# design 1

Figure 1. Layout detail (design 1).
Region (13, 13) to (53, 53) µm. Cells in grey, sequential cells in the stronger grey; small squares are vias.
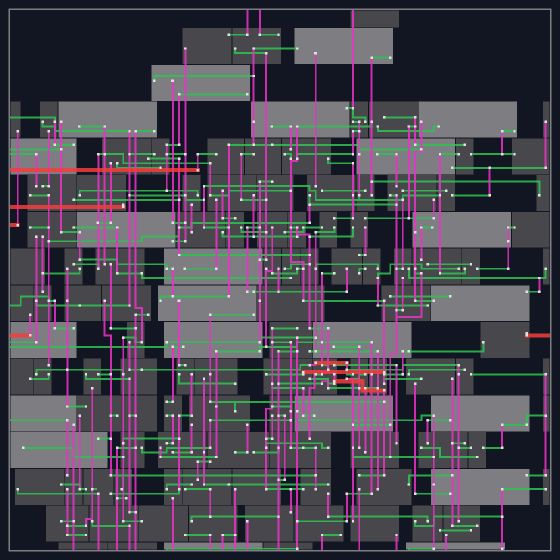
Figure 2. Wiring by layer (design 1).
Drawn at 6 px/µm. Two of the layers only.
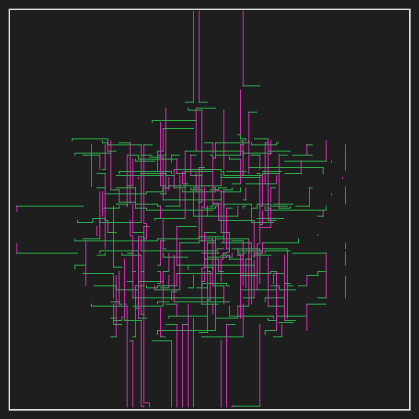
<file path="config.mk">
export PLATFORM = sky130hd
export DESIGN_NAME = lane_loader
export DESIGN_NICKNAME = d
export VERILOG_FILES = /design/src/rtl/lane_pkg.sv /design/src/rtl/lane_reg_bank.sv /design/src/rtl/lane_loader.sv
export SDC_FILE = /design/constraint.sdc
export NUM_CORES = 1
export LEC_CHECK = 0
export CORE_MARGIN = 10
export CORE_UTILIZATION = 41
export DETAILED_ROUTE_END_ITERATION = 12
export PLACE_DENSITY = 0.83
export SYNTH_ARGS = -nofsm -noshare
export SYNTH_HDL_FRONTEND = slang
export SYNTH_SLANG_ARGS = --single-unit
</file>
<file path="constraint.sdc">
create_clock -name clk -period 1.83 [get_ports clk]
set_clock_uncertainty 0.1 [all_clocks]
set_input_delay 0.2745 -clock clk [delete_from_list [all_inputs] [get_ports clk]]
set_output_delay 0.2745 -clock clk [all_outputs]
set_load 0.01 [all_outputs]
</file>
<file path="src/rtl/lane_pkg.sv">
// Shared types and constants for the lane loader: FSM state encoding and lane geometry.
package lane_pkg;

  typedef enum logic {
    FILL = 1'b0,
    HOLD = 1'b1
  } state_t;

  localparam int NUM_LANES = 8;
  localparam int IDX_W     = 3;

endpackage

</file>
<file path="src/rtl/lane_reg_bank.sv">
// Eight registered lanes written one at a time through a one-hot decode, with synchronous clear.
module lane_reg_bank
  import lane_pkg::*;
#(
  parameter int WIREWIDTH = 1
) (
  input  logic                                 clk,
  input  logic                                 rst,
  input  logic                                 i_clear,
  input  logic                                 i_wr_en,
  input  logic [IDX_W-1:0]                     i_wr_idx,
  input  logic [WIREWIDTH:0]                   i_wr_data,
  output logic [NUM_LANES-1:0][WIREWIDTH:0]    o_lanes
);

  logic [NUM_LANES-1:0]              w_wr_onehot;
  logic [NUM_LANES-1:0][WIREWIDTH:0] r_lanes;

  always_comb begin
    w_wr_onehot = '0;
    if (i_wr_en) begin
      w_wr_onehot[i_wr_idx] = 1'b1;
    end
  end

  // Clear beats a write; the loader never requests both in the same cycle anyway.
  always_ff @(posedge clk) begin
    if (rst || i_clear) begin
      r_lanes <= '0;
    end else begin
      for (int i = 0; i < NUM_LANES; i++) begin
        if (w_wr_onehot[i]) begin
          r_lanes[i] <= i_wr_data;
        end
      end
    end
  end

  assign o_lanes = r_lanes;

endmodule

</file>
<file path="src/rtl/lane_loader.sv">
// Serial-to-parallel loader feeding the 8-connector box: fills d0..d7, holds until acked.
// Optional GUI schematic hooks are compiled in with LANE_LOADER_SCHEMATIC_EN.
module lane_loader
  import lane_pkg::*;
#(
  parameter int WIREWIDTH = 1
) (
  input  logic                 clk,
  input  logic                 rst,
  input  logic                 in_valid,
  input  logic [WIREWIDTH:0]   in_data,
  input  logic                 in_last,
  output logic                 in_ready,
  output logic [WIREWIDTH:0]   d0,
  output logic [WIREWIDTH:0]   d1,
  output logic [WIREWIDTH:0]   d2,
  output logic [WIREWIDTH:0]   d3,
  output logic [WIREWIDTH:0]   d4,
  output logic [WIREWIDTH:0]   d5,
  output logic [WIREWIDTH:0]   d6,
  output logic [WIREWIDTH:0]   d7,
  output logic [3:0]           fill_count,
  output logic                 frame_valid,
  input  logic                 out_ack,
  output logic                 s
);

  state_t                            r_state;
  state_t                            w_next_state;
  logic [IDX_W-1:0]                  r_idx;
  logic [3:0]                        r_fill_count;
  logic                              r_s;
  logic                              w_accept;
  logic                              w_frame_end;
  logic                              w_ack;
  logic [NUM_LANES-1:0][WIREWIDTH:0] w_lanes;

  assign w_accept    = in_valid && (r_state == FILL);
  assign w_frame_end = w_accept && ((r_idx == 3'd7) || in_last);
  assign w_ack       = out_ack && (r_state == HOLD);

  always_comb begin
    w_next_state = r_state;
    case (r_state)
      FILL:    if (w_frame_end) w_next_state = HOLD;
      HOLD:    if (out_ack)     w_next_state = FILL;
      default: w_next_state = FILL;
    endcase
  end

  // idx wraps to 0 after lane 7, but that edge always enters HOLD and the ack resets it.
  always_ff @(posedge clk) begin
    if (rst) begin
      r_state      <= FILL;
      r_idx        <= '0;
      r_fill_count <= '0;
      r_s          <= 1'b0;
    end else begin
      r_state <= w_next_state;
      if (w_accept) begin
        r_idx        <= r_idx + 3'd1;
        r_fill_count <= {1'b0, r_idx} + 4'd1;
      end
      if (w_ack) begin
        r_idx        <= '0;
        r_fill_count <= '0;
        r_s          <= ~r_s;
      end
    end
  end

  lane_reg_bank #(
    .WIREWIDTH (WIREWIDTH)
  ) u_bank (
    .clk       (clk),
    .rst       (rst),
    .i_clear   (w_ack),
    .i_wr_en   (w_accept),
    .i_wr_idx  (r_idx),
    .i_wr_data (in_data),
    .o_lanes   (w_lanes)
  );

  assign in_ready    = (r_state == FILL);
  assign frame_valid = (r_state == HOLD);
  assign fill_count  = r_fill_count;
  assign s           = r_s;
  assign d0 = w_lanes[0];
  assign d1 = w_lanes[1];
  assign d2 = w_lanes[2];
  assign d3 = w_lanes[3];
  assign d4 = w_lanes[4];
  assign d5 = w_lanes[5];
  assign d6 = w_lanes[6];
  assign d7 = w_lanes[7];

`ifdef LANE_LOADER_SCHEMATIC_EN
  task automatic draw_bbox(input int w, input int h);
    $display("schematic bbox %0d x %0d", w, h);
  endtask

  task automatic draw_rect(input int x0, input int y0, input int x1, input int y1);
    $display("schematic rect %0d,%0d to %0d,%0d", x0, y0, x1, y1);
  endtask

  task automatic draw_connector(input string name, input int x, input int y);
    $display("schematic connector %s at %0d,%0d", name, x, y);
  endtask

  initial begin
    draw_bbox(140, 80);
    draw_rect(10, 10, 130, 70);
    draw_connector("in_data", 0, 40);
    for (int i = 0; i < NUM_LANES; i++) begin
      draw_connector($sformatf("d%0d", i), 140, 10 + i * 8);
    end
    draw_connector("s", 70, 80);
  end
`else
  // Synthesis builds carry no GUI hooks.
`endif

endmodule

</file>
==> run summary <==
outcome: complete, no violations
setup repair after global routing missed its margin: no
Avg Inst Size Synth: 9.97 µm²
worst slew margin relative to its limit: 73.8%
Sequential Power Share: 57.3%
fp_density: 44.3%
final setup fails: 0
clk slew on worst S/H paths: 0.12 ns
worst path cell trace: clkdlybuf4s50_1
Logic family by area: simple AND/OR/NAND/NOR gates
# resized after CTS: 0
Inst Count DP: 146
Seq share, synth: 49.6%
Root Buffer: clkbuf_4
global-route wire length before repair: 3460 µm
yosys stat area: 887 µm²
Mapped Cells: 89
MaxCap Viol Count: 0
Bufs and invs on worst path: 1
Worst-Skew Late Latency: 0.29 ns
Clock net power: 0.260 mW
Vias/cell: 4.85
Post-Synth XOR/XNOR Area: 1.97%
Least-Margin Pin Slew: 0.392 ns
CTS tree: built
R2R Path Start: r_idx[0]$_SDFFE_PP0P_
slack of the critical path: 0.0476 ns
CP Launch Type: flip-flop
Notes on Figure 1 above:
- magenta: met2
- red: met3
- green: met1
- cells with their middle in the window: 108
- sequential cells in the window: 20
- most frequent: nand2_1 (25), dfxtp_1 (19), mux2i_1 (18)
- netlist names of flops here include: u_bank.o_lanes (16), r_idx (2)

Notes on Figure 2 above:
- magenta: met2 (wire length 1010 µm)
- green: met1 (wire length 810 µm)
GRT Total Usage: 9.60%
WL final: 2010 µm
DR vias: 728
DR WL/cell: 13.4 µm

cell usage after synthesis (all sizes together):
cell / instances
ha: 2
and3: 1
nor2b: 4
mux2i: 18
a21oi: 2
xnor2: 1
o21ai: 1
nand2: 25
nand3: 1
nor2: 5
o21a: 1
dfxtp: 22
nor3b: 1
nand2b: 1
xor2: 1
buf: 1
inv: 1
and3b: 1
per-layer routing:
metal | vias up | GRT usage (%) | routed length (µm)
met4 | 0 | 1.57 | 0
met5 | - | 0 | 0
met2 | 21 | 17.6 | 1010
met3 | 0 | 3.51 | 187
met1 | 342 | 10.4 | 810
li1 | 365 | - | -
worst max path at each step:
stage,to,slack (ns),depth (start not counted)
5_1_grt,fill_count[1],0.005,1
2_1_floorplan,fill_count[3]$_SDFFE_PP0P_,0.53,3
3_5_place_dp,r_idx[1]$_SDFFE_PP0P_,0.18,4
3_3_place_gp,r_idx[1]$_SDFFE_PP0P_,0.20,4
6_report,fill_count[0],0.05,1
4_1_cts,frame_valid,0.008,1
cell type report:
cell class,instances,area (µm²)
clock buffers,4,36.3
flip-flops and latches,22,442
well taps,27,33.8
multi-input cells,65,438
inverters,1,3.75
fillers,170,743
repair buffers,31,305

# design 2

Figure 3. Layout detail (design 2).
Region (30, 30) to (70, 70) µm. Cells in grey, sequential cells in the stronger grey; small squares are vias.
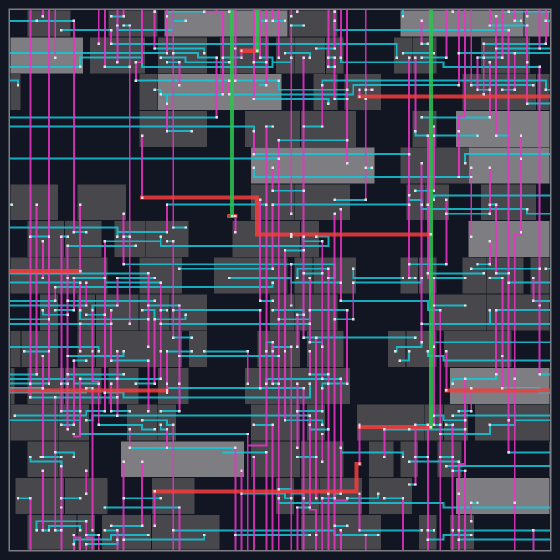
Figure 4. Wiring by layer (design 2).
Drawn at 4 px/µm. Two of the layers only.
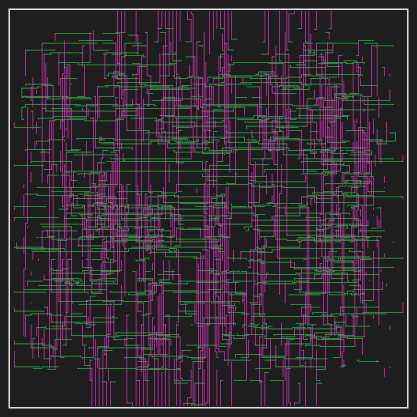
`config.mk`:
```
export PLATFORM = sky130hd
export DESIGN_NAME = cp0_exc_unit
export DESIGN_NICKNAME = d
export VERILOG_FILES = /design/src/rtl/cp0_exc_unit.sv
export SDC_FILE = /design/constraint.sdc
export NUM_CORES = 1
export LEC_CHECK = 0
export ABC_CLOCK_PERIOD_IN_PS = 1900
export CORE_MARGIN = 3
export CORE_UTILIZATION = 37
export DETAILED_ROUTE_END_ITERATION = 10
export GPL_TIMING_DRIVEN = 0
export PLACE_DENSITY_LB_ADDON = 0.05
export SYNTH_ARGS = -nofsm -noshare
export SYNTH_HDL_FRONTEND = slang
export SYNTH_SLANG_ARGS = --single-unit
```
`constraint.sdc`:
```
create_clock -name clk -period 1.9 [get_ports clk]
set_input_delay 0.38 -clock clk [delete_from_list [all_inputs] [get_ports clk]]
set_output_delay 0.38 -clock clk [all_outputs]
set_load 0.02 [all_outputs]
```
`src/rtl/cp0_exc_unit.sv`:
```
// rtl/cp0_exc_unit.sv - CP0 exception/interrupt responder (SR, Cause, EPC, PRId)
module cp0_exc_unit #(
    parameter logic [31:0] PRID    = 32'h2020_0707,
    parameter int          EXL_BIT = 1
) (
    input  logic        clk,
    input  logic        reset,
    input  logic [4:0]  A1,
    input  logic [4:0]  A2,
    input  logic [31:0] DIn,
    input  logic        WE,
    input  logic [31:0] PC,
    input  logic        BD,
    input  logic [4:0]  ExcCodeIn,
    input  logic [5:0]  HWInt,
    input  logic        EXLClr,
    output logic        IntReq,
    output logic [31:0] EPCOut,
    output logic [31:0] DOut
);

    logic [5:0]  im_q, im_d;
    logic        exl_q, exl_d;
    logic        ie_q, ie_d;
    logic        bd_q, bd_d;
    logic [5:0]  ip_q, ip_d;
    logic [4:0]  code_q, code_d;
    logic [31:0] epc_q, epc_d;

    logic        int_pend;
    logic        exc_pend;
    logic [31:0] pc_al;
    logic [31:0] sr_rd;
    logic [31:0] cause_rd;

    assign int_pend = (|(HWInt & im_q)) & ie_q & ~exl_q;
    assign exc_pend = (ExcCodeIn != 5'd0) & ~exl_q;
    // Gate with reset so a pending ExcCodeIn cannot raise IntReq while in reset.
    assign IntReq   = (int_pend | exc_pend) & reset;
    assign pc_al    = {PC[31:2], 2'b00};

    always_comb begin
        im_d   = im_q;
        exl_d  = exl_q;
        ie_d   = ie_q;
        bd_d   = bd_q;
        ip_d   = HWInt;
        code_d = code_q;
        epc_d  = epc_q;
        if (IntReq) begin
            exl_d  = 1'b1;
            code_d = int_pend ? 5'd0 : ExcCodeIn;
            bd_d   = BD;
            epc_d  = BD ? (pc_al - 32'd4) : pc_al;
        end else begin
            if (WE && (A2 == 5'd12)) begin
                im_d  = DIn[15:10];
                exl_d = DIn[EXL_BIT];
                ie_d  = DIn[0];
            end
            if (WE && (A2 == 5'd14)) begin
                epc_d = {DIn[31:2], 2'b00};
            end
            // eret beats a simultaneous mtc0 SR on the EXL bit only.
            if (EXLClr) begin
                exl_d = 1'b0;
            end
        end
    end

    always_ff @(posedge clk or negedge reset) begin
        if (!reset) begin
            im_q   <= 6'd0;
            exl_q  <= 1'b0;
            ie_q   <= 1'b0;
            bd_q   <= 1'b0;
            ip_q   <= 6'd0;
            code_q <= 5'd0;
            epc_q  <= 32'd0;
        end else begin
            im_q   <= im_d;
            exl_q  <= exl_d;
            ie_q   <= ie_d;
            bd_q   <= bd_d;
            ip_q   <= ip_d;
            code_q <= code_d;
            epc_q  <= epc_d;
        end
    end

    always_comb begin
        sr_rd          = 32'd0;
        sr_rd[15:10]   = im_q;
        sr_rd[EXL_BIT] = exl_q;
        sr_rd[0]       = ie_q;
    end

    assign cause_rd = {bd_q, 15'd0, ip_q, 3'd0, code_q, 2'b00};
    assign EPCOut   = epc_q;

    always_comb begin
        case (A1)
            5'd12:   DOut = sr_rd;
            5'd13:   DOut = cause_rd;
            5'd14:   DOut = epc_q;
            5'd15:   DOut = PRID;
            default: DOut = 32'd0;
        endcase
    end

endmodule

```
==> run summary <==
Filler cells: 703
Flops: 50
setup repair after global routing missed its margin: yes
final setup fails: 8
M3 GR Usage: 5.54%
failing checks: negative setup slack
worst path cell trace: a22o_1, o31ai_4, a31oi_4, buf_4, buf_8, nor2_4, buf_12, mux2_2
slack of the critical path: -0.218 ns
# clock sinks: 50
met1 usage: 26.7%
DRC errors left: 0
Seq share, synth: 38.9%
Comb/total area: 38.7%
CTS tree: built
Reg area: 0.00125 mm²
non-clock buffer area fraction after layout: 33.9%
initial antenna violation count: 1
Biggest Area Class: logic gates
number of buffers added on ports: 150
Post-Synth XOR/XNOR Area: 7.89%
Avg Inst Size Synth: 9.52 µm²
number of logic gates: 265
Top Ports: 155
outcome: finished, violations left
Die W: 99.3 µm
# clk buffers: 6
vias in the first global route: 3342
P_comb: 1.49 mW
die y size: 99.3 µm
# resized after CTS: 205
Notes on Figure 3 above:
- magenta: met2
- red: met3
- green: met4
- cyan: met1
- sequential cells in the window: 11
- cells with their middle in the window: 108
- netlist names of flops here include: EPCOut (10), bd_q (1)
- most frequent: dfrtp_1 (11), nor2_1 (10), nand2_1 (10)

Notes on Figure 4 above:
- green: met1 (wire length 4450 µm)
- magenta: met2 (wire length 5800 µm)
GRT Total Usage: 22.3%
DR WL/cell: 17.9 µm
DR vias: 3221

[synth_stat cells, types with 6 or more instances]
master	instances	area, µm²
nor2_1	37	139
xnor2_1	27	236
a21oi_1	8	40.0
and2_1	14	87.6
mux2_2	6	67.6
nor3_1	15	75.1
mux2i_1	56	561
o21ai_0	6	30.0
dfrtp_1	50	1250
clkbuf_1	9	33.8
o21ai_1	10	50.1
nand3_1	7	35.0
nand2_1	26	97.6
nor2b_1	6	37.5
inv_1	8	30.0
[registers in the layout, summed over array words and instances, names as in the netlist]
name	cells
bd_q	1
code_q	5
ie_q	1
EPCOut	30
exl_q	1
ip_q	6
im_q	6
[metrics by stage]
stage / total power [mW] / utilization, % / cell area (µm²) / hold WS (ns) / setup TNS (ns)
2_1_floorplan: 2.10 / - / 3220 / 0.0844 / 0
3_3_place_gp: 2.82 / 58.2 / 4850 / 0.499 / -185.49
3_5_place_dp: 2.85 / 58.4 / 4870 / 0.429 / -65.27
4_1_cts: 3.56 / 63.8 / 5330 / 0.0987 / -1.61
5_1_grt: 3.78 / 65.8 / 5490 / 0.0254 / -2.22
6_report: 3.59 / 65.8 / 5490 / 0.0135 / -1.64

# design 3

[config.mk]
export PLATFORM = sky130hd
export DESIGN_NAME = issue_queue
export DESIGN_NICKNAME = d
export VERILOG_FILES = /design/src/rtl/issue_queue_pkg.sv /design/src/rtl/iq_ram.sv /design/src/rtl/issue_queue.sv
export SDC_FILE = /design/constraint.sdc
export NUM_CORES = 2
export LEC_CHECK = 0
export CAP_MARGIN = 20
export CORE_AREA = 2 2 270 272
export DETAILED_ROUTE_END_ITERATION = 8
export DIE_AREA = 0 0 272 274
export PLACE_DENSITY_LB_ADDON = 0.15
export REMOVE_ABC_BUFFERS = 1
export SYNTH_ARGS = -nofsm -noshare
export SYNTH_HDL_FRONTEND = slang
export SYNTH_SLANG_ARGS = --single-unit
[constraint.sdc]
create_clock -name clk -period 36.9 [get_ports clk]
set_input_delay 3.69 -clock clk [delete_from_list [all_inputs] [get_ports clk]]
set_output_delay 3.69 -clock clk [all_outputs]
set_load 0.02 [all_outputs]
[src/rtl/issue_queue_pkg.sv]
// Shared types for the fetch-to-decode issue queue: entry layout, FSM states
// and the decoder optype encoding.
package issue_queue_pkg;

    localparam int IQ_DEPTH = 8;

    typedef enum logic [2:0] {
        OP_ALU   = 3'd0,
        OP_BRU   = 3'd1,
        OP_LSU   = 3'd2,
        OP_MUL   = 3'd3,
        OP_DIV   = 3'd4,
        OP_CSR   = 3'd5,
        OP_TLB   = 3'd6,
        OP_OTHER = 3'd7
    } optype_t;

    typedef struct packed {
        logic [31:0] pc;
        logic [31:0] inst;
        logic        pred_taken;
        logic [31:0] pred_target;
    } iq_entry_t;

    typedef enum logic {
        IQ_ISSUE = 1'b0,
        IQ_WAIT  = 1'b1
    } iq_state_t;

    // Ops that must drain the backend before anything younger may issue.
    function automatic logic is_serial(input optype_t op, input logic have_excp);
        return (op == OP_CSR) || (op == OP_TLB) || have_excp;
    endfunction

endpackage

[src/rtl/iq_ram.sv]
// Entry storage for the issue queue: synchronous write, asynchronous read,
// cleared to zero on reset so the head shows zero data after reset.
module iq_ram
    import issue_queue_pkg::*;
#(
    parameter int DEPTH = IQ_DEPTH,
    parameter int AW    = $clog2(DEPTH)
) (
    input  logic          clk,
    input  logic          reset,
    input  logic          we,
    input  logic [AW-1:0] waddr,
    input  iq_entry_t     wdata,
    input  logic [AW-1:0] raddr,
    output iq_entry_t     rdata
);

    iq_entry_t mem [DEPTH];

    always_ff @(posedge clk or posedge reset) begin
        if (reset) begin
            for (int i = 0; i < DEPTH; i++) begin
                mem[i] <= '0;
            end
        end else if (we) begin
            mem[waddr] <= wdata;
        end
    end

    assign rdata = mem[raddr];

endmodule

[src/rtl/issue_queue.sv]
// Fetch-to-decode instruction buffer with serialisation of CSR/TLB/exception ops
// and discard of younger entries on branch redirect or backend flush.
//
//  state    | meaning
//  ---------+---------------------------------------------------------------
//  IQ_ISSUE | head entry offered to decoder whenever the queue is non-empty
//  IQ_WAIT  | serialising op issued; issue blocked until serial_done pulses
module issue_queue
    import issue_queue_pkg::*;
#(
    parameter int DEPTH = IQ_DEPTH
) (
    input  logic        clk,
    input  logic        reset,
    input  logic        if_valid,
    output logic        if_ready,
    input  logic [31:0] if_pc,
    input  logic [31:0] if_inst,
    input  logic        if_pred_taken,
    input  logic [31:0] if_pred_target,
    output logic        id_valid,
    input  logic        id_ready,
    output logic [31:0] id_pc,
    output logic [31:0] id_inst,
    output logic        id_pred_taken,
    output logic [31:0] id_pred_target,
    input  optype_t     dec_optype,
    input  logic        dec_have_excp,
    input  logic        dec_br_mistaken,
    input  logic        flush,
    input  logic        serial_done,
    output logic        serial_wait
);

    localparam int AW = $clog2(DEPTH);
    localparam int CW = AW + 1;
    localparam logic [CW-1:0] FULL    = CW'(DEPTH);
    localparam logic [AW-1:0] PTR_ONE = AW'(1);
    localparam logic [CW-1:0] CNT_ONE = CW'(1);

    logic [AW-1:0] head, head_n, tail, tail_n;
    logic [CW-1:0] count, count_n;
    iq_state_t     state, state_n;
    iq_entry_t     wr_entry, head_entry;
    logic          enq, iss, drop, serial_op, ram_we;

    assign if_ready    = !reset && !flush && (count != FULL);
    assign id_valid    = (count != '0) && (state == IQ_ISSUE) && !flush;
    assign serial_wait = (state == IQ_WAIT);

    assign enq       = if_valid && if_ready;
    assign iss       = id_valid && id_ready;
    assign drop      = iss && dec_br_mistaken;
    assign serial_op = is_serial(dec_optype, dec_have_excp);
    // A redirect discards the same-cycle fetch, so keep it out of storage.
    assign ram_we    = enq && !drop;

    assign wr_entry = '{pc: if_pc, inst: if_inst, pred_taken: if_pred_taken,
                        pred_target: if_pred_target};

    iq_ram #(.DEPTH(DEPTH), .AW(AW)) u_ram (
        .clk   (clk),
        .reset (reset),
        .we    (ram_we),
        .waddr (tail),
        .wdata (wr_entry),
        .raddr (head),
        .rdata (head_entry)
    );

    assign id_pc          = head_entry.pc;
    assign id_inst        = head_entry.inst;
    assign id_pred_taken  = head_entry.pred_taken;
    assign id_pred_target = head_entry.pred_target;

    always_comb begin
        head_n  = head;
        tail_n  = tail;
        count_n = count;
        state_n = state;
        if (flush) begin
            head_n  = tail;
            count_n = '0;
            state_n = IQ_ISSUE;
        end else if (drop) begin
            head_n  = head + PTR_ONE;
            tail_n  = head + PTR_ONE;
            count_n = '0;
            if (serial_op) state_n = IQ_WAIT;
        end else begin
            if (enq) tail_n = tail + PTR_ONE;
            if (iss) head_n = head + PTR_ONE;
            case ({enq, iss})
                2'b10:   count_n = count + CNT_ONE;
                2'b01:   count_n = count - CNT_ONE;
                default: count_n = count;
            endcase
            case (state)
                IQ_ISSUE: if (iss && serial_op) state_n = IQ_WAIT;
                IQ_WAIT:  if (serial_done) state_n = IQ_ISSUE;
                default:  state_n = IQ_ISSUE;
            endcase
        end
    end

    always_ff @(posedge clk or posedge reset) begin
        if (reset) begin
            head  <= '0;
            tail  <= '0;
            count <= '0;
            state <= IQ_ISSUE;
        end else begin
            head  <= head_n;
            tail  <= tail_n;
            count <= count_n;
            state <= state_n;
        end
    end

    // count is unsigned, so an underflow shows up as a value above DEPTH too.
    always_ff @(posedge clk) begin
        if (!reset) begin
            assert (count <= FULL);
        end
    end

endmodule

==> run summary <==
outcome: complete, no violations
predominant post-synthesis flop cell: dfrtp_1
Core ar.: 0.0720 mm²
Flops after synth: 787
Inst Count DP: 3127
Util after Layout: 57.3%
bufs w/o clock: 242
ys async rst share: 100%
worst path cell trace: clkdlybuf4s50_1, inv_8, nand2_2, nor2_1, clkdlybuf4s50_1
Comb/total area: 36.7%
fmax: 106 MHz
WL final: 79900 µm
VDD IR max: 0.0480 mV
Reg area: 0.0197 mm²
crit-path leading delay family: buffers and inverters
H-tree depth: 3
# clk buffers: 136
==> kinds of logic after synthesis <==
family / after synthesis / share of synthesized area, %
xor gates and xnor gates: 8 / 0.197
DFF: 787 / 55.3
muxes: 1070 / 40.9
and+or+nand+nor: 41 / 0.921
adders and majority gates: 6 / 0.232
AOI/OAI and AO/OA: 13 / 0.214
buffers and inverters: 145 / 2.18
==> metal layers <==
metal,vias to the layer above,routed length [µm],GRT usage (%)
met2,283,40300,37.4
met5,-,57,0
met3,106,3650,4.52
li1,8173,-,-
met1,10400,34300,29.3
met4,10,1620,6.09
==> report_power, final <==
group	internal [mW]	leakage, nW	switching (mW)	total (mW)
registers	1.21	10.1	0.194	1.40
clock network	0.495	1.37	0.346	0.841
logic	0.769	7.07	0.505	1.27
==> state kept, by name (all words and copies together) (netlist names) <==
register / flops
serial_wait: 1
tail: 3
head: 3
count: 4
u_ram.mem: 776
==> worst max-delay path by stage <==
stage                                 end  start
2_1_floorplan  u_ram.mem[388]$_DFFE_PP0P_  reset
3_3_place_gp                     if_ready  reset
3_5_place_dp                     if_ready  reset
4_1_cts                          if_ready  reset
5_1_grt                          if_ready  reset
6_report                         if_ready  reset
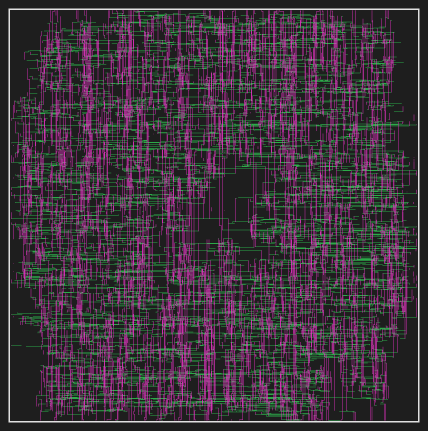
Figure 5: design 3, wiring by layer.
Drawn at 1.5 px/µm. Two of the layers only.
- magenta: met2 (wire length 40.3 mm)
- green: met1 (wire length 34.3 mm)
DR vias: 18900
GRT Total Usage: 22.2%
DR WL/cell: 24.3 µm


# design 4

Figure 6. Layout detail (design 4).
Region (18, 18) to (58, 58) µm. Cells in grey, sequential cells in the stronger grey; small squares are vias.
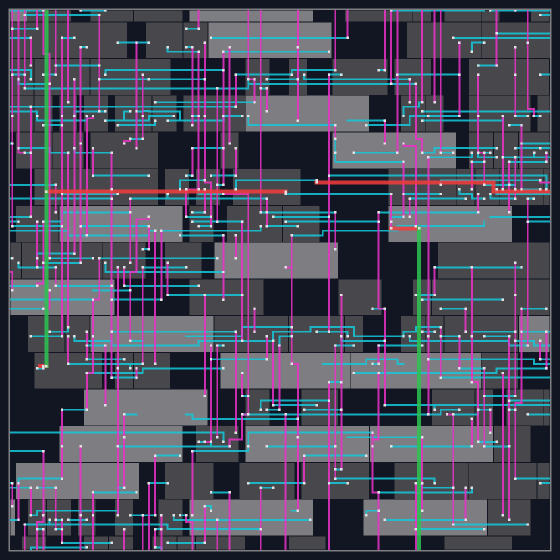
==> config.mk <==
export PLATFORM = sky130hd
export DESIGN_NAME = bin_to_bcd
export DESIGN_NICKNAME = d
export VERILOG_FILES = /design/src/rtl/bin_to_bcd.sv
export SDC_FILE = /design/constraint.sdc
export NUM_CORES = 1
export LEC_CHECK = 0
export CORE_MARGIN = 3
export CORE_UTILIZATION = 37
export DETAILED_ROUTE_END_ITERATION = 6
export PLACE_DENSITY_LB_ADDON = 0.25
export SKIP_LAST_GASP = 1
export SLEW_MARGIN = 0
export SYNTH_ARGS = -nofsm -noshare
export SYNTH_HDL_FRONTEND = slang
export SYNTH_SLANG_ARGS = --single-unit
==> constraint.sdc <==
create_clock -name clk -period 1.5 [get_ports clk]
set_clock_uncertainty 0.15 [all_clocks]
set_input_delay 0.15 -clock clk [delete_from_list [all_inputs] [get_ports clk]]
set_output_delay 0.15 -clock clk [all_outputs]
set_load 0.005 [all_outputs]
==> src/rtl/bin_to_bcd.sv <==
// Sequential double-dabble converter: 8-bit unsigned binary to 3-digit BCD in 8 shift cycles.
// Optional macro BIN_TO_BCD_START_EDGE_EN makes start rising-edge triggered instead of level.
module bin_to_bcd (
  input  logic        clk,
  input  logic        rst,
  input  logic        start,
  input  logic [7:0]  bin,
  output logic [11:0] bcd,
  output logic        busy,
  output logic        done
);

  typedef enum logic [1:0] {IDLE, SHIFT, DONE} state_t;

  state_t      r_state;
  state_t      w_next;
  logic [19:0] r_work;
  logic [2:0]  r_cnt;
  logic [11:0] r_bcd;
  logic        w_trigger;
  logic        w_lastShift;
  logic [11:0] w_adj;
  logic [19:0] w_shifted;

`ifdef BIN_TO_BCD_START_EDGE_EN
  logic r_startPrev;

  always_ff @(posedge clk or posedge rst) begin
    if (rst) r_startPrev <= 1'b0;
    else     r_startPrev <= start;
  end

  assign w_trigger = start & ~r_startPrev;
`else
  assign w_trigger = start;
`endif

  // r_work holds {hundreds, tens, ones, remaining binary bits}
  assign w_adj[11:8] = (r_work[19:16] >= 4'd5) ? r_work[19:16] + 4'd3 : r_work[19:16];
  assign w_adj[7:4]  = (r_work[15:12] >= 4'd5) ? r_work[15:12] + 4'd3 : r_work[15:12];
  assign w_adj[3:0]  = (r_work[11:8]  >= 4'd5) ? r_work[11:8]  + 4'd3 : r_work[11:8];
  assign w_shifted   = {w_adj, r_work[7:0]} << 1;
  assign w_lastShift = (r_cnt == 3'd7);
  assign bcd         = r_bcd;

  always_ff @(posedge clk or posedge rst) begin
    if (rst) r_state <= IDLE;
    else     r_state <= w_next;
  end

  always_comb begin
    w_next = r_state;
    busy   = 1'b0;
    done   = 1'b0;
    case (r_state)
      IDLE:  if (w_trigger) w_next = SHIFT;
      SHIFT: begin
        busy = 1'b1;
        if (w_lastShift) w_next = DONE;
      end
      DONE: begin
        done   = 1'b1;
        w_next = IDLE;
      end
      default: w_next = IDLE;
    endcase
  end

  // The output register only changes on the final shift, so bcd holds the old result meanwhile.
  always_ff @(posedge clk or posedge rst) begin
    if (rst) begin
      r_work <= 20'h00000;
      r_cnt  <= 3'd0;
      r_bcd  <= 12'h000;
    end else begin
      case (r_state)
        IDLE: begin
          if (w_trigger) begin
            r_work <= {12'h000, bin};
            r_cnt  <= 3'd0;
          end
        end
        SHIFT: begin
          r_work <= w_shifted;
          r_cnt  <= r_cnt + 3'd1;
          if (w_lastShift) r_bcd <= w_shifted[19:8];
        end
        default: ;
      endcase
    end
  end

endmodule

==> run summary <==
Post-Synth XOR/XNOR Area: 1.47%
Layout area overhead: 41.3%
R2R Path End: r_work[18]$_DFFE_PP0P_
Combinational Area: 935 µm²
R2R Path Start: r_work[16]$_DFFE_PP0P_
detailed placement HPWL: 2540 µm
WL final: 3820 µm
nets@finish: 238
Fin Setup TNS: -0.357 ns
fp_density: 39.6%
number of buffers added on ports: 24
Worst path depth: 5
final setup fails: 8
failing checks: negative setup slack
Critical Path Max Stage Delay: 0.44 ns
clk slew on worst S/H paths: 0.07 ns
MaxCap Viol Count: 0
predominant post-synthesis flop cell: dfrtp_1
M1 wire length: 1720 µm
CP Data Arrival Time: 1.64 ns
outcome: finished, violations left
slack of the critical path: -0.0678 ns
Crit Path Category: flip-flop to flip-flop
CTS Buf Count: 5
area fraction in mux cells: 5.61%
worst path cell trace: ha_4, nand2b_4, a21oi_4, mux2_4, o21ai_1
Logic family by area: AND-OR/OR-AND gates
About Figure 6:
- green: met4
- red: met3
- magenta: met2
- cyan: met1
- cells with their middle in the window: 98
- most frequent: dfrtp_1 (15), buf_4 (11), nand2_1 (10)
- sequential cells in the window: 17
- netlist names of flops here include: r_work (9), bcd (3), r_cnt (3)

==> layout make-up <==
class,count,area share [%]
Inverter,10,1.79
Clock buffer,7,3.82
Clock inverter,1,0.199
Multi-Input combinational cell,120,37.1
Tap cell,52,2.58
Sequential cell,37,36.9
Timing Repair Buffer,45,17.6
==> cell families after synthesis <==
group,after synthesis
DFF,37
adders and majority gates,8
AOI/OAI and AO/OA,49
buffers and inverters,17
and+or+nand+nor,51
xor gates and xnor gates,3
muxes,9
==> sequential cells by signal, summed over array words and instances (netlist names) <==
signal   flops
bcd         12
r_work      20
r_state      2
r_cnt        3
==> cells in the final DEF, fill, tap and decap left out, types with 5 or more instances in the layout <==
cell / synthesis / layout
inv_2: 1 / 6
dfrtp_1: 37 / 34
clkbuf_8: 0 / 7
nor3b_1: 8 / 6
a21oi_1: 10 / 9
nand2_1: 30 / 30
o21ai_0: 30 / 18
buf_4: 3 / 16
o21ai_1: 1 / 10
clkdlybuf4s50_1: 0 / 18
ha_4: 0 / 5
==> power by group <==
part           leakage, nW  internal [mW]  switching [mW]
Clock               0.0542          0.415           0.353
Combinational        0.640           1.55            1.25
Sequential           0.469           1.42           0.366

# design 5

Figure 7. Layout detail (design 5).
Region (44, 76) to (84, 116) µm. Cells in grey, sequential cells in the stronger grey; small squares are vias.
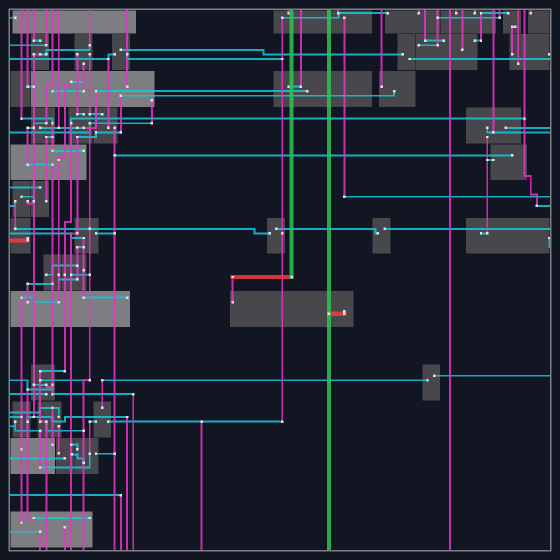
Figure 8. Ports around the boundary (design 5).
Drawn at 2 px/µm. Pins as bars across the die edge, other pins in grey.
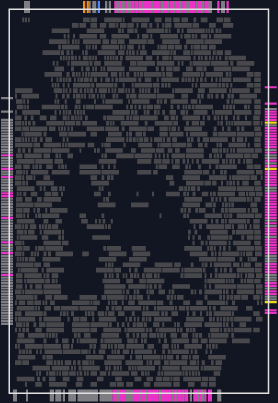
`config.mk`:
```
export PLATFORM = sky130hd
export DESIGN_NAME = icache_refill_ctrl
export DESIGN_NICKNAME = d
export VERILOG_FILES = /design/src/rtl/icache_refill_ctrl.sv
export SDC_FILE = /design/constraint.sdc
export NUM_CORES = 1
export LEC_CHECK = 0
export ABC_AREA = 1
export CORE_ASPECT_RATIO = 1.5
export CORE_MARGIN = 2
export CORE_UTILIZATION = 43
export DETAILED_ROUTE_END_ITERATION = 6
export GPL_ROUTABILITY_DRIVEN = 0
export PLACE_DENSITY = 0.77
export REMOVE_ABC_BUFFERS = 1
export SLEW_MARGIN = 25
export SYNTH_ARGS = -nofsm -noshare
export SYNTH_HDL_FRONTEND = slang
export SYNTH_SLANG_ARGS = --single-unit
```
`constraint.sdc`:
```
create_clock -name hclk -period 2.1 [get_ports hclk]
set_input_delay 0.315 -clock hclk [delete_from_list [all_inputs] [get_ports hclk]]
set_output_delay 0.315 -clock hclk [all_outputs]
set_load 0.01 [all_outputs]
```
`src/rtl/icache_refill_ctrl.sv`:
```
// -----------------------------------------------------------------------------
// icache_refill_ctrl
//
// Refills one 16-byte I-cache line over an AHB-Lite master port. It accepts a
// miss address from the cache core and issues a 4-beat read burst. With
// CRIT_FIRST=1 the burst is WRAP4 and starts at the missed word. With
// CRIT_FIRST=0 it is INCR4 and starts at the line base. The first beat is
// returned early on crit_*, and the assembled line is returned on line_*.
// Slave wait states and two-cycle ERROR responses are tolerated.
//
// Parameters
//   CRIT_FIRST : 1 = WRAP4 starting at the miss word, 0 = INCR4 from line base
//   IDLE_GAP   : minimum extra idle cycles (0..3) spent in GAP after a burst
//
// Ports
//   hclk, hrstn            clock, asynchronous active-low reset
//   req_valid/req_addr     refill request from the cache core (held by core)
//   req_ready              controller idle, request is accepted on valid&ready
//   crit_valid/crit_data   one-cycle pulse with the first returned beat
//   line_valid             one-cycle pulse, line_data holds the complete line
//   line_err               one-cycle pulse, refill aborted by an ERROR response
//   line_addr/line_data    line base address and assembled line (word w at
//                          [32w+31:32w])
//   haddr/htrans/hburst/hsize/hwrite   AHB-Lite address phase (all registered)
//   hrdata/hready/hresp    AHB-Lite data phase response
// -----------------------------------------------------------------------------
module icache_refill_ctrl #(
    parameter int CRIT_FIRST = 1,
    parameter int IDLE_GAP   = 0
) (
    input  logic         hclk,
    input  logic         hrstn,
    input  logic         req_valid,
    input  logic [31:0]  req_addr,
    output logic         req_ready,
    output logic         crit_valid,
    output logic [31:0]  crit_data,
    output logic         line_valid,
    output logic         line_err,
    output logic [31:0]  line_addr,
    output logic [127:0] line_data,
    output logic [31:0]  haddr,
    output logic [1:0]   htrans,
    output logic [2:0]   hburst,
    output logic [2:0]   hsize,
    output logic         hwrite,
    input  logic [31:0]  hrdata,
    input  logic         hready,
    input  logic         hresp
);

    localparam logic [1:0] HTRANS_IDLE   = 2'b00;
    localparam logic [1:0] HTRANS_NONSEQ = 2'b10;
    localparam logic [1:0] HTRANS_SEQ    = 2'b11;
    localparam logic [2:0] HBURST_INIT   = (CRIT_FIRST != 0) ? 3'b010 : 3'b011;
    localparam bit         USE_GAP       = (IDLE_GAP > 0);
    // GAP counts down to zero, so it is loaded with IDLE_GAP-1.
    localparam logic [1:0] GAP_INIT      = USE_GAP ? 2'(IDLE_GAP - 1) : 2'd0;

    typedef enum logic [1:0] {
        S_IDLE,
        S_ADDR,
        S_DATA,
        S_GAP
    } state_t;

    state_t         r_state;
    logic [31:0]    r_haddr;
    logic [1:0]     r_htrans;
    logic [2:0]     r_hburst;
    logic           r_req_ready;
    logic           r_crit_valid;
    logic [31:0]    r_crit_data;
    logic           r_line_valid;
    logic           r_line_err;
    logic [31:0]    r_line_addr;
    logic [127:0]   r_line_data;
    logic [1:0]     r_addr_cnt;   // address phases accepted so far
    logic [1:0]     r_beat_cnt;   // data beats captured so far
    logic           r_dphase;     // a data phase is outstanding on the bus
    logic [1:0]     r_dword;      // line word index of the outstanding beat
    logic           r_err;        // first ERROR cycle seen, waiting for second
    logic [1:0]     r_gap_cnt;

    logic           w_accept;
    logic [31:0]    w_start_addr;
    logic [31:0]    w_next_haddr;
    logic           w_err_first;

    assign w_accept     = req_valid && r_req_ready && (r_state == S_IDLE);
    assign w_start_addr = (CRIT_FIRST != 0) ? {req_addr[31:2], 2'b00}
                                            : {req_addr[31:4], 4'h0};
    // Word index increments modulo 4 so the address never leaves the line.
    assign w_next_haddr = {r_haddr[31:4], r_haddr[3:2] + 2'd1, 2'b00};
    // First cycle of the two-cycle ERROR response on an outstanding beat.
    assign w_err_first  = r_dphase && hresp && !hready && !r_err;

    always_ff @(posedge hclk or negedge hrstn) begin
        if (!hrstn) begin
            r_state      <= S_IDLE;
            r_haddr      <= 32'd0;
            r_htrans     <= HTRANS_IDLE;
            r_hburst     <= HBURST_INIT;
            r_req_ready  <= 1'b1;
            r_crit_valid <= 1'b0;
            r_crit_data  <= 32'd0;
            r_line_valid <= 1'b0;
            r_line_err   <= 1'b0;
            r_line_addr  <= 32'd0;
            r_line_data  <= 128'd0;
            r_addr_cnt   <= 2'd0;
            r_beat_cnt   <= 2'd0;
            r_dphase     <= 1'b0;
            r_dword      <= 2'd0;
            r_err        <= 1'b0;
            r_gap_cnt    <= 2'd0;
        end else begin
            r_crit_valid <= 1'b0;
            r_line_valid <= 1'b0;
            r_line_err   <= 1'b0;

            case (r_state)
                S_IDLE: begin
                    if (w_accept) begin
                        r_req_ready <= 1'b0;
                        r_line_addr <= {req_addr[31:4], 4'h0};
                        r_addr_cnt  <= 2'd0;
                        r_beat_cnt  <= 2'd0;
                        r_dphase    <= 1'b0;
                        r_err       <= 1'b0;
                        r_haddr     <= w_start_addr;
                        r_htrans    <= HTRANS_NONSEQ;
                        r_state     <= S_ADDR;
                    end
                end

                S_ADDR, S_DATA: begin
                    if (r_err) begin
                        // Second ERROR cycle: the burst is abandoned here.
                        if (hready) begin
                            r_line_err <= 1'b1;
                            r_dphase   <= 1'b0;
                            r_err      <= 1'b0;
                            if (USE_GAP) begin
                                r_state   <= S_GAP;
                                r_gap_cnt <= GAP_INIT;
                            end else begin
                                r_state     <= S_IDLE;
                                r_req_ready <= 1'b1;
                            end
                        end
                    end else if (w_err_first) begin
                        // Cancel any remaining address phases immediately.
                        r_err    <= 1'b1;
                        r_htrans <= HTRANS_IDLE;
                        r_state  <= S_DATA;
                    end else if (hready) begin
                        // Data phase of the previously accepted address.
                        if (r_dphase) begin
                            r_line_data[{r_dword, 5'd0} +: 32] <= hrdata;
                            r_beat_cnt <= r_beat_cnt + 2'd1;
                            if (r_beat_cnt == 2'd0) begin
                                r_crit_valid <= 1'b1;
                                r_crit_data  <= hrdata;
                            end
                            if (r_beat_cnt == 2'd3) begin
                                r_line_valid <= 1'b1;
                                if (USE_GAP) begin
                                    r_state   <= S_GAP;
                                    r_gap_cnt <= GAP_INIT;
                                end else begin
                                    r_state     <= S_IDLE;
                                    r_req_ready <= 1'b1;
                                end
                            end
                        end

                        // Address phase currently on the bus is accepted and
                        // becomes the next data phase.
                        r_dphase <= 1'b0;
                        if (r_htrans != HTRANS_IDLE) begin
                            r_dphase   <= 1'b1;
                            r_dword    <= r_haddr[3:2];
                            r_addr_cnt <= r_addr_cnt + 2'd1;
                            if (r_addr_cnt == 2'd3) begin
                                r_htrans <= HTRANS_IDLE;
                                r_state  <= S_DATA;
                            end else begin
                                r_haddr  <= w_next_haddr;
                                r_htrans <= HTRANS_SEQ;
                            end
                        end
                    end
                end

                S_GAP: begin
                    if (r_gap_cnt == 2'd0) begin
                        r_state     <= S_IDLE;
                        r_req_ready <= 1'b1;
                    end else begin
                        r_gap_cnt <= r_gap_cnt - 2'd1;
                    end
                end

                default: r_state <= S_IDLE;
            endcase
        end
    end

    assign req_ready  = r_req_ready;
    assign crit_valid = r_crit_valid;
    assign crit_data  = r_crit_data;
    assign line_valid = r_line_valid;
    assign line_err   = r_line_err;
    assign line_addr  = r_line_addr;
    assign line_data  = r_line_data;
    assign haddr      = r_haddr;
    assign htrans     = r_htrans;
    assign hburst     = r_hburst;
    assign hsize      = 3'b010;
    assign hwrite     = 1'b0;

endmodule

```
==> run summary <==
outcome: complete, no violations
most used logic cell in the final layout: nand2_1
Post-Synth XOR/XNOR Area: 0.0871%
GR Util met2: 43.4%
Vias/cell: 5.22
Sequential Power Share: 50.4%
worst-path fanout max: 4
Final Max Slew Viols: 0
Bufs and invs on worst path: 1
R2R Path Start: r_state[1]$_DFFE_PN0P_
number of post-CTS setup repair buffers: 0
yosys stat area: 0.0101 mm²
Flop+latch power: 4.55 mW
cell type with the largest total area: dfrtp_1
Finished Cell Area: 0.0143 mm²
Total Power: 9.03 mW
Post-Place Worst Slack: 0.0493 ns
Notes on Figure 7 above:
- magenta: met2
- cyan: met1
- red: met3
- green: met4
- sequential cells in the window: 5
- most frequent: nand2_1 (10), o21ai_0 (5), dfrtp_1 (5)
- netlist names of flops here include: crit_data (3), line_data (2)
- cells with their middle in the window: 39

Notes on Figure 8 above:
- orange: htrans (pins 2; direction output; edge top)
- yellow: hburst (pins 3; direction output; edge right)
- blue: hready (pins 1; direction input; edge top)
- magenta: line_data (pins 128; direction output; edge 53 right, 34 bottom, 32 top, 9 left)
- all pins by edge: 84 bottom, 78 left, 76 right, 68 top
die y size: 191 µm
number of buffers added on ports: 290
Die W: 129 µm

final cells by class:
cell class / count / area, µm²
flip-flops and latches: 236 / 5910
inverters: 64 / 240
repair buffers: 335 / 3420
clock inverters: 9 / 128
multi-input cells: 791 / 3590
well taps: 280 / 350
diodes: 1 / 2.50
clock buffers: 28 / 624
fillers: 1949 / 8700
routing by layer:
| layer | wire length [µm] | share of wire, % |
|---|---|---|
| met1 | 11200 | 37 |
| met2 | 15600 | 52 |
| met3 | 2130 | 7.1 |
| met4 | 1150 | 3.8 |
| met5 | 0 | 0 |
stage by stage:
stage	std cells	hold WS (ns)	TNS (ns)
floorplan	1091	0.0194	-456.92
global placement	1704	0.286	0
detailed placement	1704	0.285	0
CTS	1742	0.340	0
global route	1744	0.370	0
finish	1744	0.337	0
flip-flops by register name (all words and copies together) (netlist names), 2 cells and up:
| name | cells |
|---|---|
| haddr | 30 |
| r_addr_cnt | 2 |
| r_state | 2 |
| r_beat_cnt | 2 |
| r_dword | 2 |
| crit_data | 32 |
| line_data | 128 |
| line_addr | 28 |
| r_gap_cnt | 2 |
| htrans | 2 |

# design 6

==> src/rtl/tnoc_axi_write_read_arbiter.sv <==
// Merges the write-response and read-response flit streams onto one output,
// locking on a packet until its tail and bounding read bursts while a write waits.
module tnoc_axi_write_read_arbiter #(
    parameter int FLIT_WIDTH     = 64,
    parameter int MAX_READ_BURST = 4
) (
    input  logic                  i_clk,
    input  logic                  i_rst_n,
    input  logic                  i_write_valid,
    output logic                  o_write_ready,
    input  logic [FLIT_WIDTH-1:0] i_write_flit,
    input  logic                  i_write_tail,
    input  logic                  i_read_valid,
    output logic                  o_read_ready,
    input  logic [FLIT_WIDTH-1:0] i_read_flit,
    input  logic                  i_read_tail,
    output logic                  o_valid,
    input  logic                  i_ready,
    output logic [FLIT_WIDTH-1:0] o_flit,
    output logic                  o_tail
);

    typedef enum logic [1:0] {IDLE, WRITE_LOCK, READ_LOCK} state_e;

    localparam logic [3:0] BURST_MAX = 4'(MAX_READ_BURST);

    state_e                  state_q, state_d;
    logic [3:0]              burst_cnt_q, burst_cnt_d;
    logic                    out_valid_q, out_valid_d;
    logic [FLIT_WIDTH-1:0]   out_flit_q, out_flit_d;
    logic                    out_tail_q, out_tail_d;
    logic                    grant_write, grant_read;
    logic                    slot_free;
    logic                    write_xfer, read_xfer;

    // Grant decode: IDLE arbitrates on the live valids, LOCK states hold the owner.
    always_comb begin
        grant_write = 1'b0;
        grant_read  = 1'b0;
        case (state_q)
            IDLE: begin
                if (i_write_valid && (!i_read_valid || burst_cnt_q == BURST_MAX))
                    grant_write = 1'b1;
                else if (i_read_valid)
                    grant_read = 1'b1;
            end
            WRITE_LOCK: grant_write = 1'b1;
            READ_LOCK:  grant_read  = 1'b1;
            default: ;
        endcase
    end

    assign slot_free     = !out_valid_q || i_ready;
    // Readies are gated by reset so they drop in the same cycle reset asserts.
    assign o_write_ready = i_rst_n && grant_write && slot_free;
    assign o_read_ready  = i_rst_n && grant_read && slot_free;
    assign write_xfer    = i_write_valid && o_write_ready;
    assign read_xfer     = i_read_valid && o_read_ready;

    always_comb begin
        state_d = state_q;
        case (state_q)
            IDLE: begin
                if (write_xfer && !i_write_tail)
                    state_d = WRITE_LOCK;
                else if (read_xfer && !i_read_tail)
                    state_d = READ_LOCK;
            end
            WRITE_LOCK: if (write_xfer && i_write_tail) state_d = IDLE;
            READ_LOCK:  if (read_xfer && i_read_tail)   state_d = IDLE;
            default:    state_d = IDLE;
        endcase
    end

    // Reads only count toward the burst limit while a write is actually waiting.
    always_comb begin
        burst_cnt_d = burst_cnt_q;
        if (write_xfer && i_write_tail) begin
            burst_cnt_d = '0;
        end else if (read_xfer && i_read_tail) begin
            if (!i_write_valid)
                burst_cnt_d = '0;
            else if (burst_cnt_q != BURST_MAX)
                burst_cnt_d = burst_cnt_q + 4'd1;
        end
    end

    always_comb begin
        out_valid_d = out_valid_q;
        out_flit_d  = out_flit_q;
        out_tail_d  = out_tail_q;
        if (write_xfer) begin
            out_valid_d = 1'b1;
            out_flit_d  = i_write_flit;
            out_tail_d  = i_write_tail;
        end else if (read_xfer) begin
            out_valid_d = 1'b1;
            out_flit_d  = i_read_flit;
            out_tail_d  = i_read_tail;
        end else if (i_ready) begin
            out_valid_d = 1'b0;
        end
    end

    always_ff @(posedge i_clk or negedge i_rst_n) begin
        if (!i_rst_n) begin
            state_q     <= IDLE;
            burst_cnt_q <= '0;
            out_valid_q <= 1'b0;
            out_flit_q  <= '0;
            out_tail_q  <= 1'b0;
        end else begin
            state_q     <= state_d;
            burst_cnt_q <= burst_cnt_d;
            out_valid_q <= out_valid_d;
            out_flit_q  <= out_flit_d;
            out_tail_q  <= out_tail_d;
        end
    end

    assign o_valid = out_valid_q;
    assign o_flit  = out_flit_q;
    assign o_tail  = out_tail_q;

endmodule

==> config.mk <==
export PLATFORM = sky130hd
export DESIGN_NAME = tnoc_axi_write_read_arbiter
export DESIGN_NICKNAME = d
export VERILOG_FILES = /design/src/rtl/tnoc_axi_write_read_arbiter.sv
export SDC_FILE = /design/constraint.sdc
export NUM_CORES = 1
export LEC_CHECK = 0
export ABC_AREA = 1
export CAP_MARGIN = 20
export CORE_ASPECT_RATIO = 2
export CORE_MARGIN = 5
export CORE_UTILIZATION = 40
export CTS_CLUSTER_SIZE = 25
export DETAILED_ROUTE_END_ITERATION = 6
export PLACE_DENSITY = 0.9
export SLEW_MARGIN = 40
export SYNTH_ARGS = -nofsm -noshare
export SYNTH_HDL_FRONTEND = slang
export SYNTH_SLANG_ARGS = --single-unit
==> constraint.sdc <==
create_clock -name i_clk -period 2.88 [get_ports i_clk]
set_input_delay 0.288 -clock i_clk [delete_from_list [all_inputs] [get_ports i_clk]]
set_output_delay 0.288 -clock i_clk [all_outputs]
set_load 0.05 [all_outputs]
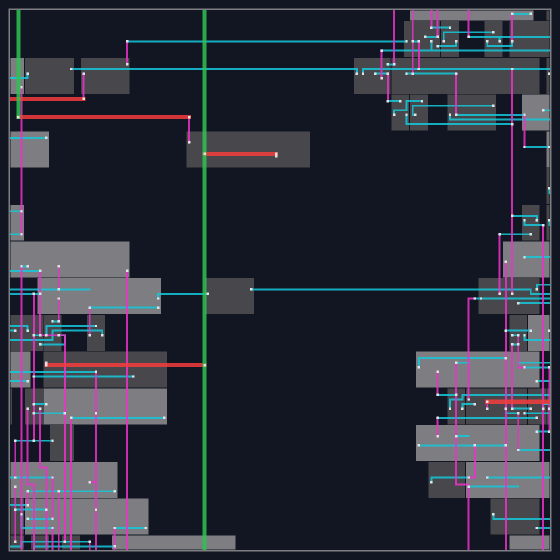
Figure 9: design 6, layout detail.
Region (21, 56) to (61, 96) µm. Cells in grey, sequential cells in the stronger grey; small squares are vias.
- cyan: met1
- green: met4
- red: met3
- magenta: met2
- most frequent: nand2_1 (11), dfrtp_1 (8), clkdlybuf4s50_1 (6)
- cells with their middle in the window: 36
- sequential cells in the window: 8
- netlist names of flops here include: burst_cnt_q (4), o_flit (4)

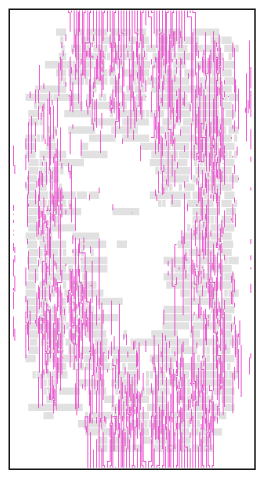
Figure 10: design 6, met2 routing.
Drawn at 3 px/µm. Cells faint in the background.
- nets with wire on the layer: 681
- wire length on this layer: 6670 µm
WL final: 12100 µm
GR Util met2: 36.6%

==> run summary <==
CP Data Arrival Time: 2.29 ns
outcome: complete, no violations
setup repair after global routing missed its margin: no
Post-Place Worst Slack: 0.372 ns
Worst Setup EP: o_read_ready
hold_buf cts: 0
number of flip-flops in the largest register: 64
Seq share, synth: 44.1%
Total Power: 6.74 mW
final setup fails: 0
worst path cell trace: inv_1, ha_1, nand2_1, inv_1, nand2_2, nand3_2, a21oi_1, clkdlybuf4s50_1
layout cells sized above 1: 8.99%
Worst Hold Margin: 0.0799 ns
CP required: 2.59 ns
Die W: 81.4 µm
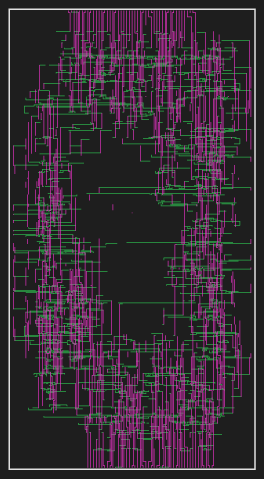
Figure 11: design 6, wiring by layer.
Drawn at 3 px/µm. Two of the layers only.
- green: met1 (wire length 4150 µm)
- magenta: met2 (wire length 6670 µm)
DR WL/cell: 14.6 µm
GRT Total Usage: 19.6%
DR vias: 3877

-- power breakdown --
part / switching, mW / leakage, nW / internal (mW)
registers: 0.274 / 0.899 / 1.49
clock network: 0.393 / 0.148 / 0.714
logic: 2.60 / 2.25 / 1.27
total: 3.27 / 3.29 / 3.47
-- cells in the final DEF (no fill, tap or decap), types with 2 or more instances in the layout --
master           instances
o211ai_2                30
inv_1                   79
dfrtp_1                 72
clkdlybuf4s50_1        200
clkbuf_16                9
clkinvlp_4               2
nand3_2                  2
clkbuf_8                 2
ha_1                     2
nand2_1                215
buf_4                    4
nor2_1                  12
nand4_1                  2
a21oi_1                  2
nand3_1                  5
clkinv_2                 2
nand2_2                  2
o211ai_1                34
-- Yosys cell counts, drive strengths merged --
cell type  count
a21oi          3
a22o           1
a31oi          1
and3           1
buf           27
clkbuf         1
dfrtp         72
ha             2
inv           81
nand2        218
nand3          8
nand4          2
nor2          13
o211ai        64
xnor2          1
xor2           1
-- metal layers --
metal	vias to the layer above	GRT usage, %	part of all wire, %
li1	1925	-	-
met1	1788	20.6	34
met2	143	36.6	55
met3	21	4.83	8.1
met4	0	5.96	2.2
met5	-	0	0

# design 7

Figure 12. Ports around the boundary (design 7).
Drawn at 1.5 px/µm. Pins as bars across the die edge, other pins in grey.
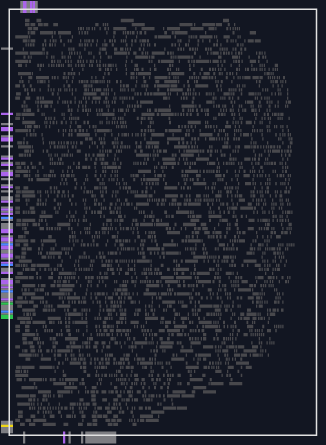
Figure 13. Met2 routing (design 7).
Drawn at 1.5 px/µm. Cells faint in the background.
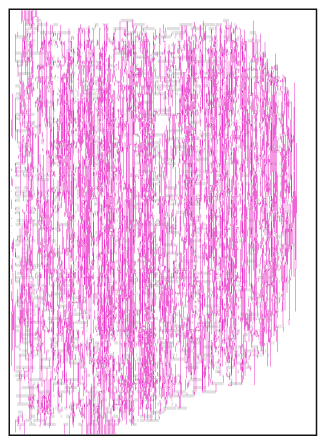
File: config.mk
export PLATFORM = sky130hd
export DESIGN_NAME = muldiv_unit
export DESIGN_NICKNAME = d
export VERILOG_FILES = /design/src/rtl/muldiv_pkg.sv /design/src/rtl/muldiv_sign_adjust.sv /design/src/rtl/muldiv_unit.sv
export SDC_FILE = /design/constraint.sdc
export NUM_CORES = 1
export LEC_CHECK = 0
export ABC_AREA = 1
export CORE_ASPECT_RATIO = 1.4
export CORE_MARGIN = 3
export CORE_UTILIZATION = 35
export CTS_CLUSTER_DIAMETER = 150
export DETAILED_ROUTE_END_ITERATION = 12
export PLACE_DENSITY = 0.53
export SLEW_MARGIN = 5
export SYNTH_ARGS = -nofsm -noshare
export SYNTH_HDL_FRONTEND = slang
export SYNTH_SLANG_ARGS = --single-unit
File: constraint.sdc
create_clock -name clk -period 5.6 [get_ports clk]
set_input_delay 1.12 -clock clk [delete_from_list [all_inputs] [get_ports clk]]
set_output_delay 1.12 -clock clk [all_outputs]
set_load 0.02 [all_outputs]
File: src/rtl/muldiv_pkg.sv
// Shared types and helpers for the iterative RV32M multiply/divide unit.
package muldiv_pkg;

    typedef enum logic [1:0] {
        S_IDLE = 2'd0,
        S_MUL  = 2'd1,
        S_DIV  = 2'd2,
        S_DONE = 2'd3
    } muldiv_state_t;

    localparam logic [2:0] F3_MUL    = 3'b000;
    localparam logic [2:0] F3_MULH   = 3'b001;
    localparam logic [2:0] F3_MULHSU = 3'b010;
    localparam logic [2:0] F3_MULHU  = 3'b011;
    localparam logic [2:0] F3_DIV    = 3'b100;
    localparam logic [2:0] F3_DIVU   = 3'b101;
    localparam logic [2:0] F3_REM    = 3'b110;
    localparam logic [2:0] F3_REMU   = 3'b111;

    function automatic logic is_signed_a(input logic [2:0] f3);
        return f3 inside {F3_MUL, F3_MULH, F3_MULHSU, F3_DIV, F3_REM};
    endfunction

    function automatic logic is_signed_b(input logic [2:0] f3);
        return f3 inside {F3_MUL, F3_MULH, F3_DIV, F3_REM};
    endfunction

endpackage

File: src/rtl/muldiv_sign_adjust.sv
// Conditional two's-complement negate, used for operand magnitude
// and for the final sign fix-up of the result.
module muldiv_sign_adjust #(
    parameter int W = 32
) (
    input  logic [W-1:0] val_i,
    input  logic         neg_i,
    output logic [W-1:0] val_o
);

    assign val_o = neg_i ? (~val_i + {{(W-1){1'b0}}, 1'b1}) : val_i;

endmodule

File: src/rtl/muldiv_unit.sv
// Iterative RV32M multiply/divide: shift-add multiply and restoring
// divide, one bit per cycle, with stall and done handshakes.
module muldiv_unit
    import muldiv_pkg::*;
#(
    parameter int DATA_WIDTH             = 32,
    parameter int REGISTER_ADDRESS_WIDTH = 5
) (
    input  logic                              clk,
    input  logic                              rst_n,
    input  logic                              startE_i,
    input  logic [2:0]                        funct3E_i,
    input  logic [DATA_WIDTH-1:0]             srcAE_i,
    input  logic [DATA_WIDTH-1:0]             srcBE_i,
    input  logic [REGISTER_ADDRESS_WIDTH-1:0] AD3E_i,
    input  logic                              flushE_i,
    output logic                              busy_o,
    output logic                              doneM_o,
    output logic [DATA_WIDTH-1:0]             resultM_o,
    output logic [REGISTER_ADDRESS_WIDTH-1:0] AD3M_o
);

    localparam int W  = DATA_WIDTH;
    localparam int CW = $clog2(W) + 1;
    localparam int RW = REGISTER_ADDRESS_WIDTH;

    muldiv_state_t   state_q;
    logic [CW-1:0]   cnt_q;
    logic [2*W-1:0]  acc_q;
    logic [W-1:0]    opnd_q;
    logic [2:0]      op_q;
    logic            neg_q;
    logic [RW-1:0]   rd_q;
    logic            done_q;
    logic [W-1:0]    res_q;
    logic [RW-1:0]   ad3m_q;

    logic            sign_a;
    logic            sign_b;
    logic            neg_d;
    logic            div_zero;
    logic            div_ovf;
    logic [W-1:0]    spec_res;
    logic [W-1:0]    abs_b;
    logic [2*W-1:0]  adj_in;
    logic [2*W-1:0]  adj_out;
    logic            adj_neg;
    logic [W:0]      mul_sum;
    logic [2*W-1:0]  mul_next;
    logic [W:0]      div_trial;
    logic [2*W-1:0]  div_next;
    logic [2*W-1:0]  step_next;
    logic [W-1:0]    final_res;
    logic            last;

    assign busy_o    = (state_q == S_MUL) || (state_q == S_DIV);
    assign doneM_o   = done_q;
    assign resultM_o = res_q;
    assign AD3M_o    = ad3m_q;

    assign sign_a = is_signed_a(funct3E_i) & srcAE_i[W-1];
    assign sign_b = is_signed_b(funct3E_i) & srcBE_i[W-1];
    assign neg_d  = (funct3E_i[2] & funct3E_i[1]) ? sign_a : (sign_a ^ sign_b);

    assign div_zero = funct3E_i[2] && (srcBE_i == '0);
    assign div_ovf  = funct3E_i[2] && !funct3E_i[0]
                   && (srcAE_i == {1'b1, {(W-1){1'b0}}})
                   && (srcBE_i == '1);
    assign spec_res = div_zero ? (funct3E_i[1] ? srcAE_i : '1)
                               : (funct3E_i[1] ? '0 : srcAE_i);

    // One shift-add step: carry of the upper-half add shifts back in.
    assign mul_sum  = {1'b0, acc_q[2*W-1:W]} + {1'b0, opnd_q};
    assign mul_next = acc_q[0] ? {mul_sum, acc_q[W-1:1]}
                               : {1'b0, acc_q[2*W-1:W], acc_q[W-1:1]};

    assign div_trial = {acc_q[2*W-1:W], acc_q[W-1]} - {1'b0, opnd_q};
    assign div_next  = div_trial[W] ? {acc_q[2*W-2:0], 1'b0}
                                    : {div_trial[W-1:0], acc_q[W-2:0], 1'b1};

    assign step_next = (state_q == S_MUL) ? mul_next : div_next;
    assign last      = (cnt_q == CW'(W - 1));

    // The wide adjuster takes |srcA| at accept and the fix-up while busy.
    always_comb begin
        adj_in  = {{W{1'b0}}, srcAE_i};
        adj_neg = sign_a;
        if (busy_o) begin
            adj_neg = neg_q;
            if (state_q == S_MUL)
                adj_in = step_next;
            else if (op_q[1])
                adj_in = {{W{1'b0}}, step_next[2*W-1:W]};
            else
                adj_in = {{W{1'b0}}, step_next[W-1:0]};
        end
    end

    always_comb begin
        final_res = adj_out[W-1:0];
        if (state_q == S_MUL && op_q != F3_MUL)
            final_res = adj_out[2*W-1:W];
    end

    muldiv_sign_adjust #(.W(2*W)) u_adj (
        .val_i (adj_in),
        .neg_i (adj_neg),
        .val_o (adj_out)
    );

    muldiv_sign_adjust #(.W(W)) u_abs_b (
        .val_i (srcBE_i),
        .neg_i (sign_b),
        .val_o (abs_b)
    );

    always_ff @(posedge clk or negedge rst_n) begin
        if (!rst_n) begin
            state_q <= S_IDLE;
            cnt_q   <= '0;
            acc_q   <= '0;
            opnd_q  <= '0;
            op_q    <= '0;
            neg_q   <= 1'b0;
            rd_q    <= '0;
            done_q  <= 1'b0;
            res_q   <= '0;
            ad3m_q  <= '0;
        end else if (flushE_i) begin
            state_q <= S_IDLE;
            cnt_q   <= '0;
            done_q  <= 1'b0;
        end else begin
            unique case (state_q)
                S_IDLE, S_DONE: begin
                    done_q  <= 1'b0;
                    state_q <= S_IDLE;
                    if (startE_i) begin
                        op_q  <= funct3E_i;
                        neg_q <= neg_d;
                        rd_q  <= AD3E_i;
                        cnt_q <= '0;
                        if (div_zero || div_ovf) begin
                            res_q   <= spec_res;
                            ad3m_q  <= AD3E_i;
                            done_q  <= 1'b1;
                            state_q <= S_DONE;
                        end else if (funct3E_i[2]) begin
                            acc_q   <= {{W{1'b0}}, adj_out[W-1:0]};
                            opnd_q  <= abs_b;
                            state_q <= S_DIV;
                        end else begin
                            acc_q   <= {{W{1'b0}}, abs_b};
                            opnd_q  <= adj_out[W-1:0];
                            state_q <= S_MUL;
                        end
                    end
                end
                S_MUL, S_DIV: begin
                    acc_q <= step_next;
                    cnt_q <= cnt_q + 1'b1;
                    if (last) begin
                        res_q   <= final_res;
                        ad3m_q  <= rd_q;
                        done_q  <= 1'b1;
                        state_q <= S_DONE;
                    end
                end
            endcase
        end
    end

endmodule

==> run summary <==
Top-area cell share: 22.1%
global-route wire length before repair: 136000 µm
worst min-delay path class: flip-flop to flip-flop
worst-path fanout max: 5
cell type with the largest total area: nand2_1
Synth Cell Area: 0.0192 mm²
Avg Inst Size Synth: 5.55 µm²
CTS tree: built
Setup Skew: 0.0171 ns
Initial DRC Count: 1908
drt pass-1 iters: 6
Mapped Cells: 3456
Main area contributors: nand2_1 22%, dfrtp_1 20%, inv_1 9.3%, nor2_1 8.1%, nand3_1 6.8%
Seq share, synth: 19.7%
Worst path depth: 24
start point of the critical path: acc_q[32]$_DFFE_PN0P_
fmax: 205 MHz
Worst Setup End Kind: flip-flop
yosys cell count: 3456
Vias/cell: 5.38
slack of the critical path: 0.713 ns
# rows: 100
top sig layer: met4
fp_density: 35.8%
MaxCap Viol Count: 0
# clock sinks: 151
R2R Setup Slk: 0.71 ns
PwrDens: 724 mW/mm²
ys async rst share: 100%
outcome: complete, no violations
## Picture notes: Figure 12
- yellow: flushE_i (pins 1; direction input; edge left)
- purple: srcAE_i (pins 32; direction input; edge 27 left, 4 top, 1 bottom)
- green: funct3E_i (pins 3; direction input; edge left)
- blue: AD3M_o (pins 5; direction output; edge left)
- all pins by edge: 77 left, 26 bottom, 12 top
die y size: 283 µm
Die W: 204 µm

## Picture notes: Figure 13
- longest straight run: 125 µm
- share of all routed wire: 47%
DR vias: 22800
GR Util met2: 53.0%
WL final: 91800 µm

## flip-flops by register name, indices dropped and copies added, names as in the netlist
register and cells:
acc_q 64, opnd_q 32, resultM_o 32, cnt_q 6, AD3M_o 5, rd_q 5, op_q 3, state_q 2
doneM_o 1, neg_q 1
## cell type report
| type | count | area [µm²] |
|---|---|---|
| well taps | 714 | 893 |
| clock buffers | 18 | 439 |
| multi-input cells | 2692 | 13100 |
| inverters | 487 | 1830 |
| fillers | 6022 | 32000 |
| clock inverters | 14 | 144 |
| flip-flops and latches | 151 | 3780 |
| repair buffers | 155 | 1500 |
## per-stage QoR
step / cell area (µm²) / std cells / utilization, %
after detailed placement: 21100 / 4199 / 39.2
after global routing: 21600 / 4231 / 40.3
final: 21600 / 4231 / 40.3
after global placement: 21100 / 4199 / 39.2
after CTS: 21600 / 4231 / 40.3
after floorplan: 19200 / 3456 / -
## per-layer routing
layer,up-vias,track usage (%)
met4,0,20.5
met1,10500,37.2
met5,-,0
met3,263,2.71
li1,11100,-
met2,882,53.0
## where the power goes
group / total [mW] / internal, mW / switching [mW]
clock: 1.22 / 0.635 / 0.586
combinational: 12.4 / 3.72 / 8.72
sequential: 2.01 / 1.59 / 0.416
total: 15.7 / 5.95 / 9.72

# design 8

File: config.mk
export PLATFORM = sky130hd
export DESIGN_NAME = alarm_key_controller
export DESIGN_NICKNAME = d
export VERILOG_FILES = /design/src/rtl/alarm_pkg.sv /design/src/rtl/alarm_key_controller_key_buffer.sv /design/src/rtl/alarm_key_controller.sv
export SDC_FILE = /design/constraint.sdc
export NUM_CORES = 1
export LEC_CHECK = 0
export CORE_UTILIZATION = 40
export CTS_CLUSTER_DIAMETER = 30
export CTS_CLUSTER_SIZE = 24
export DETAILED_ROUTE_END_ITERATION = 7
export PLACE_DENSITY_LB_ADDON = 0.3
export SYNTH_ARGS = -nofsm -noshare
export SYNTH_HDL_FRONTEND = slang
export SYNTH_SLANG_ARGS = --single-unit
File: constraint.sdc
create_clock -name clk -period 3.95 [get_ports clk]
set_input_delay 0.395 -clock clk [delete_from_list [all_inputs] [get_ports clk]]
set_output_delay 0.395 -clock clk [all_outputs]
set_load 0.05 [all_outputs]
File: src/rtl/alarm_pkg.sv
// Shared definitions for the alarm clock: FSM state encoding, keypad codes and BCD digit type.
// Used by the key controller, the time counter and the display mux.
package alarm_pkg;

    typedef logic [3:0] bcd_t;

    typedef enum logic [2:0] {
        SHOW_TIME  = 3'd0,
        KEY_STORED = 3'd1,
        KEY_WAITED = 3'd2,
        KEY_ENTRY  = 3'd3,
        SHOW_ALARM = 3'd4
    } state_t;

    localparam logic [3:0] DEFAULT_KEY_ALARM = 4'hA;
    localparam logic [3:0] DEFAULT_KEY_TIME  = 4'hB;
    localparam logic [3:0] DEFAULT_KEY_NONE  = 4'hF;
    localparam int unsigned DEFAULT_TIMEOUT_SEC = 10;

    // A 24-hour HH:MM value in BCD; 20..23 is the only legal range once the tens-of-hours digit is 2.
    function automatic logic bcd_time_valid(input bcd_t ms_hr, input bcd_t ls_hr,
                                            input bcd_t ms_min, input bcd_t ls_min);
        return (ms_hr <= 4'd2) && (ls_hr <= 4'd9) && (ms_min <= 4'd5) && (ls_min <= 4'd9) &&
               !((ms_hr == 4'd2) && (ls_hr > 4'd3));
    endfunction

endpackage

File: src/rtl/alarm_key_controller_key_buffer.sv
// Four-digit BCD entry shift register; a clear in the same cycle as a shift
// starts a fresh entry with the new digit in the least significant position.
module key_buffer
    import alarm_pkg::*;
(
    input  logic clk,
    input  logic reset,
    input  logic clear,
    input  logic shift,
    input  bcd_t digit,
    output bcd_t ms_hr,
    output bcd_t ls_hr,
    output bcd_t ms_min,
    output bcd_t ls_min,
    output logic valid
);

    bcd_t ms_hr_r, ls_hr_r, ms_min_r, ls_min_r;

    // Digit storage: clear and shift controls from the controller FSM
    always_ff @(posedge clk) begin
        if (reset) begin
            {ms_hr_r, ls_hr_r, ms_min_r, ls_min_r} <= 16'h0000;
        end else if (clear && shift) begin
            {ms_hr_r, ls_hr_r, ms_min_r, ls_min_r} <= {12'h000, digit};
        end else if (clear) begin
            {ms_hr_r, ls_hr_r, ms_min_r, ls_min_r} <= 16'h0000;
        end else if (shift) begin
            {ms_hr_r, ls_hr_r, ms_min_r, ls_min_r} <= {ls_hr_r, ms_min_r, ls_min_r, digit};
        end else begin
            {ms_hr_r, ls_hr_r, ms_min_r, ls_min_r} <= {ms_hr_r, ls_hr_r, ms_min_r, ls_min_r};
        end
    end

    assign ms_hr  = ms_hr_r;
    assign ls_hr  = ls_hr_r;
    assign ms_min = ms_min_r;
    assign ls_min = ls_min_r;
    assign valid  = bcd_time_valid(ms_hr_r, ls_hr_r, ms_min_r, ls_min_r);

endmodule

File: src/rtl/alarm_key_controller.sv
// Keypad entry sequencer: collects four BCD digits, validates them and pulses
// a load into the time counter or alarm register; aborts idle entries on timeout.
module alarm_key_controller
    import alarm_pkg::*;
#(
    parameter int unsigned TIMEOUT_SEC = DEFAULT_TIMEOUT_SEC,
    parameter logic [3:0]  KEY_ALARM   = DEFAULT_KEY_ALARM,
    parameter logic [3:0]  KEY_TIME    = DEFAULT_KEY_TIME,
    parameter logic [3:0]  KEY_NONE    = DEFAULT_KEY_NONE
) (
    input  logic       clk,
    input  logic       reset,
    input  logic       one_second,
    input  logic [3:0] key,
    output logic [3:0] key_buf_ms_hr,
    output logic [3:0] key_buf_ls_hr,
    output logic [3:0] key_buf_ms_min,
    output logic [3:0] key_buf_ls_min,
    output logic       load_new_c,
    output logic       load_new_a,
    output logic       show_new_time,
    output logic       show_a,
    output logic       entry_error
);

    localparam logic [3:0] TIMEOUT_VAL = TIMEOUT_SEC[3:0];

    state_t     state_r, state_nxt_s;
    logic [3:0] timer_r;
    logic       load_c_r, load_a_r, error_r;
    logic       load_c_nxt_s, load_a_nxt_s, error_nxt_s;
    logic       clear_s, shift_s, buf_valid_s;
    logic       is_digit_s, timeout_s;

    assign is_digit_s = (key <= 4'd9);
    assign timeout_s  = (timer_r == TIMEOUT_VAL);

    key_buffer u_key_buffer (
        .clk    (clk),
        .reset  (reset),
        .clear  (clear_s),
        .shift  (shift_s),
        .digit  (key),
        .ms_hr  (key_buf_ms_hr),
        .ls_hr  (key_buf_ls_hr),
        .ms_min (key_buf_ms_min),
        .ls_min (key_buf_ls_min),
        .valid  (buf_valid_s)
    );

    // State, inactivity timer and load/error pulse registers
    always_ff @(posedge clk) begin
        if (reset) begin
            state_r  <= SHOW_TIME;
            timer_r  <= 4'd0;
            load_c_r <= 1'b0;
            load_a_r <= 1'b0;
            error_r  <= 1'b0;
        end else begin
            state_r  <= state_nxt_s;
            load_c_r <= load_c_nxt_s;
            load_a_r <= load_a_nxt_s;
            error_r  <= error_nxt_s;
            if ((state_r == KEY_WAITED) || (state_r == KEY_ENTRY)) begin
                if (one_second && !timeout_s) begin
                    timer_r <= timer_r + 4'd1;
                end else begin
                    timer_r <= timer_r;
                end
            end else begin
                timer_r <= 4'd0;
            end
        end
    end

    // Next state and buffer control; the buffer is held clear while showing time,
    // so a just-loaded value stays visible for the one pulse cycle.
    always_comb begin
        state_nxt_s  = state_r;
        clear_s      = 1'b0;
        shift_s      = 1'b0;
        load_c_nxt_s = 1'b0;
        load_a_nxt_s = 1'b0;
        error_nxt_s  = 1'b0;
        case (state_r)
            SHOW_TIME: begin
                clear_s = 1'b1;
                if (is_digit_s) begin
                    shift_s     = 1'b1;
                    state_nxt_s = KEY_STORED;
                end else if (key == KEY_ALARM) begin
                    state_nxt_s = SHOW_ALARM;
                end else begin
                    state_nxt_s = SHOW_TIME;
                end
            end
            KEY_STORED: begin
                state_nxt_s = KEY_WAITED;
            end
            KEY_WAITED: begin
                if (key == KEY_NONE) begin
                    state_nxt_s = KEY_ENTRY;
                end else if (timeout_s) begin
                    clear_s     = 1'b1;
                    state_nxt_s = SHOW_TIME;
                end else begin
                    state_nxt_s = KEY_WAITED;
                end
            end
            KEY_ENTRY: begin
                if (is_digit_s) begin
                    shift_s     = 1'b1;
                    state_nxt_s = KEY_STORED;
                end else if (key == KEY_TIME) begin
                    load_c_nxt_s = buf_valid_s;
                    error_nxt_s  = !buf_valid_s;
                    state_nxt_s  = SHOW_TIME;
                end else if (key == KEY_ALARM) begin
                    load_a_nxt_s = buf_valid_s;
                    error_nxt_s  = !buf_valid_s;
                    state_nxt_s  = SHOW_TIME;
                end else if (timeout_s) begin
                    clear_s     = 1'b1;
                    state_nxt_s = SHOW_TIME;
                end else begin
                    state_nxt_s = KEY_ENTRY;
                end
            end
            SHOW_ALARM: begin
                if (key == KEY_ALARM) begin
                    state_nxt_s = SHOW_ALARM;
                end else begin
                    state_nxt_s = SHOW_TIME;
                end
            end
            default: begin
                clear_s     = 1'b1;
                state_nxt_s = SHOW_TIME;
            end
        endcase
    end

    assign load_new_c    = load_c_r;
    assign load_new_a    = load_a_r;
    assign entry_error   = error_r;
    assign show_new_time = (state_r == KEY_STORED) || (state_r == KEY_WAITED) || (state_r == KEY_ENTRY);
    assign show_a        = (state_r == SHOW_ALARM);

endmodule

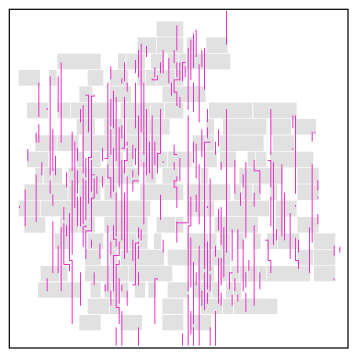
Figure 14: design 8, met2 routing.
Drawn at 6 px/µm. Cells faint in the background.
- main direction: vertical
- share of all routed wire: 46%
- nets with wire on the layer: 129
- longest straight run: 23.8 µm
- wire length on this layer: 1170 µm
WL final: 2530 µm
DR vias: 1025

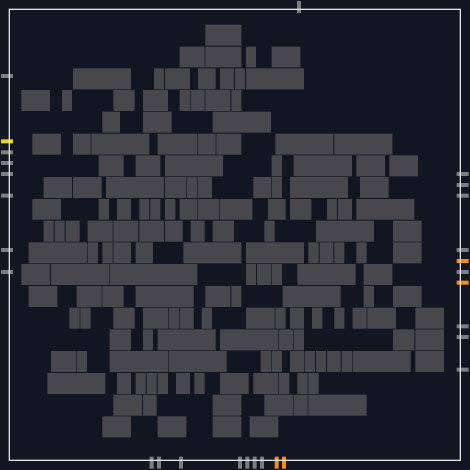
Figure 15: design 8, ports around the boundary.
Drawn at 8 px/µm. Pins as bars across the die edge, other pins in grey.
- yellow: show_a (pins 1; direction output; edge left)
- orange: key_buf_ms_hr (pins 4; direction output; edge 2 right, 2 bottom)
number of buffers added on ports: 27
die y size: 56.2 µm
Die W: 56.2 µm

==> run summary <==
Final period util: 59.4%
Mapped Cells: 139
PwrDens: 391 mW/mm²
# rows: 19
detailed placement HPWL: 1770 µm
predominant post-synthesis flop cell: dfxtp_1
Worst-Skew Late Latency: 0.33 ns
Inst Count DP: 188
global-route wire length before repair: 4220 µm
Avg Inst Size Synth: 8.45 µm²
Logic family by area: simple AND/OR/NAND/NOR gates
most frequent cell after synthesis: nand2_1
R2R Setup Slk: 1.85 ns
largest net degree at the start of global routing: 21
Hold Vio Cnt, Final: 0
layout cells sized above 1: 4.97%
Worst Setup EP: show_a
DRC errors left: 0
outcome: complete, no violations
Switching Fraction: 28.8%
most instantiated logic cells after routing: 33 x nand2_1, 27 x clkdlybuf4s50_1, 26 x dfxtp_1
Total Power: 0.573 mW
post-synth cell types: 38
Final Max Slew Viols: 0
-- layout make-up --
| cell class | count | share of cell area (%) |
|---|---|---|
| Clock buffer | 3 | 1.54 |
| Multi-Input combinational cell | 97 | 37.8 |
| Timing Repair Buffer | 28 | 18.9 |
| Inverter | 6 | 1.54 |
| Tap cell | 31 | 2.65 |
| Sequential cell | 26 | 35.5 |
| Clock inverter | 1 | 2.05 |
-- metal layers --
metal	wire length (µm)	track usage (%)	vias to the layer above
li1	-	-	520
met1	1160	23.2	466
met2	1170	25.0	35
met4	29	4.88	0
met5	0	0	-
met3	168	6.05	4
-- worst max-delay path, stage by stage, from the launching register on --
cell,delay (ns)
dfxtp_1,0.43
nor2_2,0.24
and2_1,0.16
clkdlybuf4s50_1,0.79
-- registers in the layout, summed over array words and instances, names as in the netlist --
| signal | flops |
|---|---|
| timer_r | 4 |
| u_key_buffer.ls_hr | 4 |
| entry_error | 1 |
| load_new_a | 1 |
| u_key_buffer.ms_min | 4 |
| load_new_c | 1 |
| state_r | 3 |
| u_key_buffer.ms_hr | 4 |
| u_key_buffer.ls_min | 4 |

# design 9

**config.mk**
```make
export PLATFORM = sky130hd
export DESIGN_NAME = uart_boot_loader
export DESIGN_NICKNAME = d
export VERILOG_FILES = /design/src/rtl/boot_pkg.sv /design/src/rtl/uart_rx.sv /design/src/rtl/uart_boot_loader.sv
export SDC_FILE = /design/constraint.sdc
export NUM_CORES = 1
export LEC_CHECK = 0
export ABC_AREA = 1
export CELL_PAD_IN_SITES_DETAIL_PLACEMENT = 1
export CELL_PAD_IN_SITES_GLOBAL_PLACEMENT = 1
export CORE_MARGIN = 3
export CORE_UTILIZATION = 30
export DETAILED_ROUTE_END_ITERATION = 16
export PLACE_DENSITY = 0.54
export SYNTH_ARGS = -nofsm -noshare
export SYNTH_HDL_FRONTEND = slang
export SYNTH_SLANG_ARGS = --single-unit
```
**constraint.sdc**
```tcl
create_clock -name MAX10_CLK1_50 -period 5.68 [get_ports MAX10_CLK1_50]
set_clock_uncertainty 0.05 [all_clocks]
set_input_delay 0.568 -clock MAX10_CLK1_50 [delete_from_list [all_inputs] [get_ports MAX10_CLK1_50]]
set_output_delay 0.568 -clock MAX10_CLK1_50 [all_outputs]
set_load 0.01 [all_outputs]
```
**src/rtl/boot_pkg.sv**
```systemverilog
// Shared constants for the UART boot loader: loader/receiver state encodings,
// byte-lane layout of an instruction word and the bit-period calculation.
package boot_pkg;

    typedef logic [2:0] boot_state_t;
    typedef logic [1:0] rx_state_t;

    localparam boot_state_t ST_WAIT_COUNT = 3'd0;
    localparam boot_state_t ST_RECV_DATA  = 3'd1;
    localparam boot_state_t ST_RECV_CSUM  = 3'd2;
    localparam boot_state_t ST_DONE       = 3'd3;
    localparam boot_state_t ST_ERROR      = 3'd4;

    localparam rx_state_t RX_IDLE  = 2'd0;
    localparam rx_state_t RX_START = 2'd1;
    localparam rx_state_t RX_DATA  = 2'd2;
    localparam rx_state_t RX_STOP  = 2'd3;

    localparam int        BYTES_PER_WORD = 4;
    localparam int        BYTE_W         = 8;
    localparam logic [1:0] LAST_LANE     = 2'(BYTES_PER_WORD - 1);

    // Rounded to the nearest clock so the sample point drifts least over a byte.
    function automatic int clks_per_bit(input int clk_hz, input int baud);
        return (clk_hz + baud / 2) / baud;
    endfunction

endpackage

```
**src/rtl/uart_rx.sv**
```systemverilog
// 8N1 UART receiver: two-flop synchroniser, falling-edge start detect,
// mid-bit sampling with a down-counter, one-cycle rx_valid / frame_err pulses.
module uart_rx
    import boot_pkg::*;
#(
    parameter int CLKS_PER_BIT = 434
) (
    input  logic       clk,
    input  logic       reset,
    input  logic       rxd,
    output logic [7:0] rx_data,
    output logic       rx_valid,
    output logic       frame_err
);

    localparam int CNT_W = (CLKS_PER_BIT > 2) ? $clog2(CLKS_PER_BIT) : 1;
    localparam logic [CNT_W-1:0] HALF_LOAD = CNT_W'(CLKS_PER_BIT / 2 - 1);
    localparam logic [CNT_W-1:0] BIT_LOAD  = CNT_W'(CLKS_PER_BIT - 1);
    localparam logic [CNT_W-1:0] CNT_ONE   = CNT_W'(1);

    logic [1:0]       sync_q, sync_d;
    logic             prev_q, prev_d;
    rx_state_t        state_q, state_d;
    logic [CNT_W-1:0] cnt_q, cnt_d;
    logic [2:0]       bit_q, bit_d;
    logic [7:0]       shift_q, shift_d;
    logic [7:0]       data_q, data_d;
    logic             valid_q, valid_d;
    logic             ferr_q, ferr_d;
    logic             rxs;

    assign rxs = sync_q[1];

    always_comb begin
        sync_d  = {sync_q[0], rxd};
        prev_d  = rxs;
        state_d = state_q;
        cnt_d   = cnt_q;
        bit_d   = bit_q;
        shift_d = shift_q;
        data_d  = data_q;
        valid_d = 1'b0;
        ferr_d  = 1'b0;

        case (state_q)
            RX_IDLE: begin
                if (prev_q && !rxs) begin
                    state_d = RX_START;
                    cnt_d   = HALF_LOAD;
                end
            end
            RX_START: begin
                if (cnt_q == '0) begin
                    // Line back high at mid start bit: treat as a glitch.
                    if (rxs) begin
                        state_d = RX_IDLE;
                    end else begin
                        state_d = RX_DATA;
                        cnt_d   = BIT_LOAD;
                        bit_d   = 3'd0;
                    end
                end else begin
                    cnt_d = cnt_q - CNT_ONE;
                end
            end
            RX_DATA: begin
                if (cnt_q == '0) begin
                    shift_d = {rxs, shift_q[7:1]};
                    cnt_d   = BIT_LOAD;
                    if (bit_q == 3'd7) begin
                        state_d = RX_STOP;
                    end else begin
                        bit_d = bit_q + 3'd1;
                    end
                end else begin
                    cnt_d = cnt_q - CNT_ONE;
                end
            end
            default: begin
                if (cnt_q == '0) begin
                    state_d = RX_IDLE;
                    if (rxs) begin
                        valid_d = 1'b1;
                        data_d  = shift_q;
                    end else begin
                        ferr_d = 1'b1;
                    end
                end else begin
                    cnt_d = cnt_q - CNT_ONE;
                end
            end
        endcase
    end

    // Synchroniser resets to the idle-high level so reset release is not seen as a start edge.
    always_ff @(posedge clk or posedge reset) begin
        if (reset) begin
            sync_q  <= 2'b11;
            prev_q  <= 1'b1;
            state_q <= RX_IDLE;
            cnt_q   <= '0;
            bit_q   <= 3'd0;
            shift_q <= 8'd0;
            data_q  <= 8'd0;
            valid_q <= 1'b0;
            ferr_q  <= 1'b0;
        end else begin
            sync_q  <= sync_d;
            prev_q  <= prev_d;
            state_q <= state_d;
            cnt_q   <= cnt_d;
            bit_q   <= bit_d;
            shift_q <= shift_d;
            data_q  <= data_d;
            valid_q <= valid_d;
            ferr_q  <= ferr_d;
        end
    end

    assign rx_data   = data_q;
    assign rx_valid  = valid_q;
    assign frame_err = ferr_q;

endmodule

```
**src/rtl/uart_boot_loader.sv**
```systemverilog
// Loads a COUNT / data / XOR-checksum frame from the UART into instruction memory
// and keeps the CPU in reset until a checksum-verified image has been written.
module uart_boot_loader
    import boot_pkg::*;
#(
    parameter int CLK_HZ       = 50000000,
    parameter int BAUD         = 115200,
    parameter int ADDR_W       = 8,
    parameter int TIMEOUT_CLKS = 5000000
) (
    input  logic              MAX10_CLK1_50,
    input  logic              reset,
    input  logic              uart_rxd,
    output logic              imem_we,
    output logic [ADDR_W-1:0] imem_addr,
    output logic [31:0]       imem_wdata,
    output logic              cpu_reset,
    output logic              loading,
    output logic              load_error,
    output logic [ADDR_W:0]   words_loaded
);

    localparam int TMO_W = $clog2(TIMEOUT_CLKS + 1);
    localparam logic [TMO_W-1:0]  TMO_LOAD = TMO_W'(TIMEOUT_CLKS);
    localparam logic [TMO_W-1:0]  TMO_ONE  = TMO_W'(1);
    localparam logic [ADDR_W:0]   CNT_ZERO_MEANS = (ADDR_W + 1)'(256);

    logic [7:0] rx_data;
    logic       rx_valid;
    logic       frame_err;

    uart_rx #(
        .CLKS_PER_BIT(clks_per_bit(CLK_HZ, BAUD))
    ) u_rx (
        .clk      (MAX10_CLK1_50),
        .reset    (reset),
        .rxd      (uart_rxd),
        .rx_data  (rx_data),
        .rx_valid (rx_valid),
        .frame_err(frame_err)
    );

    boot_state_t       state_q, state_d;
    logic [ADDR_W:0]   count_q, count_d;
    logic [23:0]       word_q, word_d;
    logic [1:0]        lane_q, lane_d;
    logic [7:0]        acc_q, acc_d;
    logic [TMO_W-1:0]  tmo_q, tmo_d;
    logic              imem_we_q, imem_we_d;
    logic [ADDR_W-1:0] imem_addr_q, imem_addr_d;
    logic [31:0]       imem_wdata_q, imem_wdata_d;
    logic              cpu_reset_q, cpu_reset_d;
    logic              loading_q, loading_d;
    logic              load_error_q, load_error_d;
    logic [ADDR_W:0]   words_loaded_q, words_loaded_d;
    logic [ADDR_W:0]   words_inc;
    logic              go_err;

    assign words_inc = words_loaded_q + (ADDR_W + 1)'(1);

    always_comb begin
        state_d        = state_q;
        count_d        = count_q;
        word_d         = word_q;
        lane_d         = lane_q;
        acc_d          = acc_q;
        tmo_d          = tmo_q;
        imem_we_d      = 1'b0;
        imem_addr_d    = imem_addr_q;
        imem_wdata_d   = imem_wdata_q;
        cpu_reset_d    = cpu_reset_q;
        loading_d      = loading_q;
        load_error_d   = load_error_q;
        words_loaded_d = words_loaded_q;
        go_err         = 1'b0;

        case (state_q)
            ST_WAIT_COUNT, ST_ERROR: begin
                if (rx_valid) begin
                    count_d        = (rx_data == 8'd0) ? CNT_ZERO_MEANS : (ADDR_W + 1)'(rx_data);
                    loading_d      = 1'b1;
                    load_error_d   = 1'b0;
                    words_loaded_d = '0;
                    acc_d          = 8'd0;
                    lane_d         = 2'd0;
                    tmo_d          = TMO_LOAD;
                    state_d        = ST_RECV_DATA;
                end
            end
            ST_RECV_DATA: begin
                if (rx_valid) begin
                    word_d = {rx_data, word_q[23:8]};
                    acc_d  = acc_q ^ rx_data;
                    tmo_d  = TMO_LOAD;
                    lane_d = lane_q + 2'd1;
                    if (lane_q == LAST_LANE) begin
                        imem_we_d      = 1'b1;
                        imem_addr_d    = words_loaded_q[ADDR_W-1:0];
                        imem_wdata_d   = {rx_data, word_q};
                        words_loaded_d = words_inc;
                        if (words_inc == count_q) begin
                            state_d = ST_RECV_CSUM;
                        end
                    end
                end else if (tmo_q == TMO_ONE) begin
                    go_err = 1'b1;
                end else begin
                    tmo_d = tmo_q - TMO_ONE;
                end
            end
            ST_RECV_CSUM: begin
                if (rx_valid) begin
                    if (rx_data == acc_q) begin
                        state_d     = ST_DONE;
                        cpu_reset_d = 1'b0;
                        loading_d   = 1'b0;
                    end else begin
                        go_err = 1'b1;
                    end
                end else if (tmo_q == TMO_ONE) begin
                    go_err = 1'b1;
                end else begin
                    tmo_d = tmo_q - TMO_ONE;
                end
            end
            ST_DONE: begin
            end
            default: begin
                go_err = 1'b1;
            end
        endcase

        // A completed load is final until reset; line noise must not reassert cpu_reset.
        if (frame_err && (state_q != ST_DONE)) begin
            go_err = 1'b1;
        end

        if (go_err) begin
            state_d      = ST_ERROR;
            load_error_d = 1'b1;
            loading_d    = 1'b0;
            cpu_reset_d  = 1'b1;
        end
    end

    always_ff @(posedge MAX10_CLK1_50 or posedge reset) begin
        if (reset) begin
            state_q        <= ST_WAIT_COUNT;
            count_q        <= '0;
            word_q         <= 24'd0;
            lane_q         <= 2'd0;
            acc_q          <= 8'd0;
            tmo_q          <= '0;
            imem_we_q      <= 1'b0;
            imem_addr_q    <= '0;
            imem_wdata_q   <= 32'd0;
            cpu_reset_q    <= 1'b1;
            loading_q      <= 1'b0;
            load_error_q   <= 1'b0;
            words_loaded_q <= '0;
        end else begin
            state_q        <= state_d;
            count_q        <= count_d;
            word_q         <= word_d;
            lane_q         <= lane_d;
            acc_q          <= acc_d;
            tmo_q          <= tmo_d;
            imem_we_q      <= imem_we_d;
            imem_addr_q    <= imem_addr_d;
            imem_wdata_q   <= imem_wdata_d;
            cpu_reset_q    <= cpu_reset_d;
            loading_q      <= loading_d;
            load_error_q   <= load_error_d;
            words_loaded_q <= words_loaded_d;
        end
    end

    assign imem_we      = imem_we_q;
    assign imem_addr    = imem_addr_q;
    assign imem_wdata   = imem_wdata_q;
    assign cpu_reset    = cpu_reset_q;
    assign loading      = loading_q;
    assign load_error   = load_error_q;
    assign words_loaded = words_loaded_q;

endmodule

```
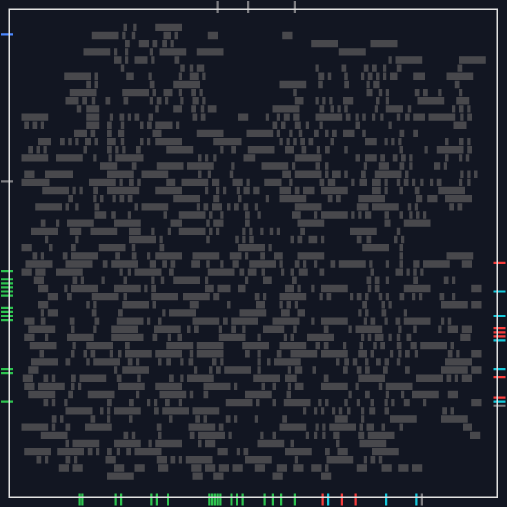
Figure 16: design 9, ports around the boundary.
Drawn at 3 px/µm. Pins as bars across the die edge, other pins in grey.
- red: words_loaded (pins 9; direction output; edge 6 right, 3 bottom)
- blue: MAX10_CLK1_50 (pins 1; direction input; edge left)
- cyan: imem_addr (pins 8; direction output; edge 5 right, 3 bottom)
- green: imem_wdata (pins 32; direction output; edge 19 bottom, 13 left)
- all pins by edge: 26 bottom, 15 left, 12 right, 3 top
die y size: 162 µm
number of buffers added on ports: 55

==> run summary <==
Switching Fraction: 35.8%
DR vias: 5779
critical hold path startpoint: u_rx.sync_q[0]$_DFF_PP1_
Top power group: registers
Synth Cell Area: 0.00732 mm²
outcome: complete, no violations
yosys warning tally: 0
Initial DRC Count: 207
worst-path fanout max: 80
P_sw: 1.21 mW
global-route wire length before repair: 32700 µm
CP required: 5.98 ns
DR WL/cell: 15.0 µm
ys async rst share: 100%
Main area contributors: dfrtp_1 52%, nand2_1 11%, o21ai_0 8.0%, inv_1 5.6%, nor2_1 3.3%
tool warning count: 30
Util after Layout: 37.1%
Int Power: 2.17 mW
# rows: 56
area fraction in mux cells: 0.462%
Bufs and invs on worst path: 4
Clock power frac: 35.0%
top cells by count: 213 x nand2_1, 153 x dfrtp_1, 117 x o21ai_0
[per-layer routing]
metal  wire length, µm  part of all wire [%]  up-vias
met4               184                  0.98        0
met5                 0                     0        -
met3               407                   2.2       12
li1                  -                     -     2894
met1              9510                    51     2817
met2              8640                    46       56
[final cells by class]
cell class | instances | area [µm²] | area share [%]
Inverter | 115 | 444 | 5.03
Clock buffer | 17 | 425 | 4.82
Multi-Input combinational cell | 567 | 2860 | 32.4
Tap cell | 319 | 399 | 4.52
Clock inverter | 15 | 176 | 2.00
Timing Repair Buffer | 59 | 581 | 6.58
Sequential cell | 157 | 3930 | 44.6
[cells by family (layout without fill, tap and decap cells)]
kind of cell	after synthesis	after routing
AND-OR/OR-AND	161	161
XOR/XNOR	15	15
adder cells (fa/ha/maj)	11	11
buffers and inverters	133	206
flip-flops	157	157
multiplexers	3	3
AND/OR/NAND/NOR	377	377
[state kept, by name, indices dropped and copies added, names as in the netlist, 9 cells and up]
signal        count
count_q           9
u_rx.cnt_q        9
tmo_q            23
words_loaded      9
imem_wdata       32
word_q           24

# design 10

$ cat config.mk
export PLATFORM = sky130hd
export DESIGN_NAME = seq_detector_mealy_param
export DESIGN_NICKNAME = d
export VERILOG_FILES = /design/src/rtl/seq_det_pkg.sv /design/src/rtl/seq_det_match.sv /design/src/rtl/seq_detector_mealy_param.sv
export SDC_FILE = /design/constraint.sdc
export NUM_CORES = 1
export LEC_CHECK = 0
export CAP_MARGIN = 30
export CORE_UTILIZATION = 45
export DETAILED_ROUTE_END_ITERATION = 16
export GPL_ROUTABILITY_DRIVEN = 0
export PLACE_DENSITY = 0.68
export SLEW_MARGIN = 5
export SYNTH_ARGS = -nofsm -noshare
export SYNTH_HDL_FRONTEND = slang
export SYNTH_SLANG_ARGS = --single-unit
$ cat constraint.sdc
create_clock -name clk -period 4.28 [get_ports clk]
set_clock_uncertainty 0.05 [all_clocks]
set_input_delay 1.284 -clock clk [delete_from_list [all_inputs] [get_ports clk]]
set_output_delay 1.284 -clock clk [all_outputs]
set_load 0.05 [all_outputs]
$ cat src/rtl/seq_det_pkg.sv
// Shared types and defaults for the programmable serial pattern detector.
// The length clamp is shared so load logic and any user agree on limits.
package seq_det_pkg;

  typedef enum logic {
    MODE_OVERLAP    = 1'b0,
    MODE_NONOVERLAP = 1'b1
  } seq_mode_t;

  localparam int unsigned DEFAULT_PAT = 32'b1011;
  localparam int unsigned DEFAULT_LEN = 4;

  function automatic int unsigned clamp_len(
    input int unsigned len,
    input int unsigned max_len
  );
    if (len <= 1) return 1;
    if (len > max_len) return max_len;
    return len;
  endfunction

endpackage

$ cat src/rtl/seq_det_match.sv
// Masked comparator: history plus the live bit against the low pat_len
// pattern bits, qualified by enough valid history.
module seq_det_match #(
  parameter int MAX_LEN = 16,
  parameter int LEN_W   = $clog2(MAX_LEN + 1)
) (
  input  logic [MAX_LEN-2:0] hist_i,
  input  logic               din_i,
  input  logic [MAX_LEN-1:0] pattern_i,
  input  logic [LEN_W-1:0]   pat_len_i,
  input  logic [LEN_W-1:0]   fill_i,
  output logic               hit_o
);

  logic [MAX_LEN-1:0] cand;
  logic [MAX_LEN-1:0] mask;
  logic               armed;

  always_comb begin
    cand = {hist_i, din_i};
    mask = '0;
    for (int i = 0; i < MAX_LEN; i++) begin
      mask[i] = LEN_W'(i) < pat_len_i;
    end
    // fill >= pat_len-1 without underflow
    armed = ({1'b0, fill_i} + 1'b1) >= {1'b0, pat_len_i};
    hit_o = armed && (((cand ^ pattern_i) & mask) == '0);
  end

endmodule

$ cat src/rtl/seq_detector_mealy_param.sv
// Runtime-programmable Mealy serial pattern detector with overlap control,
// input qualifier and saturating match counter.
module seq_detector_mealy_param
  import seq_det_pkg::*;
#(
  parameter int MAX_LEN = 16,
  parameter int CNT_W   = 8,
  parameter int LEN_W   = $clog2(MAX_LEN + 1)
) (
  input  logic               clk,
  input  logic               reset,
  input  logic               din,
  input  logic               din_valid,
  input  logic               pat_load,
  input  logic [MAX_LEN-1:0] pat_in,
  input  logic [LEN_W-1:0]   pat_len_in,
  input  logic               mode_in,
  output logic               detected,
  output logic [CNT_W-1:0]   match_count,
  output logic               busy
);

  localparam int HW = MAX_LEN - 1;

  logic [MAX_LEN-1:0] pattern_q, pattern_d;
  logic [LEN_W-1:0]   pat_len_q, pat_len_d;
  seq_mode_t          mode_q, mode_d;
  logic [HW-1:0]      hist_q, hist_d;
  logic [LEN_W-1:0]   fill_q, fill_d;
  logic [CNT_W-1:0]   cnt_q, cnt_d;
  logic               hit;

  seq_det_match #(
    .MAX_LEN (MAX_LEN),
    .LEN_W   (LEN_W)
  ) u_match (
    .hist_i    (hist_q),
    .din_i     (din),
    .pattern_i (pattern_q),
    .pat_len_i (pat_len_q),
    .fill_i    (fill_q),
    .hit_o     (hit)
  );

  assign detected    = din_valid & ~pat_load & hit;
  assign match_count = cnt_q;
  assign busy = ({1'b0, fill_q} + 1'b1) >= {1'b0, pat_len_q};

  always_comb begin
    pattern_d = pattern_q;
    pat_len_d = pat_len_q;
    mode_d    = mode_q;
    hist_d    = hist_q;
    fill_d    = fill_q;
    cnt_d     = cnt_q;
    if (pat_load) begin
      pattern_d = pat_in;
      pat_len_d = LEN_W'(clamp_len(32'(pat_len_in), MAX_LEN));
      mode_d    = seq_mode_t'(mode_in);
      fill_d    = '0;
      cnt_d     = '0;
    end else if (din_valid) begin
      hist_d = HW'({hist_q, din});
      if (fill_q != LEN_W'(HW)) fill_d = fill_q + 1'b1;
      if (detected) begin
        if (cnt_q != '1) cnt_d = cnt_q + 1'b1;
        // next match must be built from fresh bits
        if (mode_q == MODE_NONOVERLAP) fill_d = '0;
      end
    end
  end

  always_ff @(posedge clk or negedge reset) begin
    if (!reset) begin
      pattern_q <= MAX_LEN'(DEFAULT_PAT);
      pat_len_q <= LEN_W'(DEFAULT_LEN);
      mode_q    <= MODE_OVERLAP;
      hist_q    <= '0;
      fill_q    <= '0;
      cnt_q     <= '0;
    end else begin
      pattern_q <= pattern_d;
      pat_len_q <= pat_len_d;
      mode_q    <= mode_d;
      hist_q    <= hist_d;
      fill_q    <= fill_d;
      cnt_q     <= cnt_d;
    end
  end

endmodule

==> run summary <==
outcome: complete, no violations
CTS tree: built
Hold Vio Cnt, Final: 0
final setup fails: 0
Critical-path top delay cell: clkdlybuf4s50_1
ys async rst share: 100%
Initial DRC Count: 89
P_comb: 0.298 mW
most instantiated logic cells after routing: 46 x dfrtp_1, 33 x clkdlybuf4s50_1, 31 x mux2_2
Least-Margin Pin Slew: 0.671 ns
# clk buffers: 7
PwrDens: 375 mW/mm²
Final period util: 98.3%
drt pass-1 iters: 4
Synth Cell Area: 0.00271 mm²
CTS Buf Count: 5
Seq share, synth: 46.4%
fmax: 238 MHz
Routed Antenna Nets: 0
cell count of the worst hold path: 1
Crit Path Category: input pin to output port
largest net degree at the start of global routing: 37
tool warning count: 27
most frequent cell after synthesis: dfrtp_1
Top-area cell share: 42.5%
Worst Reg-to-Reg Cells: 12
clk slew on worst S/H paths: 0.08 ns
initial antenna violation count: 0
Combinational Area: 0.00134 mm²
-- cells by family after synthesis --
kind of cell | after synthesis | synth area share, %
flip-flops | 50 | 46.4
XOR/XNOR | 18 | 5.82
adder cells (fa/ha/maj) | 10 | 4.52
multiplexers | 35 | 14.4
AND/OR/NAND/NOR | 55 | 10.8
buffers and inverters | 25 | 4.20
AND-OR/OR-AND | 54 | 13.9
-- metrics by stage --
step / instance area, µm² / std cells / hold slack [ns] / setup slack [ns] / util, %
2_1_floorplan: 2710 / 247 / 0.450 / 0.00185 / -
3_3_place_gp: 3150 / 349 / 0.458 / 0.0898 / 55.8
3_5_place_dp: 3150 / 349 / 0.467 / 0.0676 / 55.8
4_1_cts: 3240 / 357 / 0.489 / 0.0366 / 57.4
5_1_grt: 3240 / 357 / 0.500 / 0.0108 / 57.5
6_report: 3240 / 357 / 0.482 / 0.0743 / 57.5
-- metal layers --
| metal | up-vias | track usage (%) | wire (µm) |
|---|---|---|---|
| met4 | 0 | 6.55 | 96 |
| met3 | 8 | 4.00 | 136 |
| li1 | 966 | - | - |
| met5 | - | 0 | 0 |
| met1 | 981 | 25.8 | 2520 |
| met2 | 26 | 30.1 | 2650 |
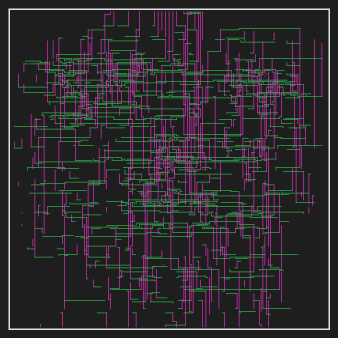
Figure 17: design 10, wiring by layer.
Drawn at 4 px/µm. Two of the layers only.
- green: met1 (wire length 2520 µm)
- magenta: met2 (wire length 2650 µm)
WL final: 5410 µm
DR WL/cell: 15.1 µm

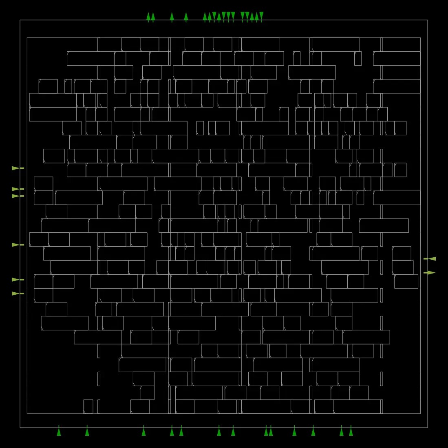
Figure 18: design 10, placed standard cells.
Util after Layout: 57.5%
Final Non-Filler Cells: 357


# design 11

Figure 19. Wiring by layer (design 11).
Drawn at 1 px/µm. Two of the layers only.
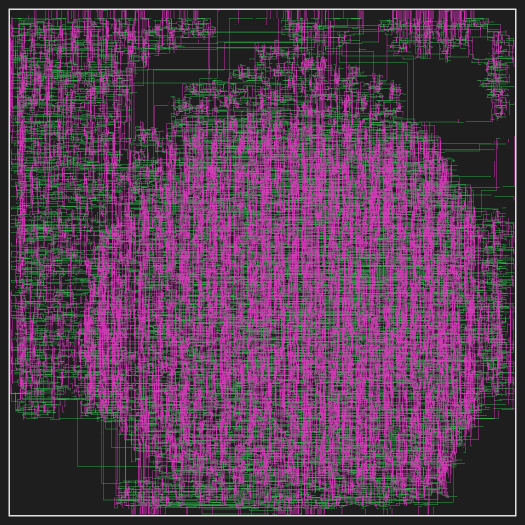
`config.mk`:
```
export PLATFORM = sky130hd
export DESIGN_NAME = order_issuer
export DESIGN_NICKNAME = d
export VERILOG_FILES = /design/src/rtl/order_types_pkg.sv /design/src/rtl/order_fifo.sv /design/src/rtl/order_issuer.sv
export SDC_FILE = /design/constraint.sdc
export NUM_CORES = 2
export LEC_CHECK = 0
export CORE_MARGIN = 5
export CORE_UTILIZATION = 40
export DETAILED_ROUTE_END_ITERATION = 6
export PLACE_DENSITY = 0.57
export SETUP_SLACK_MARGIN = 0.4
export SYNTH_ARGS = -nofsm -noshare
export SYNTH_HDL_FRONTEND = slang
export SYNTH_SLANG_ARGS = --single-unit
export TNS_END_PERCENT = 100
```
`constraint.sdc`:
```
create_clock -name clk -period 10.1 [get_ports clk]
set_input_delay 2.02 -clock clk [delete_from_list [all_inputs] [get_ports clk]]
set_output_delay 2.02 -clock clk [all_outputs]
set_load 0.1 [all_outputs]
```
`src/rtl/order_types_pkg.sv`:
```
// Shared order types for the strategy-side order path.
// Type/side codes, default widths and the request bundle.
package order_types_pkg;

  localparam int ORDER_W  = 64;
  localparam int SYMBOL_W = 32;
  localparam int PRICE_W  = 32;
  localparam int VOLUME_W = 32;

  localparam logic [2:0] MARKET = 3'd0;
  localparam logic [2:0] LIMIT  = 3'd1;
  localparam logic [2:0] CANCEL = 3'd2;

  localparam logic SIDE_BUY  = 1'b0;
  localparam logic SIDE_SELL = 1'b1;

  typedef struct packed {
    logic [SYMBOL_W-1:0] symbol;
    logic [PRICE_W-1:0]  price;
    logic [VOLUME_W-1:0] volume;
    logic                side;
    logic [2:0]          otype;
  } order_req_t;

  // Codes 3..7 behave as limit orders, so only cancel is special.
  function automatic logic is_cancel(input logic [2:0] t);
    return t == CANCEL;
  endfunction

endpackage

```
`src/rtl/order_fifo.sv`:
```
// First-word-fall-through request buffer.
// Head entry is valid whenever empty is low.
module order_fifo
  import order_types_pkg::*;
#(
  parameter int  FIFO_DEPTH = 4,
  parameter type T          = order_req_t
) (
  input  logic clk,
  input  logic rst,
  input  logic push,
  input  T     wdata,
  input  logic pop,
  output T     rdata,
  output logic full,
  output logic empty
);

  localparam int PW = $clog2(FIFO_DEPTH);

  T              mem [FIFO_DEPTH];
  logic [PW-1:0] wptr;
  logic [PW-1:0] rptr;
  logic [PW:0]   count;
  logic          do_push;
  logic          do_pop;

  assign do_push = push && !full;
  assign do_pop  = pop && !empty;
  assign full    = count == (PW+1)'(FIFO_DEPTH);
  assign empty   = count == '0;
  assign rdata   = mem[rptr];

  // Storage array carries no reset; occupancy is tracked by count.
  always_ff @(posedge clk) begin
    if (do_push) mem[wptr] <= wdata;
  end

  // Pointer and occupancy bookkeeping.
  always_ff @(posedge clk) begin
    if (rst) begin
      wptr  <= '0;
      rptr  <= '0;
      count <= '0;
    end else begin
      if (do_push) wptr <= wptr + 1'b1;
      if (do_pop)  rptr <= rptr + 1'b1;
      case ({do_push, do_pop})
        2'b10:   count <= count + 1'b1;
        2'b01:   count <= count - 1'b1;
        default: count <= count;
      endcase
    end
  end

endmodule

```
`src/rtl/order_issuer.sv`:
```
// Strategy-side order transmitter: buffers requests, assigns IDs,
// tracks outstanding orders and retires them by fill or timeout.
module order_issuer
  import order_types_pkg::*;
#(
  parameter int ORDER_WIDTH    = ORDER_W,
  parameter int SYMBOL_WIDTH   = SYMBOL_W,
  parameter int PRICE_WIDTH    = PRICE_W,
  parameter int VOLUME_WIDTH   = VOLUME_W,
  parameter int FIFO_DEPTH     = 4,
  parameter int SLOT_BITS      = 4,
  parameter int TIMEOUT_CYCLES = 1024
) (
  input  logic                    clk,
  input  logic                    rst,
  input  logic                    req_valid,
  output logic                    req_ready,
  input  logic [SYMBOL_WIDTH-1:0] req_symbol,
  input  logic [PRICE_WIDTH-1:0]  req_price,
  input  logic [VOLUME_WIDTH-1:0] req_volume,
  input  logic                    req_side,
  input  logic [2:0]              req_type,
  output logic                    order_valid,
  input  logic                    order_ready,
  output logic [ORDER_WIDTH-1:0]  order_data,
  output logic [SYMBOL_WIDTH-1:0] order_symbol,
  output logic [PRICE_WIDTH-1:0]  order_price,
  output logic [VOLUME_WIDTH-1:0] order_volume,
  output logic                    order_side,
  output logic [2:0]              order_type,
  output logic                    issue_valid,
  output logic [ORDER_WIDTH-1:0]  issue_order_id,
  input  logic                    exec_valid,
  input  logic [ORDER_WIDTH-1:0]  exec_order_id,
  input  logic [PRICE_WIDTH-1:0]  exec_price,
  input  logic [VOLUME_WIDTH-1:0] exec_volume,
  output logic                    fill_valid,
  output logic [ORDER_WIDTH-1:0]  fill_order_id,
  output logic [PRICE_WIDTH-1:0]  fill_price,
  output logic [VOLUME_WIDTH-1:0] fill_volume,
  output logic                    timeout_valid,
  output logic [ORDER_WIDTH-1:0]  timeout_order_id,
  output logic [SLOT_BITS:0]      outstanding_count,
  output logic [31:0]             issued_count,
  output logic [31:0]             stray_count
);

  localparam int NSLOT = 1 << SLOT_BITS;
  localparam int AW    = $clog2(TIMEOUT_CYCLES) + 1;
  localparam int CW    = SLOT_BITS + 1;
  localparam logic [AW-1:0] AGE_LAST = AW'(TIMEOUT_CYCLES - 1);

  typedef struct packed {
    logic [SYMBOL_WIDTH-1:0] symbol;
    logic [PRICE_WIDTH-1:0]  price;
    logic [VOLUME_WIDTH-1:0] volume;
    logic                    side;
    logic [2:0]              otype;
  } req_t;

  req_t                   wr_req;
  req_t                   head;
  logic                   full;
  logic                   empty;
  logic [ORDER_WIDTH-1:0] next_id;
  logic [ORDER_WIDTH-1:0] id_inc;
  logic [NSLOT-1:0]       live;
  logic [ORDER_WIDTH-1:0] slot_id [NSLOT];
  logic [AW-1:0]          age [NSLOT];
  logic [SLOT_BITS-1:0]   alloc_slot;
  logic [SLOT_BITS-1:0]   exec_slot;
  logic [SLOT_BITS-1:0]   to_slot;
  logic                   head_cancel;
  logic                   can_issue;
  logic                   xfer;
  logic                   alloc;
  logic                   exec_hit;
  logic                   to_hit;

  assign wr_req.symbol = req_symbol;
  assign wr_req.price  = req_price;
  assign wr_req.volume = req_volume;
  assign wr_req.side   = req_side;
  assign wr_req.otype  = req_type;

  order_fifo #(
    .FIFO_DEPTH (FIFO_DEPTH),
    .T          (req_t)
  ) u_fifo (
    .clk   (clk),
    .rst   (rst),
    .push  (req_valid),
    .wdata (wr_req),
    .pop   (xfer),
    .rdata (head),
    .full  (full),
    .empty (empty)
  );

  assign req_ready   = !full;
  assign head_cancel = is_cancel(head.otype);
  assign alloc_slot  = next_id[SLOT_BITS-1:0];
  assign exec_slot   = exec_order_id[SLOT_BITS-1:0];

  // Cancels bypass the slot check since they never occupy a slot.
  assign can_issue = !empty && (head_cancel || !live[alloc_slot]);
  assign xfer      = can_issue && order_ready;
  assign alloc     = xfer && !head_cancel;
  assign exec_hit  = exec_valid && live[exec_slot]
                   && (slot_id[exec_slot] == exec_order_id);

  // Order port is zeroed while nothing is presented.
  assign order_valid  = can_issue;
  assign order_data   = can_issue ? next_id     : '0;
  assign order_symbol = can_issue ? head.symbol : '0;
  assign order_price  = can_issue ? head.price  : '0;
  assign order_volume = can_issue ? head.volume : '0;
  assign order_side   = can_issue ? head.side   : 1'b0;
  assign order_type   = can_issue ? head.otype  : 3'd0;

  // Next ID wraps past the top and skips the reserved value 0.
  always_comb begin
    id_inc = next_id + 1'b1;
    if (id_inc == '0) id_inc = ORDER_WIDTH'(1);
  end

  // Find the slot whose age expires; a same-cycle fill takes priority.
  always_comb begin
    to_hit  = 1'b0;
    to_slot = '0;
    for (int i = 0; i < NSLOT; i++) begin
      if (live[i] && age[i] == AGE_LAST
          && !(exec_hit && exec_slot == SLOT_BITS'(i))) begin
        to_hit  = 1'b1;
        to_slot = SLOT_BITS'(i);
      end
    end
  end

  // Slot table: age live entries, retire on fill/timeout, allocate on issue.
  always_ff @(posedge clk) begin
    if (rst) begin
      live <= '0;
      for (int i = 0; i < NSLOT; i++) begin
        slot_id[i] <= '0;
        age[i]     <= '0;
      end
    end else begin
      for (int i = 0; i < NSLOT; i++) begin
        if (live[i]) age[i] <= age[i] + 1'b1;
      end
      if (exec_hit) live[exec_slot] <= 1'b0;
      if (to_hit)   live[to_slot]   <= 1'b0;
      if (alloc) begin
        live[alloc_slot]    <= 1'b1;
        slot_id[alloc_slot] <= next_id;
        age[alloc_slot]     <= '0;
      end
    end
  end

  // ID counter, status counters and registered event pulses.
  always_ff @(posedge clk) begin
    if (rst) begin
      next_id           <= ORDER_WIDTH'(1);
      issued_count      <= '0;
      stray_count       <= '0;
      outstanding_count <= '0;
      issue_valid       <= 1'b0;
      issue_order_id    <= '0;
      fill_valid        <= 1'b0;
      fill_order_id     <= '0;
      fill_price        <= '0;
      fill_volume       <= '0;
      timeout_valid     <= 1'b0;
      timeout_order_id  <= '0;
    end else begin
      issue_valid   <= xfer;
      fill_valid    <= exec_hit;
      timeout_valid <= to_hit;
      outstanding_count <= outstanding_count + CW'(alloc)
                         - CW'(exec_hit) - CW'(to_hit);
      if (xfer) begin
        next_id        <= id_inc;
        issue_order_id <= next_id;
        issued_count   <= issued_count + 1'b1;
      end
      if (exec_hit) begin
        fill_order_id <= exec_order_id;
        fill_price    <= exec_price;
        fill_volume   <= exec_volume;
      end
      if (exec_valid && !exec_hit) stray_count <= stray_count + 1'b1;
      if (to_hit) timeout_order_id <= slot_id[to_slot];
    end
  end

endmodule

```
==> run summary <==
CP required: 10.84 ns
failing checks: design-rule violations, max-capacitance violations, max-slew violations
Worst-Skew Late Latency: 0.93 ns
Main area contributors: edfxtp_1 44%, dfxtp_1 12%, mux4_2 6.3%, and3_1 5.8%, mux2i_1 3.5%
met1 usage: 43.4%
Total Power: 24.4 mW
yosys stat area: 0.0980 mm²
VDD IR max: 0.267 mV
non-clock buffer area fraction after layout: 8.83%
DRC errors left: 4
Inst Count DP: 11800
Combinational Area: 0.0398 mm²
top sig layer: met5
Top Ports: 727
R2R Setup Slk: 2.79 ns
Final Max Slew Viols: 40
CTS tree: built
MaxCap Viol Count: 1
worst-path fanout max: 39
Critical-path top delay cell: a221oi_1
clk slew on worst S/H paths: 0.06 ns
outcome: finished, violations left
area fraction in mux cells: 10.7%
worst path cell trace: clkbuf_8, buf_12, nor2_2, buf_4, a22o_1, a221oi_1, xor2_1, o41ai_1, nand4_1, or4_1, nor4_1, o21ai_0, a211oi_1, buf_4, o21a_4, buf_4, nor3b_1, buf_4, a22o_1, a211oi_1, a41oi_1
## Picture notes: Figure 19
- green: met1 (wire length 167 mm)
- magenta: met2 (wire length 190 mm)
DR vias: 79200
GRT Total Usage: 33.7%
DR WL/cell: 36.6 µm

-- cell usage in the layout (no fill, tap or decap), drive strengths merged, types with 308 or more instances in the layout --
| cell type | instances |
|---|---|
| mux2i | 341 |
| a21oi | 359 |
| buf | 333 |
| nor2 | 421 |
| nand2 | 656 |
| and3 | 912 |
| dfxtp | 593 |
| clkdlybuf4s50 | 714 |
| and2 | 384 |
| clkbuf | 308 |
| edfxtp | 1424 |
-- report_power, final --
group	total (mW)	leakage [nW]	switching [mW]	internal [mW]
registers	9.54	18.5	0.251	9.29
clock network	8.53	3.73	3.65	4.88
logic	6.33	20.9	4.91	1.42
-- flip-flops by register name, summed over array words and instances, names as in the netlist, 2 cells and up, named ones only --
| register | cells |
|---|---|
| u_fifo.rptr | 2 |
| timeout_order_id | 64 |
| fill_price | 32 |
| fill_order_id | 64 |
| issue_order_id | 64 |
| stray_count | 32 |
| outstanding_count | 5 |
| issued_count | 32 |
| u_fifo.mem | 400 |
| live | 16 |
| age | 176 |
| next_id | 64 |
| u_fifo.count | 3 |
| fill_volume | 32 |
| u_fifo.wptr | 2 |
| slot_id | 1024 |

# design 12

Figure 20. Met2 routing (design 12).
Drawn at 4 px/µm. Cells faint in the background.
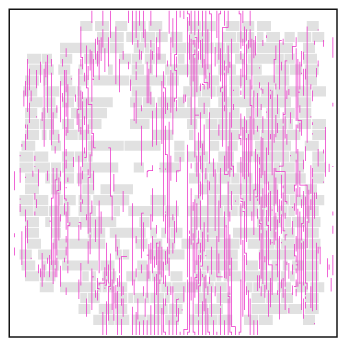
Figure 21. Ports around the boundary (design 12).
Drawn at 6 px/µm. Pins as bars across the die edge, other pins in grey.
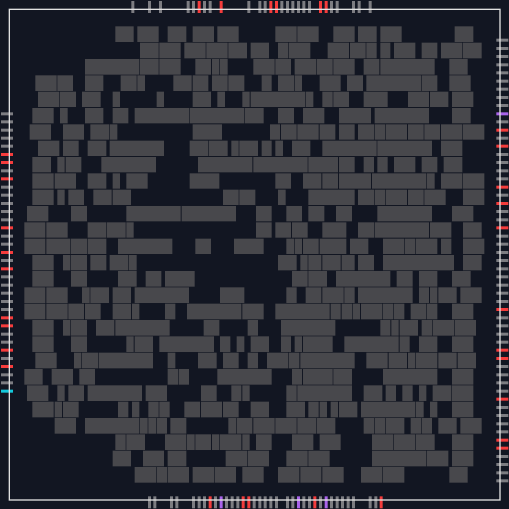
===== src/rtl/cdb_arbiter.sv =====
// cdb_arbiter: grants one of three functional units the common data bus and registers its result/tag.
// Define CDB_ROUND_ROBIN_EN for rotating priority; otherwise port 0 > port 1 > port 2.
module cdb_arbiter (
    input  logic        clk,
    input  logic        nRST,
    input  logic        require0,
    input  logic        require1,
    input  logic        require2,
    input  logic [31:0] result0,
    input  logic [31:0] result1,
    input  logic [31:0] result2,
    input  logic [3:0]  label0,
    input  logic [3:0]  label1,
    input  logic [3:0]  label2,
    output logic        requireAC0,
    output logic        requireAC1,
    output logic        requireAC2,
    output logic        cdbValid,
    output logic [31:0] cdbData,
    output logic [3:0]  cdbLabel
);
    logic [2:0] req;
    logic [2:0] pick;
    logic [2:0] gnt;
    logic [31:0] sel_data;
    logic [3:0]  sel_label;

    assign req = {require2, require1, require0};

`ifdef CDB_ROUND_ROBIN_EN
    logic [1:0] ptr;
    logic [2:0] mask;
    logic [2:0] hi;
    logic [2:0] cand;
    // Requests at or above the pointer win; otherwise wrap to the lowest index.
    assign mask = (ptr == 2'd2) ? 3'b100 : (ptr == 2'd1) ? 3'b110 : 3'b111;
    assign hi   = req & mask;
    assign cand = (|hi) ? hi : req;
    assign pick = cand & (~cand + 3'd1);

    always_ff @(posedge clk or negedge nRST) begin
        if (!nRST)
            ptr <= 2'd0;
        else if (|gnt)
            ptr <= gnt[0] ? 2'd1 : gnt[1] ? 2'd2 : 2'd0;
    end
`else
    assign pick = req & (~req + 3'd1);
`endif

    assign gnt        = nRST ? pick : 3'b000;
    assign requireAC0 = gnt[0];
    assign requireAC1 = gnt[1];
    assign requireAC2 = gnt[2];

    assign sel_data  = ({32{gnt[0]}} & result0) | ({32{gnt[1]}} & result1) | ({32{gnt[2]}} & result2);
    assign sel_label = ({4{gnt[0]}} & label0) | ({4{gnt[1]}} & label1) | ({4{gnt[2]}} & label2);

    always_ff @(posedge clk or negedge nRST) begin
        if (!nRST) begin
            cdbValid <= 1'b0;
            cdbData  <= 32'h0;
            cdbLabel <= 4'h0;
        end else begin
            cdbValid <= |gnt;
            if (|gnt) begin
                cdbData  <= sel_data;
                cdbLabel <= sel_label;
            end
        end
    end
endmodule


===== config.mk =====
export PLATFORM = sky130hd
export DESIGN_NAME = cdb_arbiter
export DESIGN_NICKNAME = d
export VERILOG_FILES = /design/src/rtl/cdb_arbiter.sv
export SDC_FILE = /design/constraint.sdc
export NUM_CORES = 1
export LEC_CHECK = 0
export CAP_MARGIN = 10
export CORE_MARGIN = 2
export CORE_UTILIZATION = 36
export CTS_BUF_LIST = sky130_fd_sc_hd__clkbuf_8
export DETAILED_ROUTE_END_ITERATION = 8
export GPL_ROUTABILITY_DRIVEN = 0
export PLACE_DENSITY = 0.79
export SLEW_MARGIN = 20
export SYNTH_ARGS = -nofsm -noshare
export SYNTH_HDL_FRONTEND = slang
export SYNTH_SLANG_ARGS = --single-unit

===== constraint.sdc =====
create_clock -name clk -period 1.4 [get_ports clk]
set_clock_uncertainty 0.1 [all_clocks]
set_input_delay 0.21 -clock clk [delete_from_list [all_inputs] [get_ports clk]]
set_output_delay 0.21 -clock clk [all_outputs]
set_load 0.02 [all_outputs]

==> run summary <==
Worst path depth: 3
CTS Buf Count: 5
number of enable flip-flop cells: 0
outcome: complete, no violations
hold path endpoint: cdbData[14]$_DFFE_PN0P_
post-synthesis adder-cell area fraction: 0%
clk slew on worst S/H paths: 0.07 ns
post-synth cell types: 22
yosys warning tally: 0
grt ovf: 0
Crit Path Category: input pin to output port
CP most frequent cell: clkdlybuf4s15_2
Initial DRC Count: 98
Int Power: 2.27 mW
Core ar.: 0.00585 mm²
nets@finish: 520
GR Util met2: 39.6%
About Figure 20:
- longest straight run: 33.0 µm
- main direction: vertical
- share of all routed wire: 49%
- nets with wire on the layer: 449
WL final: 7880 µm
DR vias: 2524

About Figure 21:
- cyan: clk (pins 1; direction input; edge left)
- red: result1 (pins 32; direction input; edge 11 right, 10 left, 6 top, 5 bottom)
- purple: label2 (pins 4; direction input; edge 3 bottom, 1 right)
- all pins by edge: 55 right, 36 bottom, 35 left, 27 top
die y size: 81.5 µm
number of buffers added on ports: 152
Die W: 81.5 µm

metrics by stage:
step                      power, mW  std cells  setup TNS [ns]
after global routing           3.44        483        -0.00358
after global placement         2.52        470          -17.12
final                          3.27        483               0
after detailed placement       2.54        470          -18.63
after CTS                      3.28        481               0
after floorplan                1.80        242               0
routing by layer:
metal / wire, µm / share of wire (%) / vias to the layer above
met4: 178 / 2.3 / 0
met3: 735 / 9.3 / 16
met5: 0 / 0 / -
li1: - / - / 1200
met2: 3830 / 49 / 124
met1: 3140 / 40 / 1184
synth_stat cells, types with 2 or more instances:
master,n,area (µm²)
o21ai_0,3,15.0
o21ai_1,26,130
inv_2,2,7.51
a21oi_2,20,175
a221oi_1,11,96.3
nand2_1,29,109
a21oi_1,16,80.1
dfrtp_1,37,926
buf_6,3,33.8
a22oi_1,14,105
nor2b_1,2,12.5
nand3b_1,18,135
buf_2,8,40.0
clkbuf_1,10,37.5
a21o_1,18,135
nor2_1,19,71.3
state kept, by name, summed over array words and instances (netlist names):
| register | flops |
|---|---|
| cdbValid | 1 |
| cdbData | 32 |
| cdbLabel | 4 |


==> layout pictures side by side <==
Wiring by layer.
picture 1
Drawn at 1.5 px/µm. Two of the layers only.
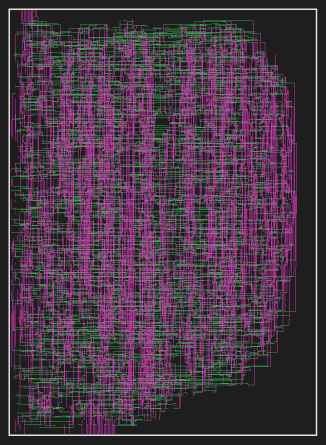
picture 2
Drawn at 2 px/µm. Two of the layers only.
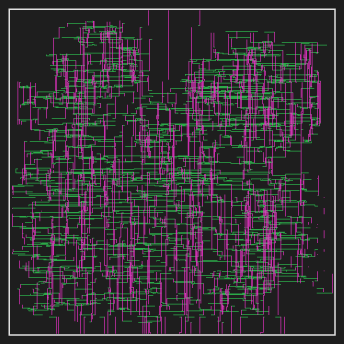
picture 3
Drawn at 4 px/µm. Two of the layers only.
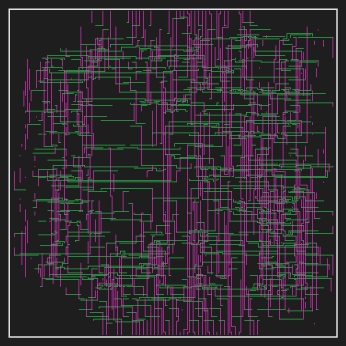
picture 4
Drawn at 4 px/µm. Two of the layers only.
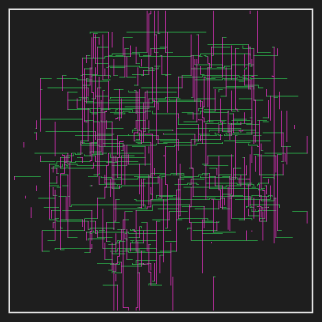
picture 5
Drawn at 6 px/µm. Two of the layers only.
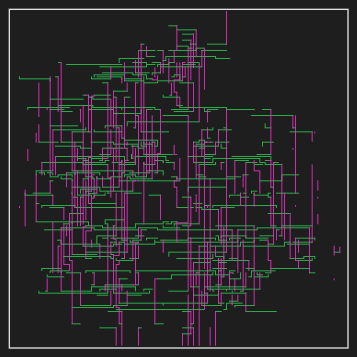
picture 6
Drawn at 2 px/µm. Two of the layers only.
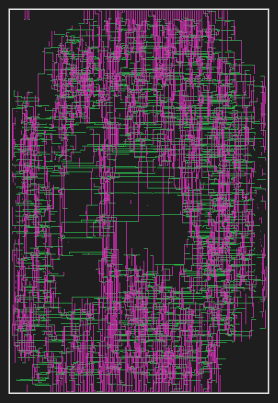
- largest die: picture 1
- least wire: picture 5
Design 12 is picture 3.
Design 9 is picture 2.
Design 5 is picture 6.
Design 4 is picture 4.
Design 8 is picture 5.
Design 7 is picture 1.


==> layout pictures side by side <==
Layout detail.
panel A
Region (61, 61) to (101, 101) µm. Cells in grey, sequential cells in the stronger grey; small squares are vias.
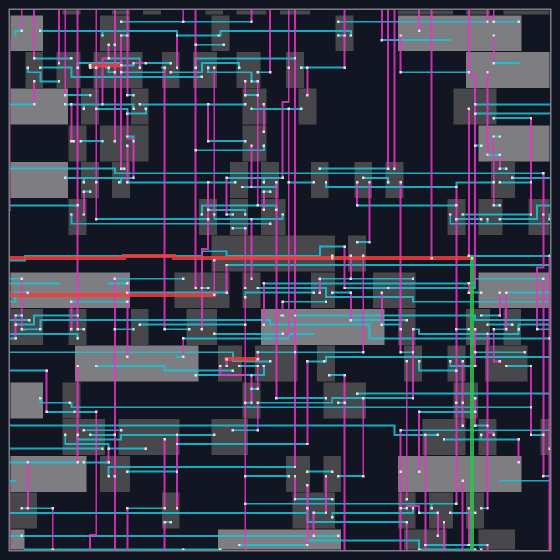
panel B
Region (232, 232) to (272, 272) µm. Cells in grey, sequential cells in the stronger grey; small squares are vias.
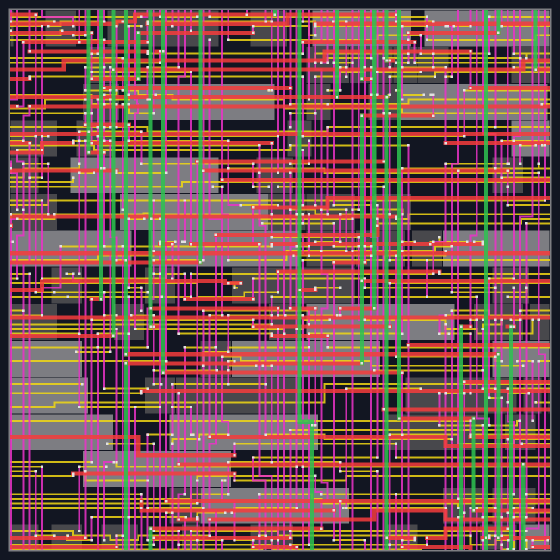
panel C
Region (116, 117) to (156, 157) µm. Cells in grey, sequential cells in the stronger grey; small squares are vias.
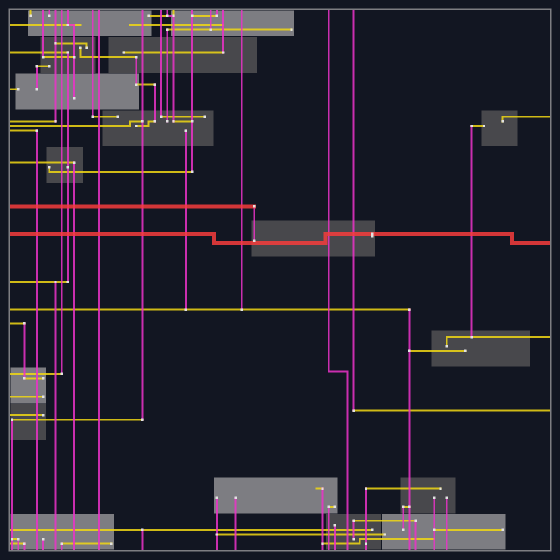
panel D
Region (20, 20) to (60, 60) µm. Cells in grey, sequential cells in the stronger grey; small squares are vias.
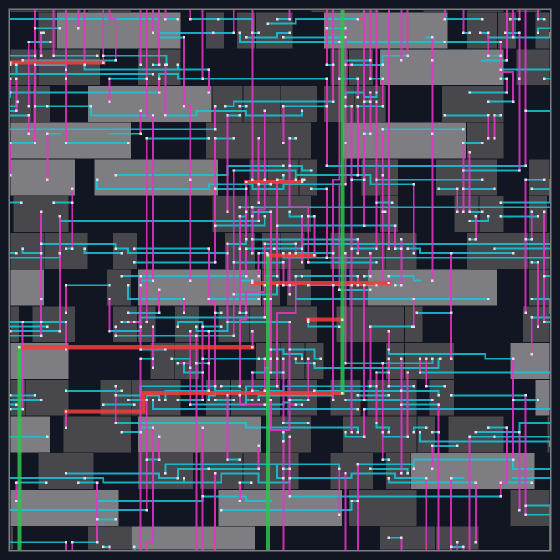
panel E
Region (82, 122) to (122, 162) µm. Cells in grey, sequential cells in the stronger grey; small squares are vias.
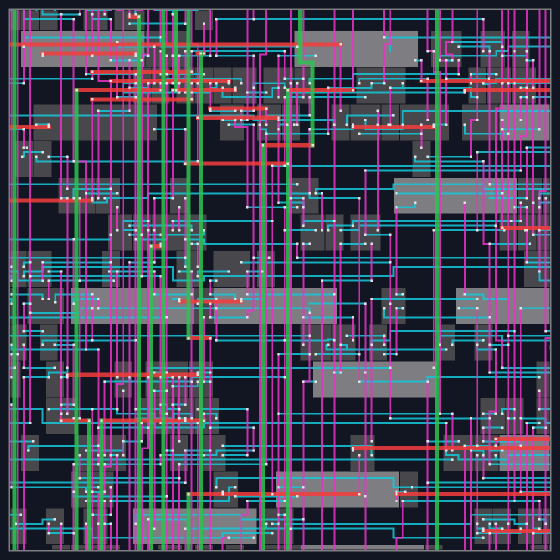
panel F
Region (21, 21) to (61, 61) µm. Cells in grey, sequential cells in the stronger grey; small squares are vias.
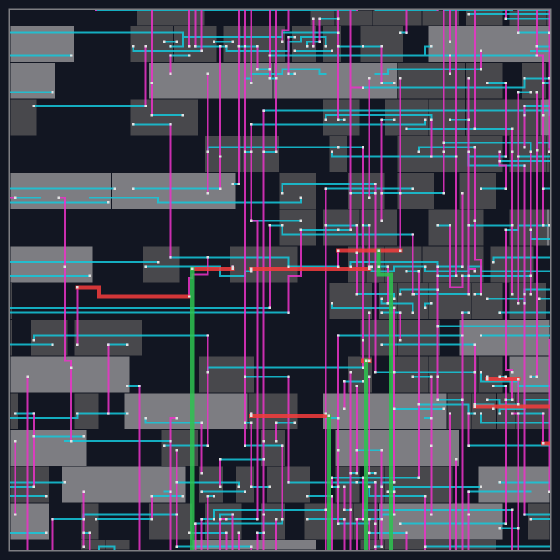
Panel C is design 3.
Panel A is design 9.
Panel B is design 11.
Panel D is design 10.
Panel E is design 7.
Panel F is design 12.

Key to panel B:
- red: met3
- magenta: met2
- green: met4
- yellow: met1
- most frequent: edfxtp_1 (15), and3_1 (13), mux2i_1 (5)
- sequential cells in the window: 16
- netlist names of flops here include: slot_id (15), timeout_order_id (1)
- cells with their middle in the window: 65

Power and IR drop assume default switching activity.
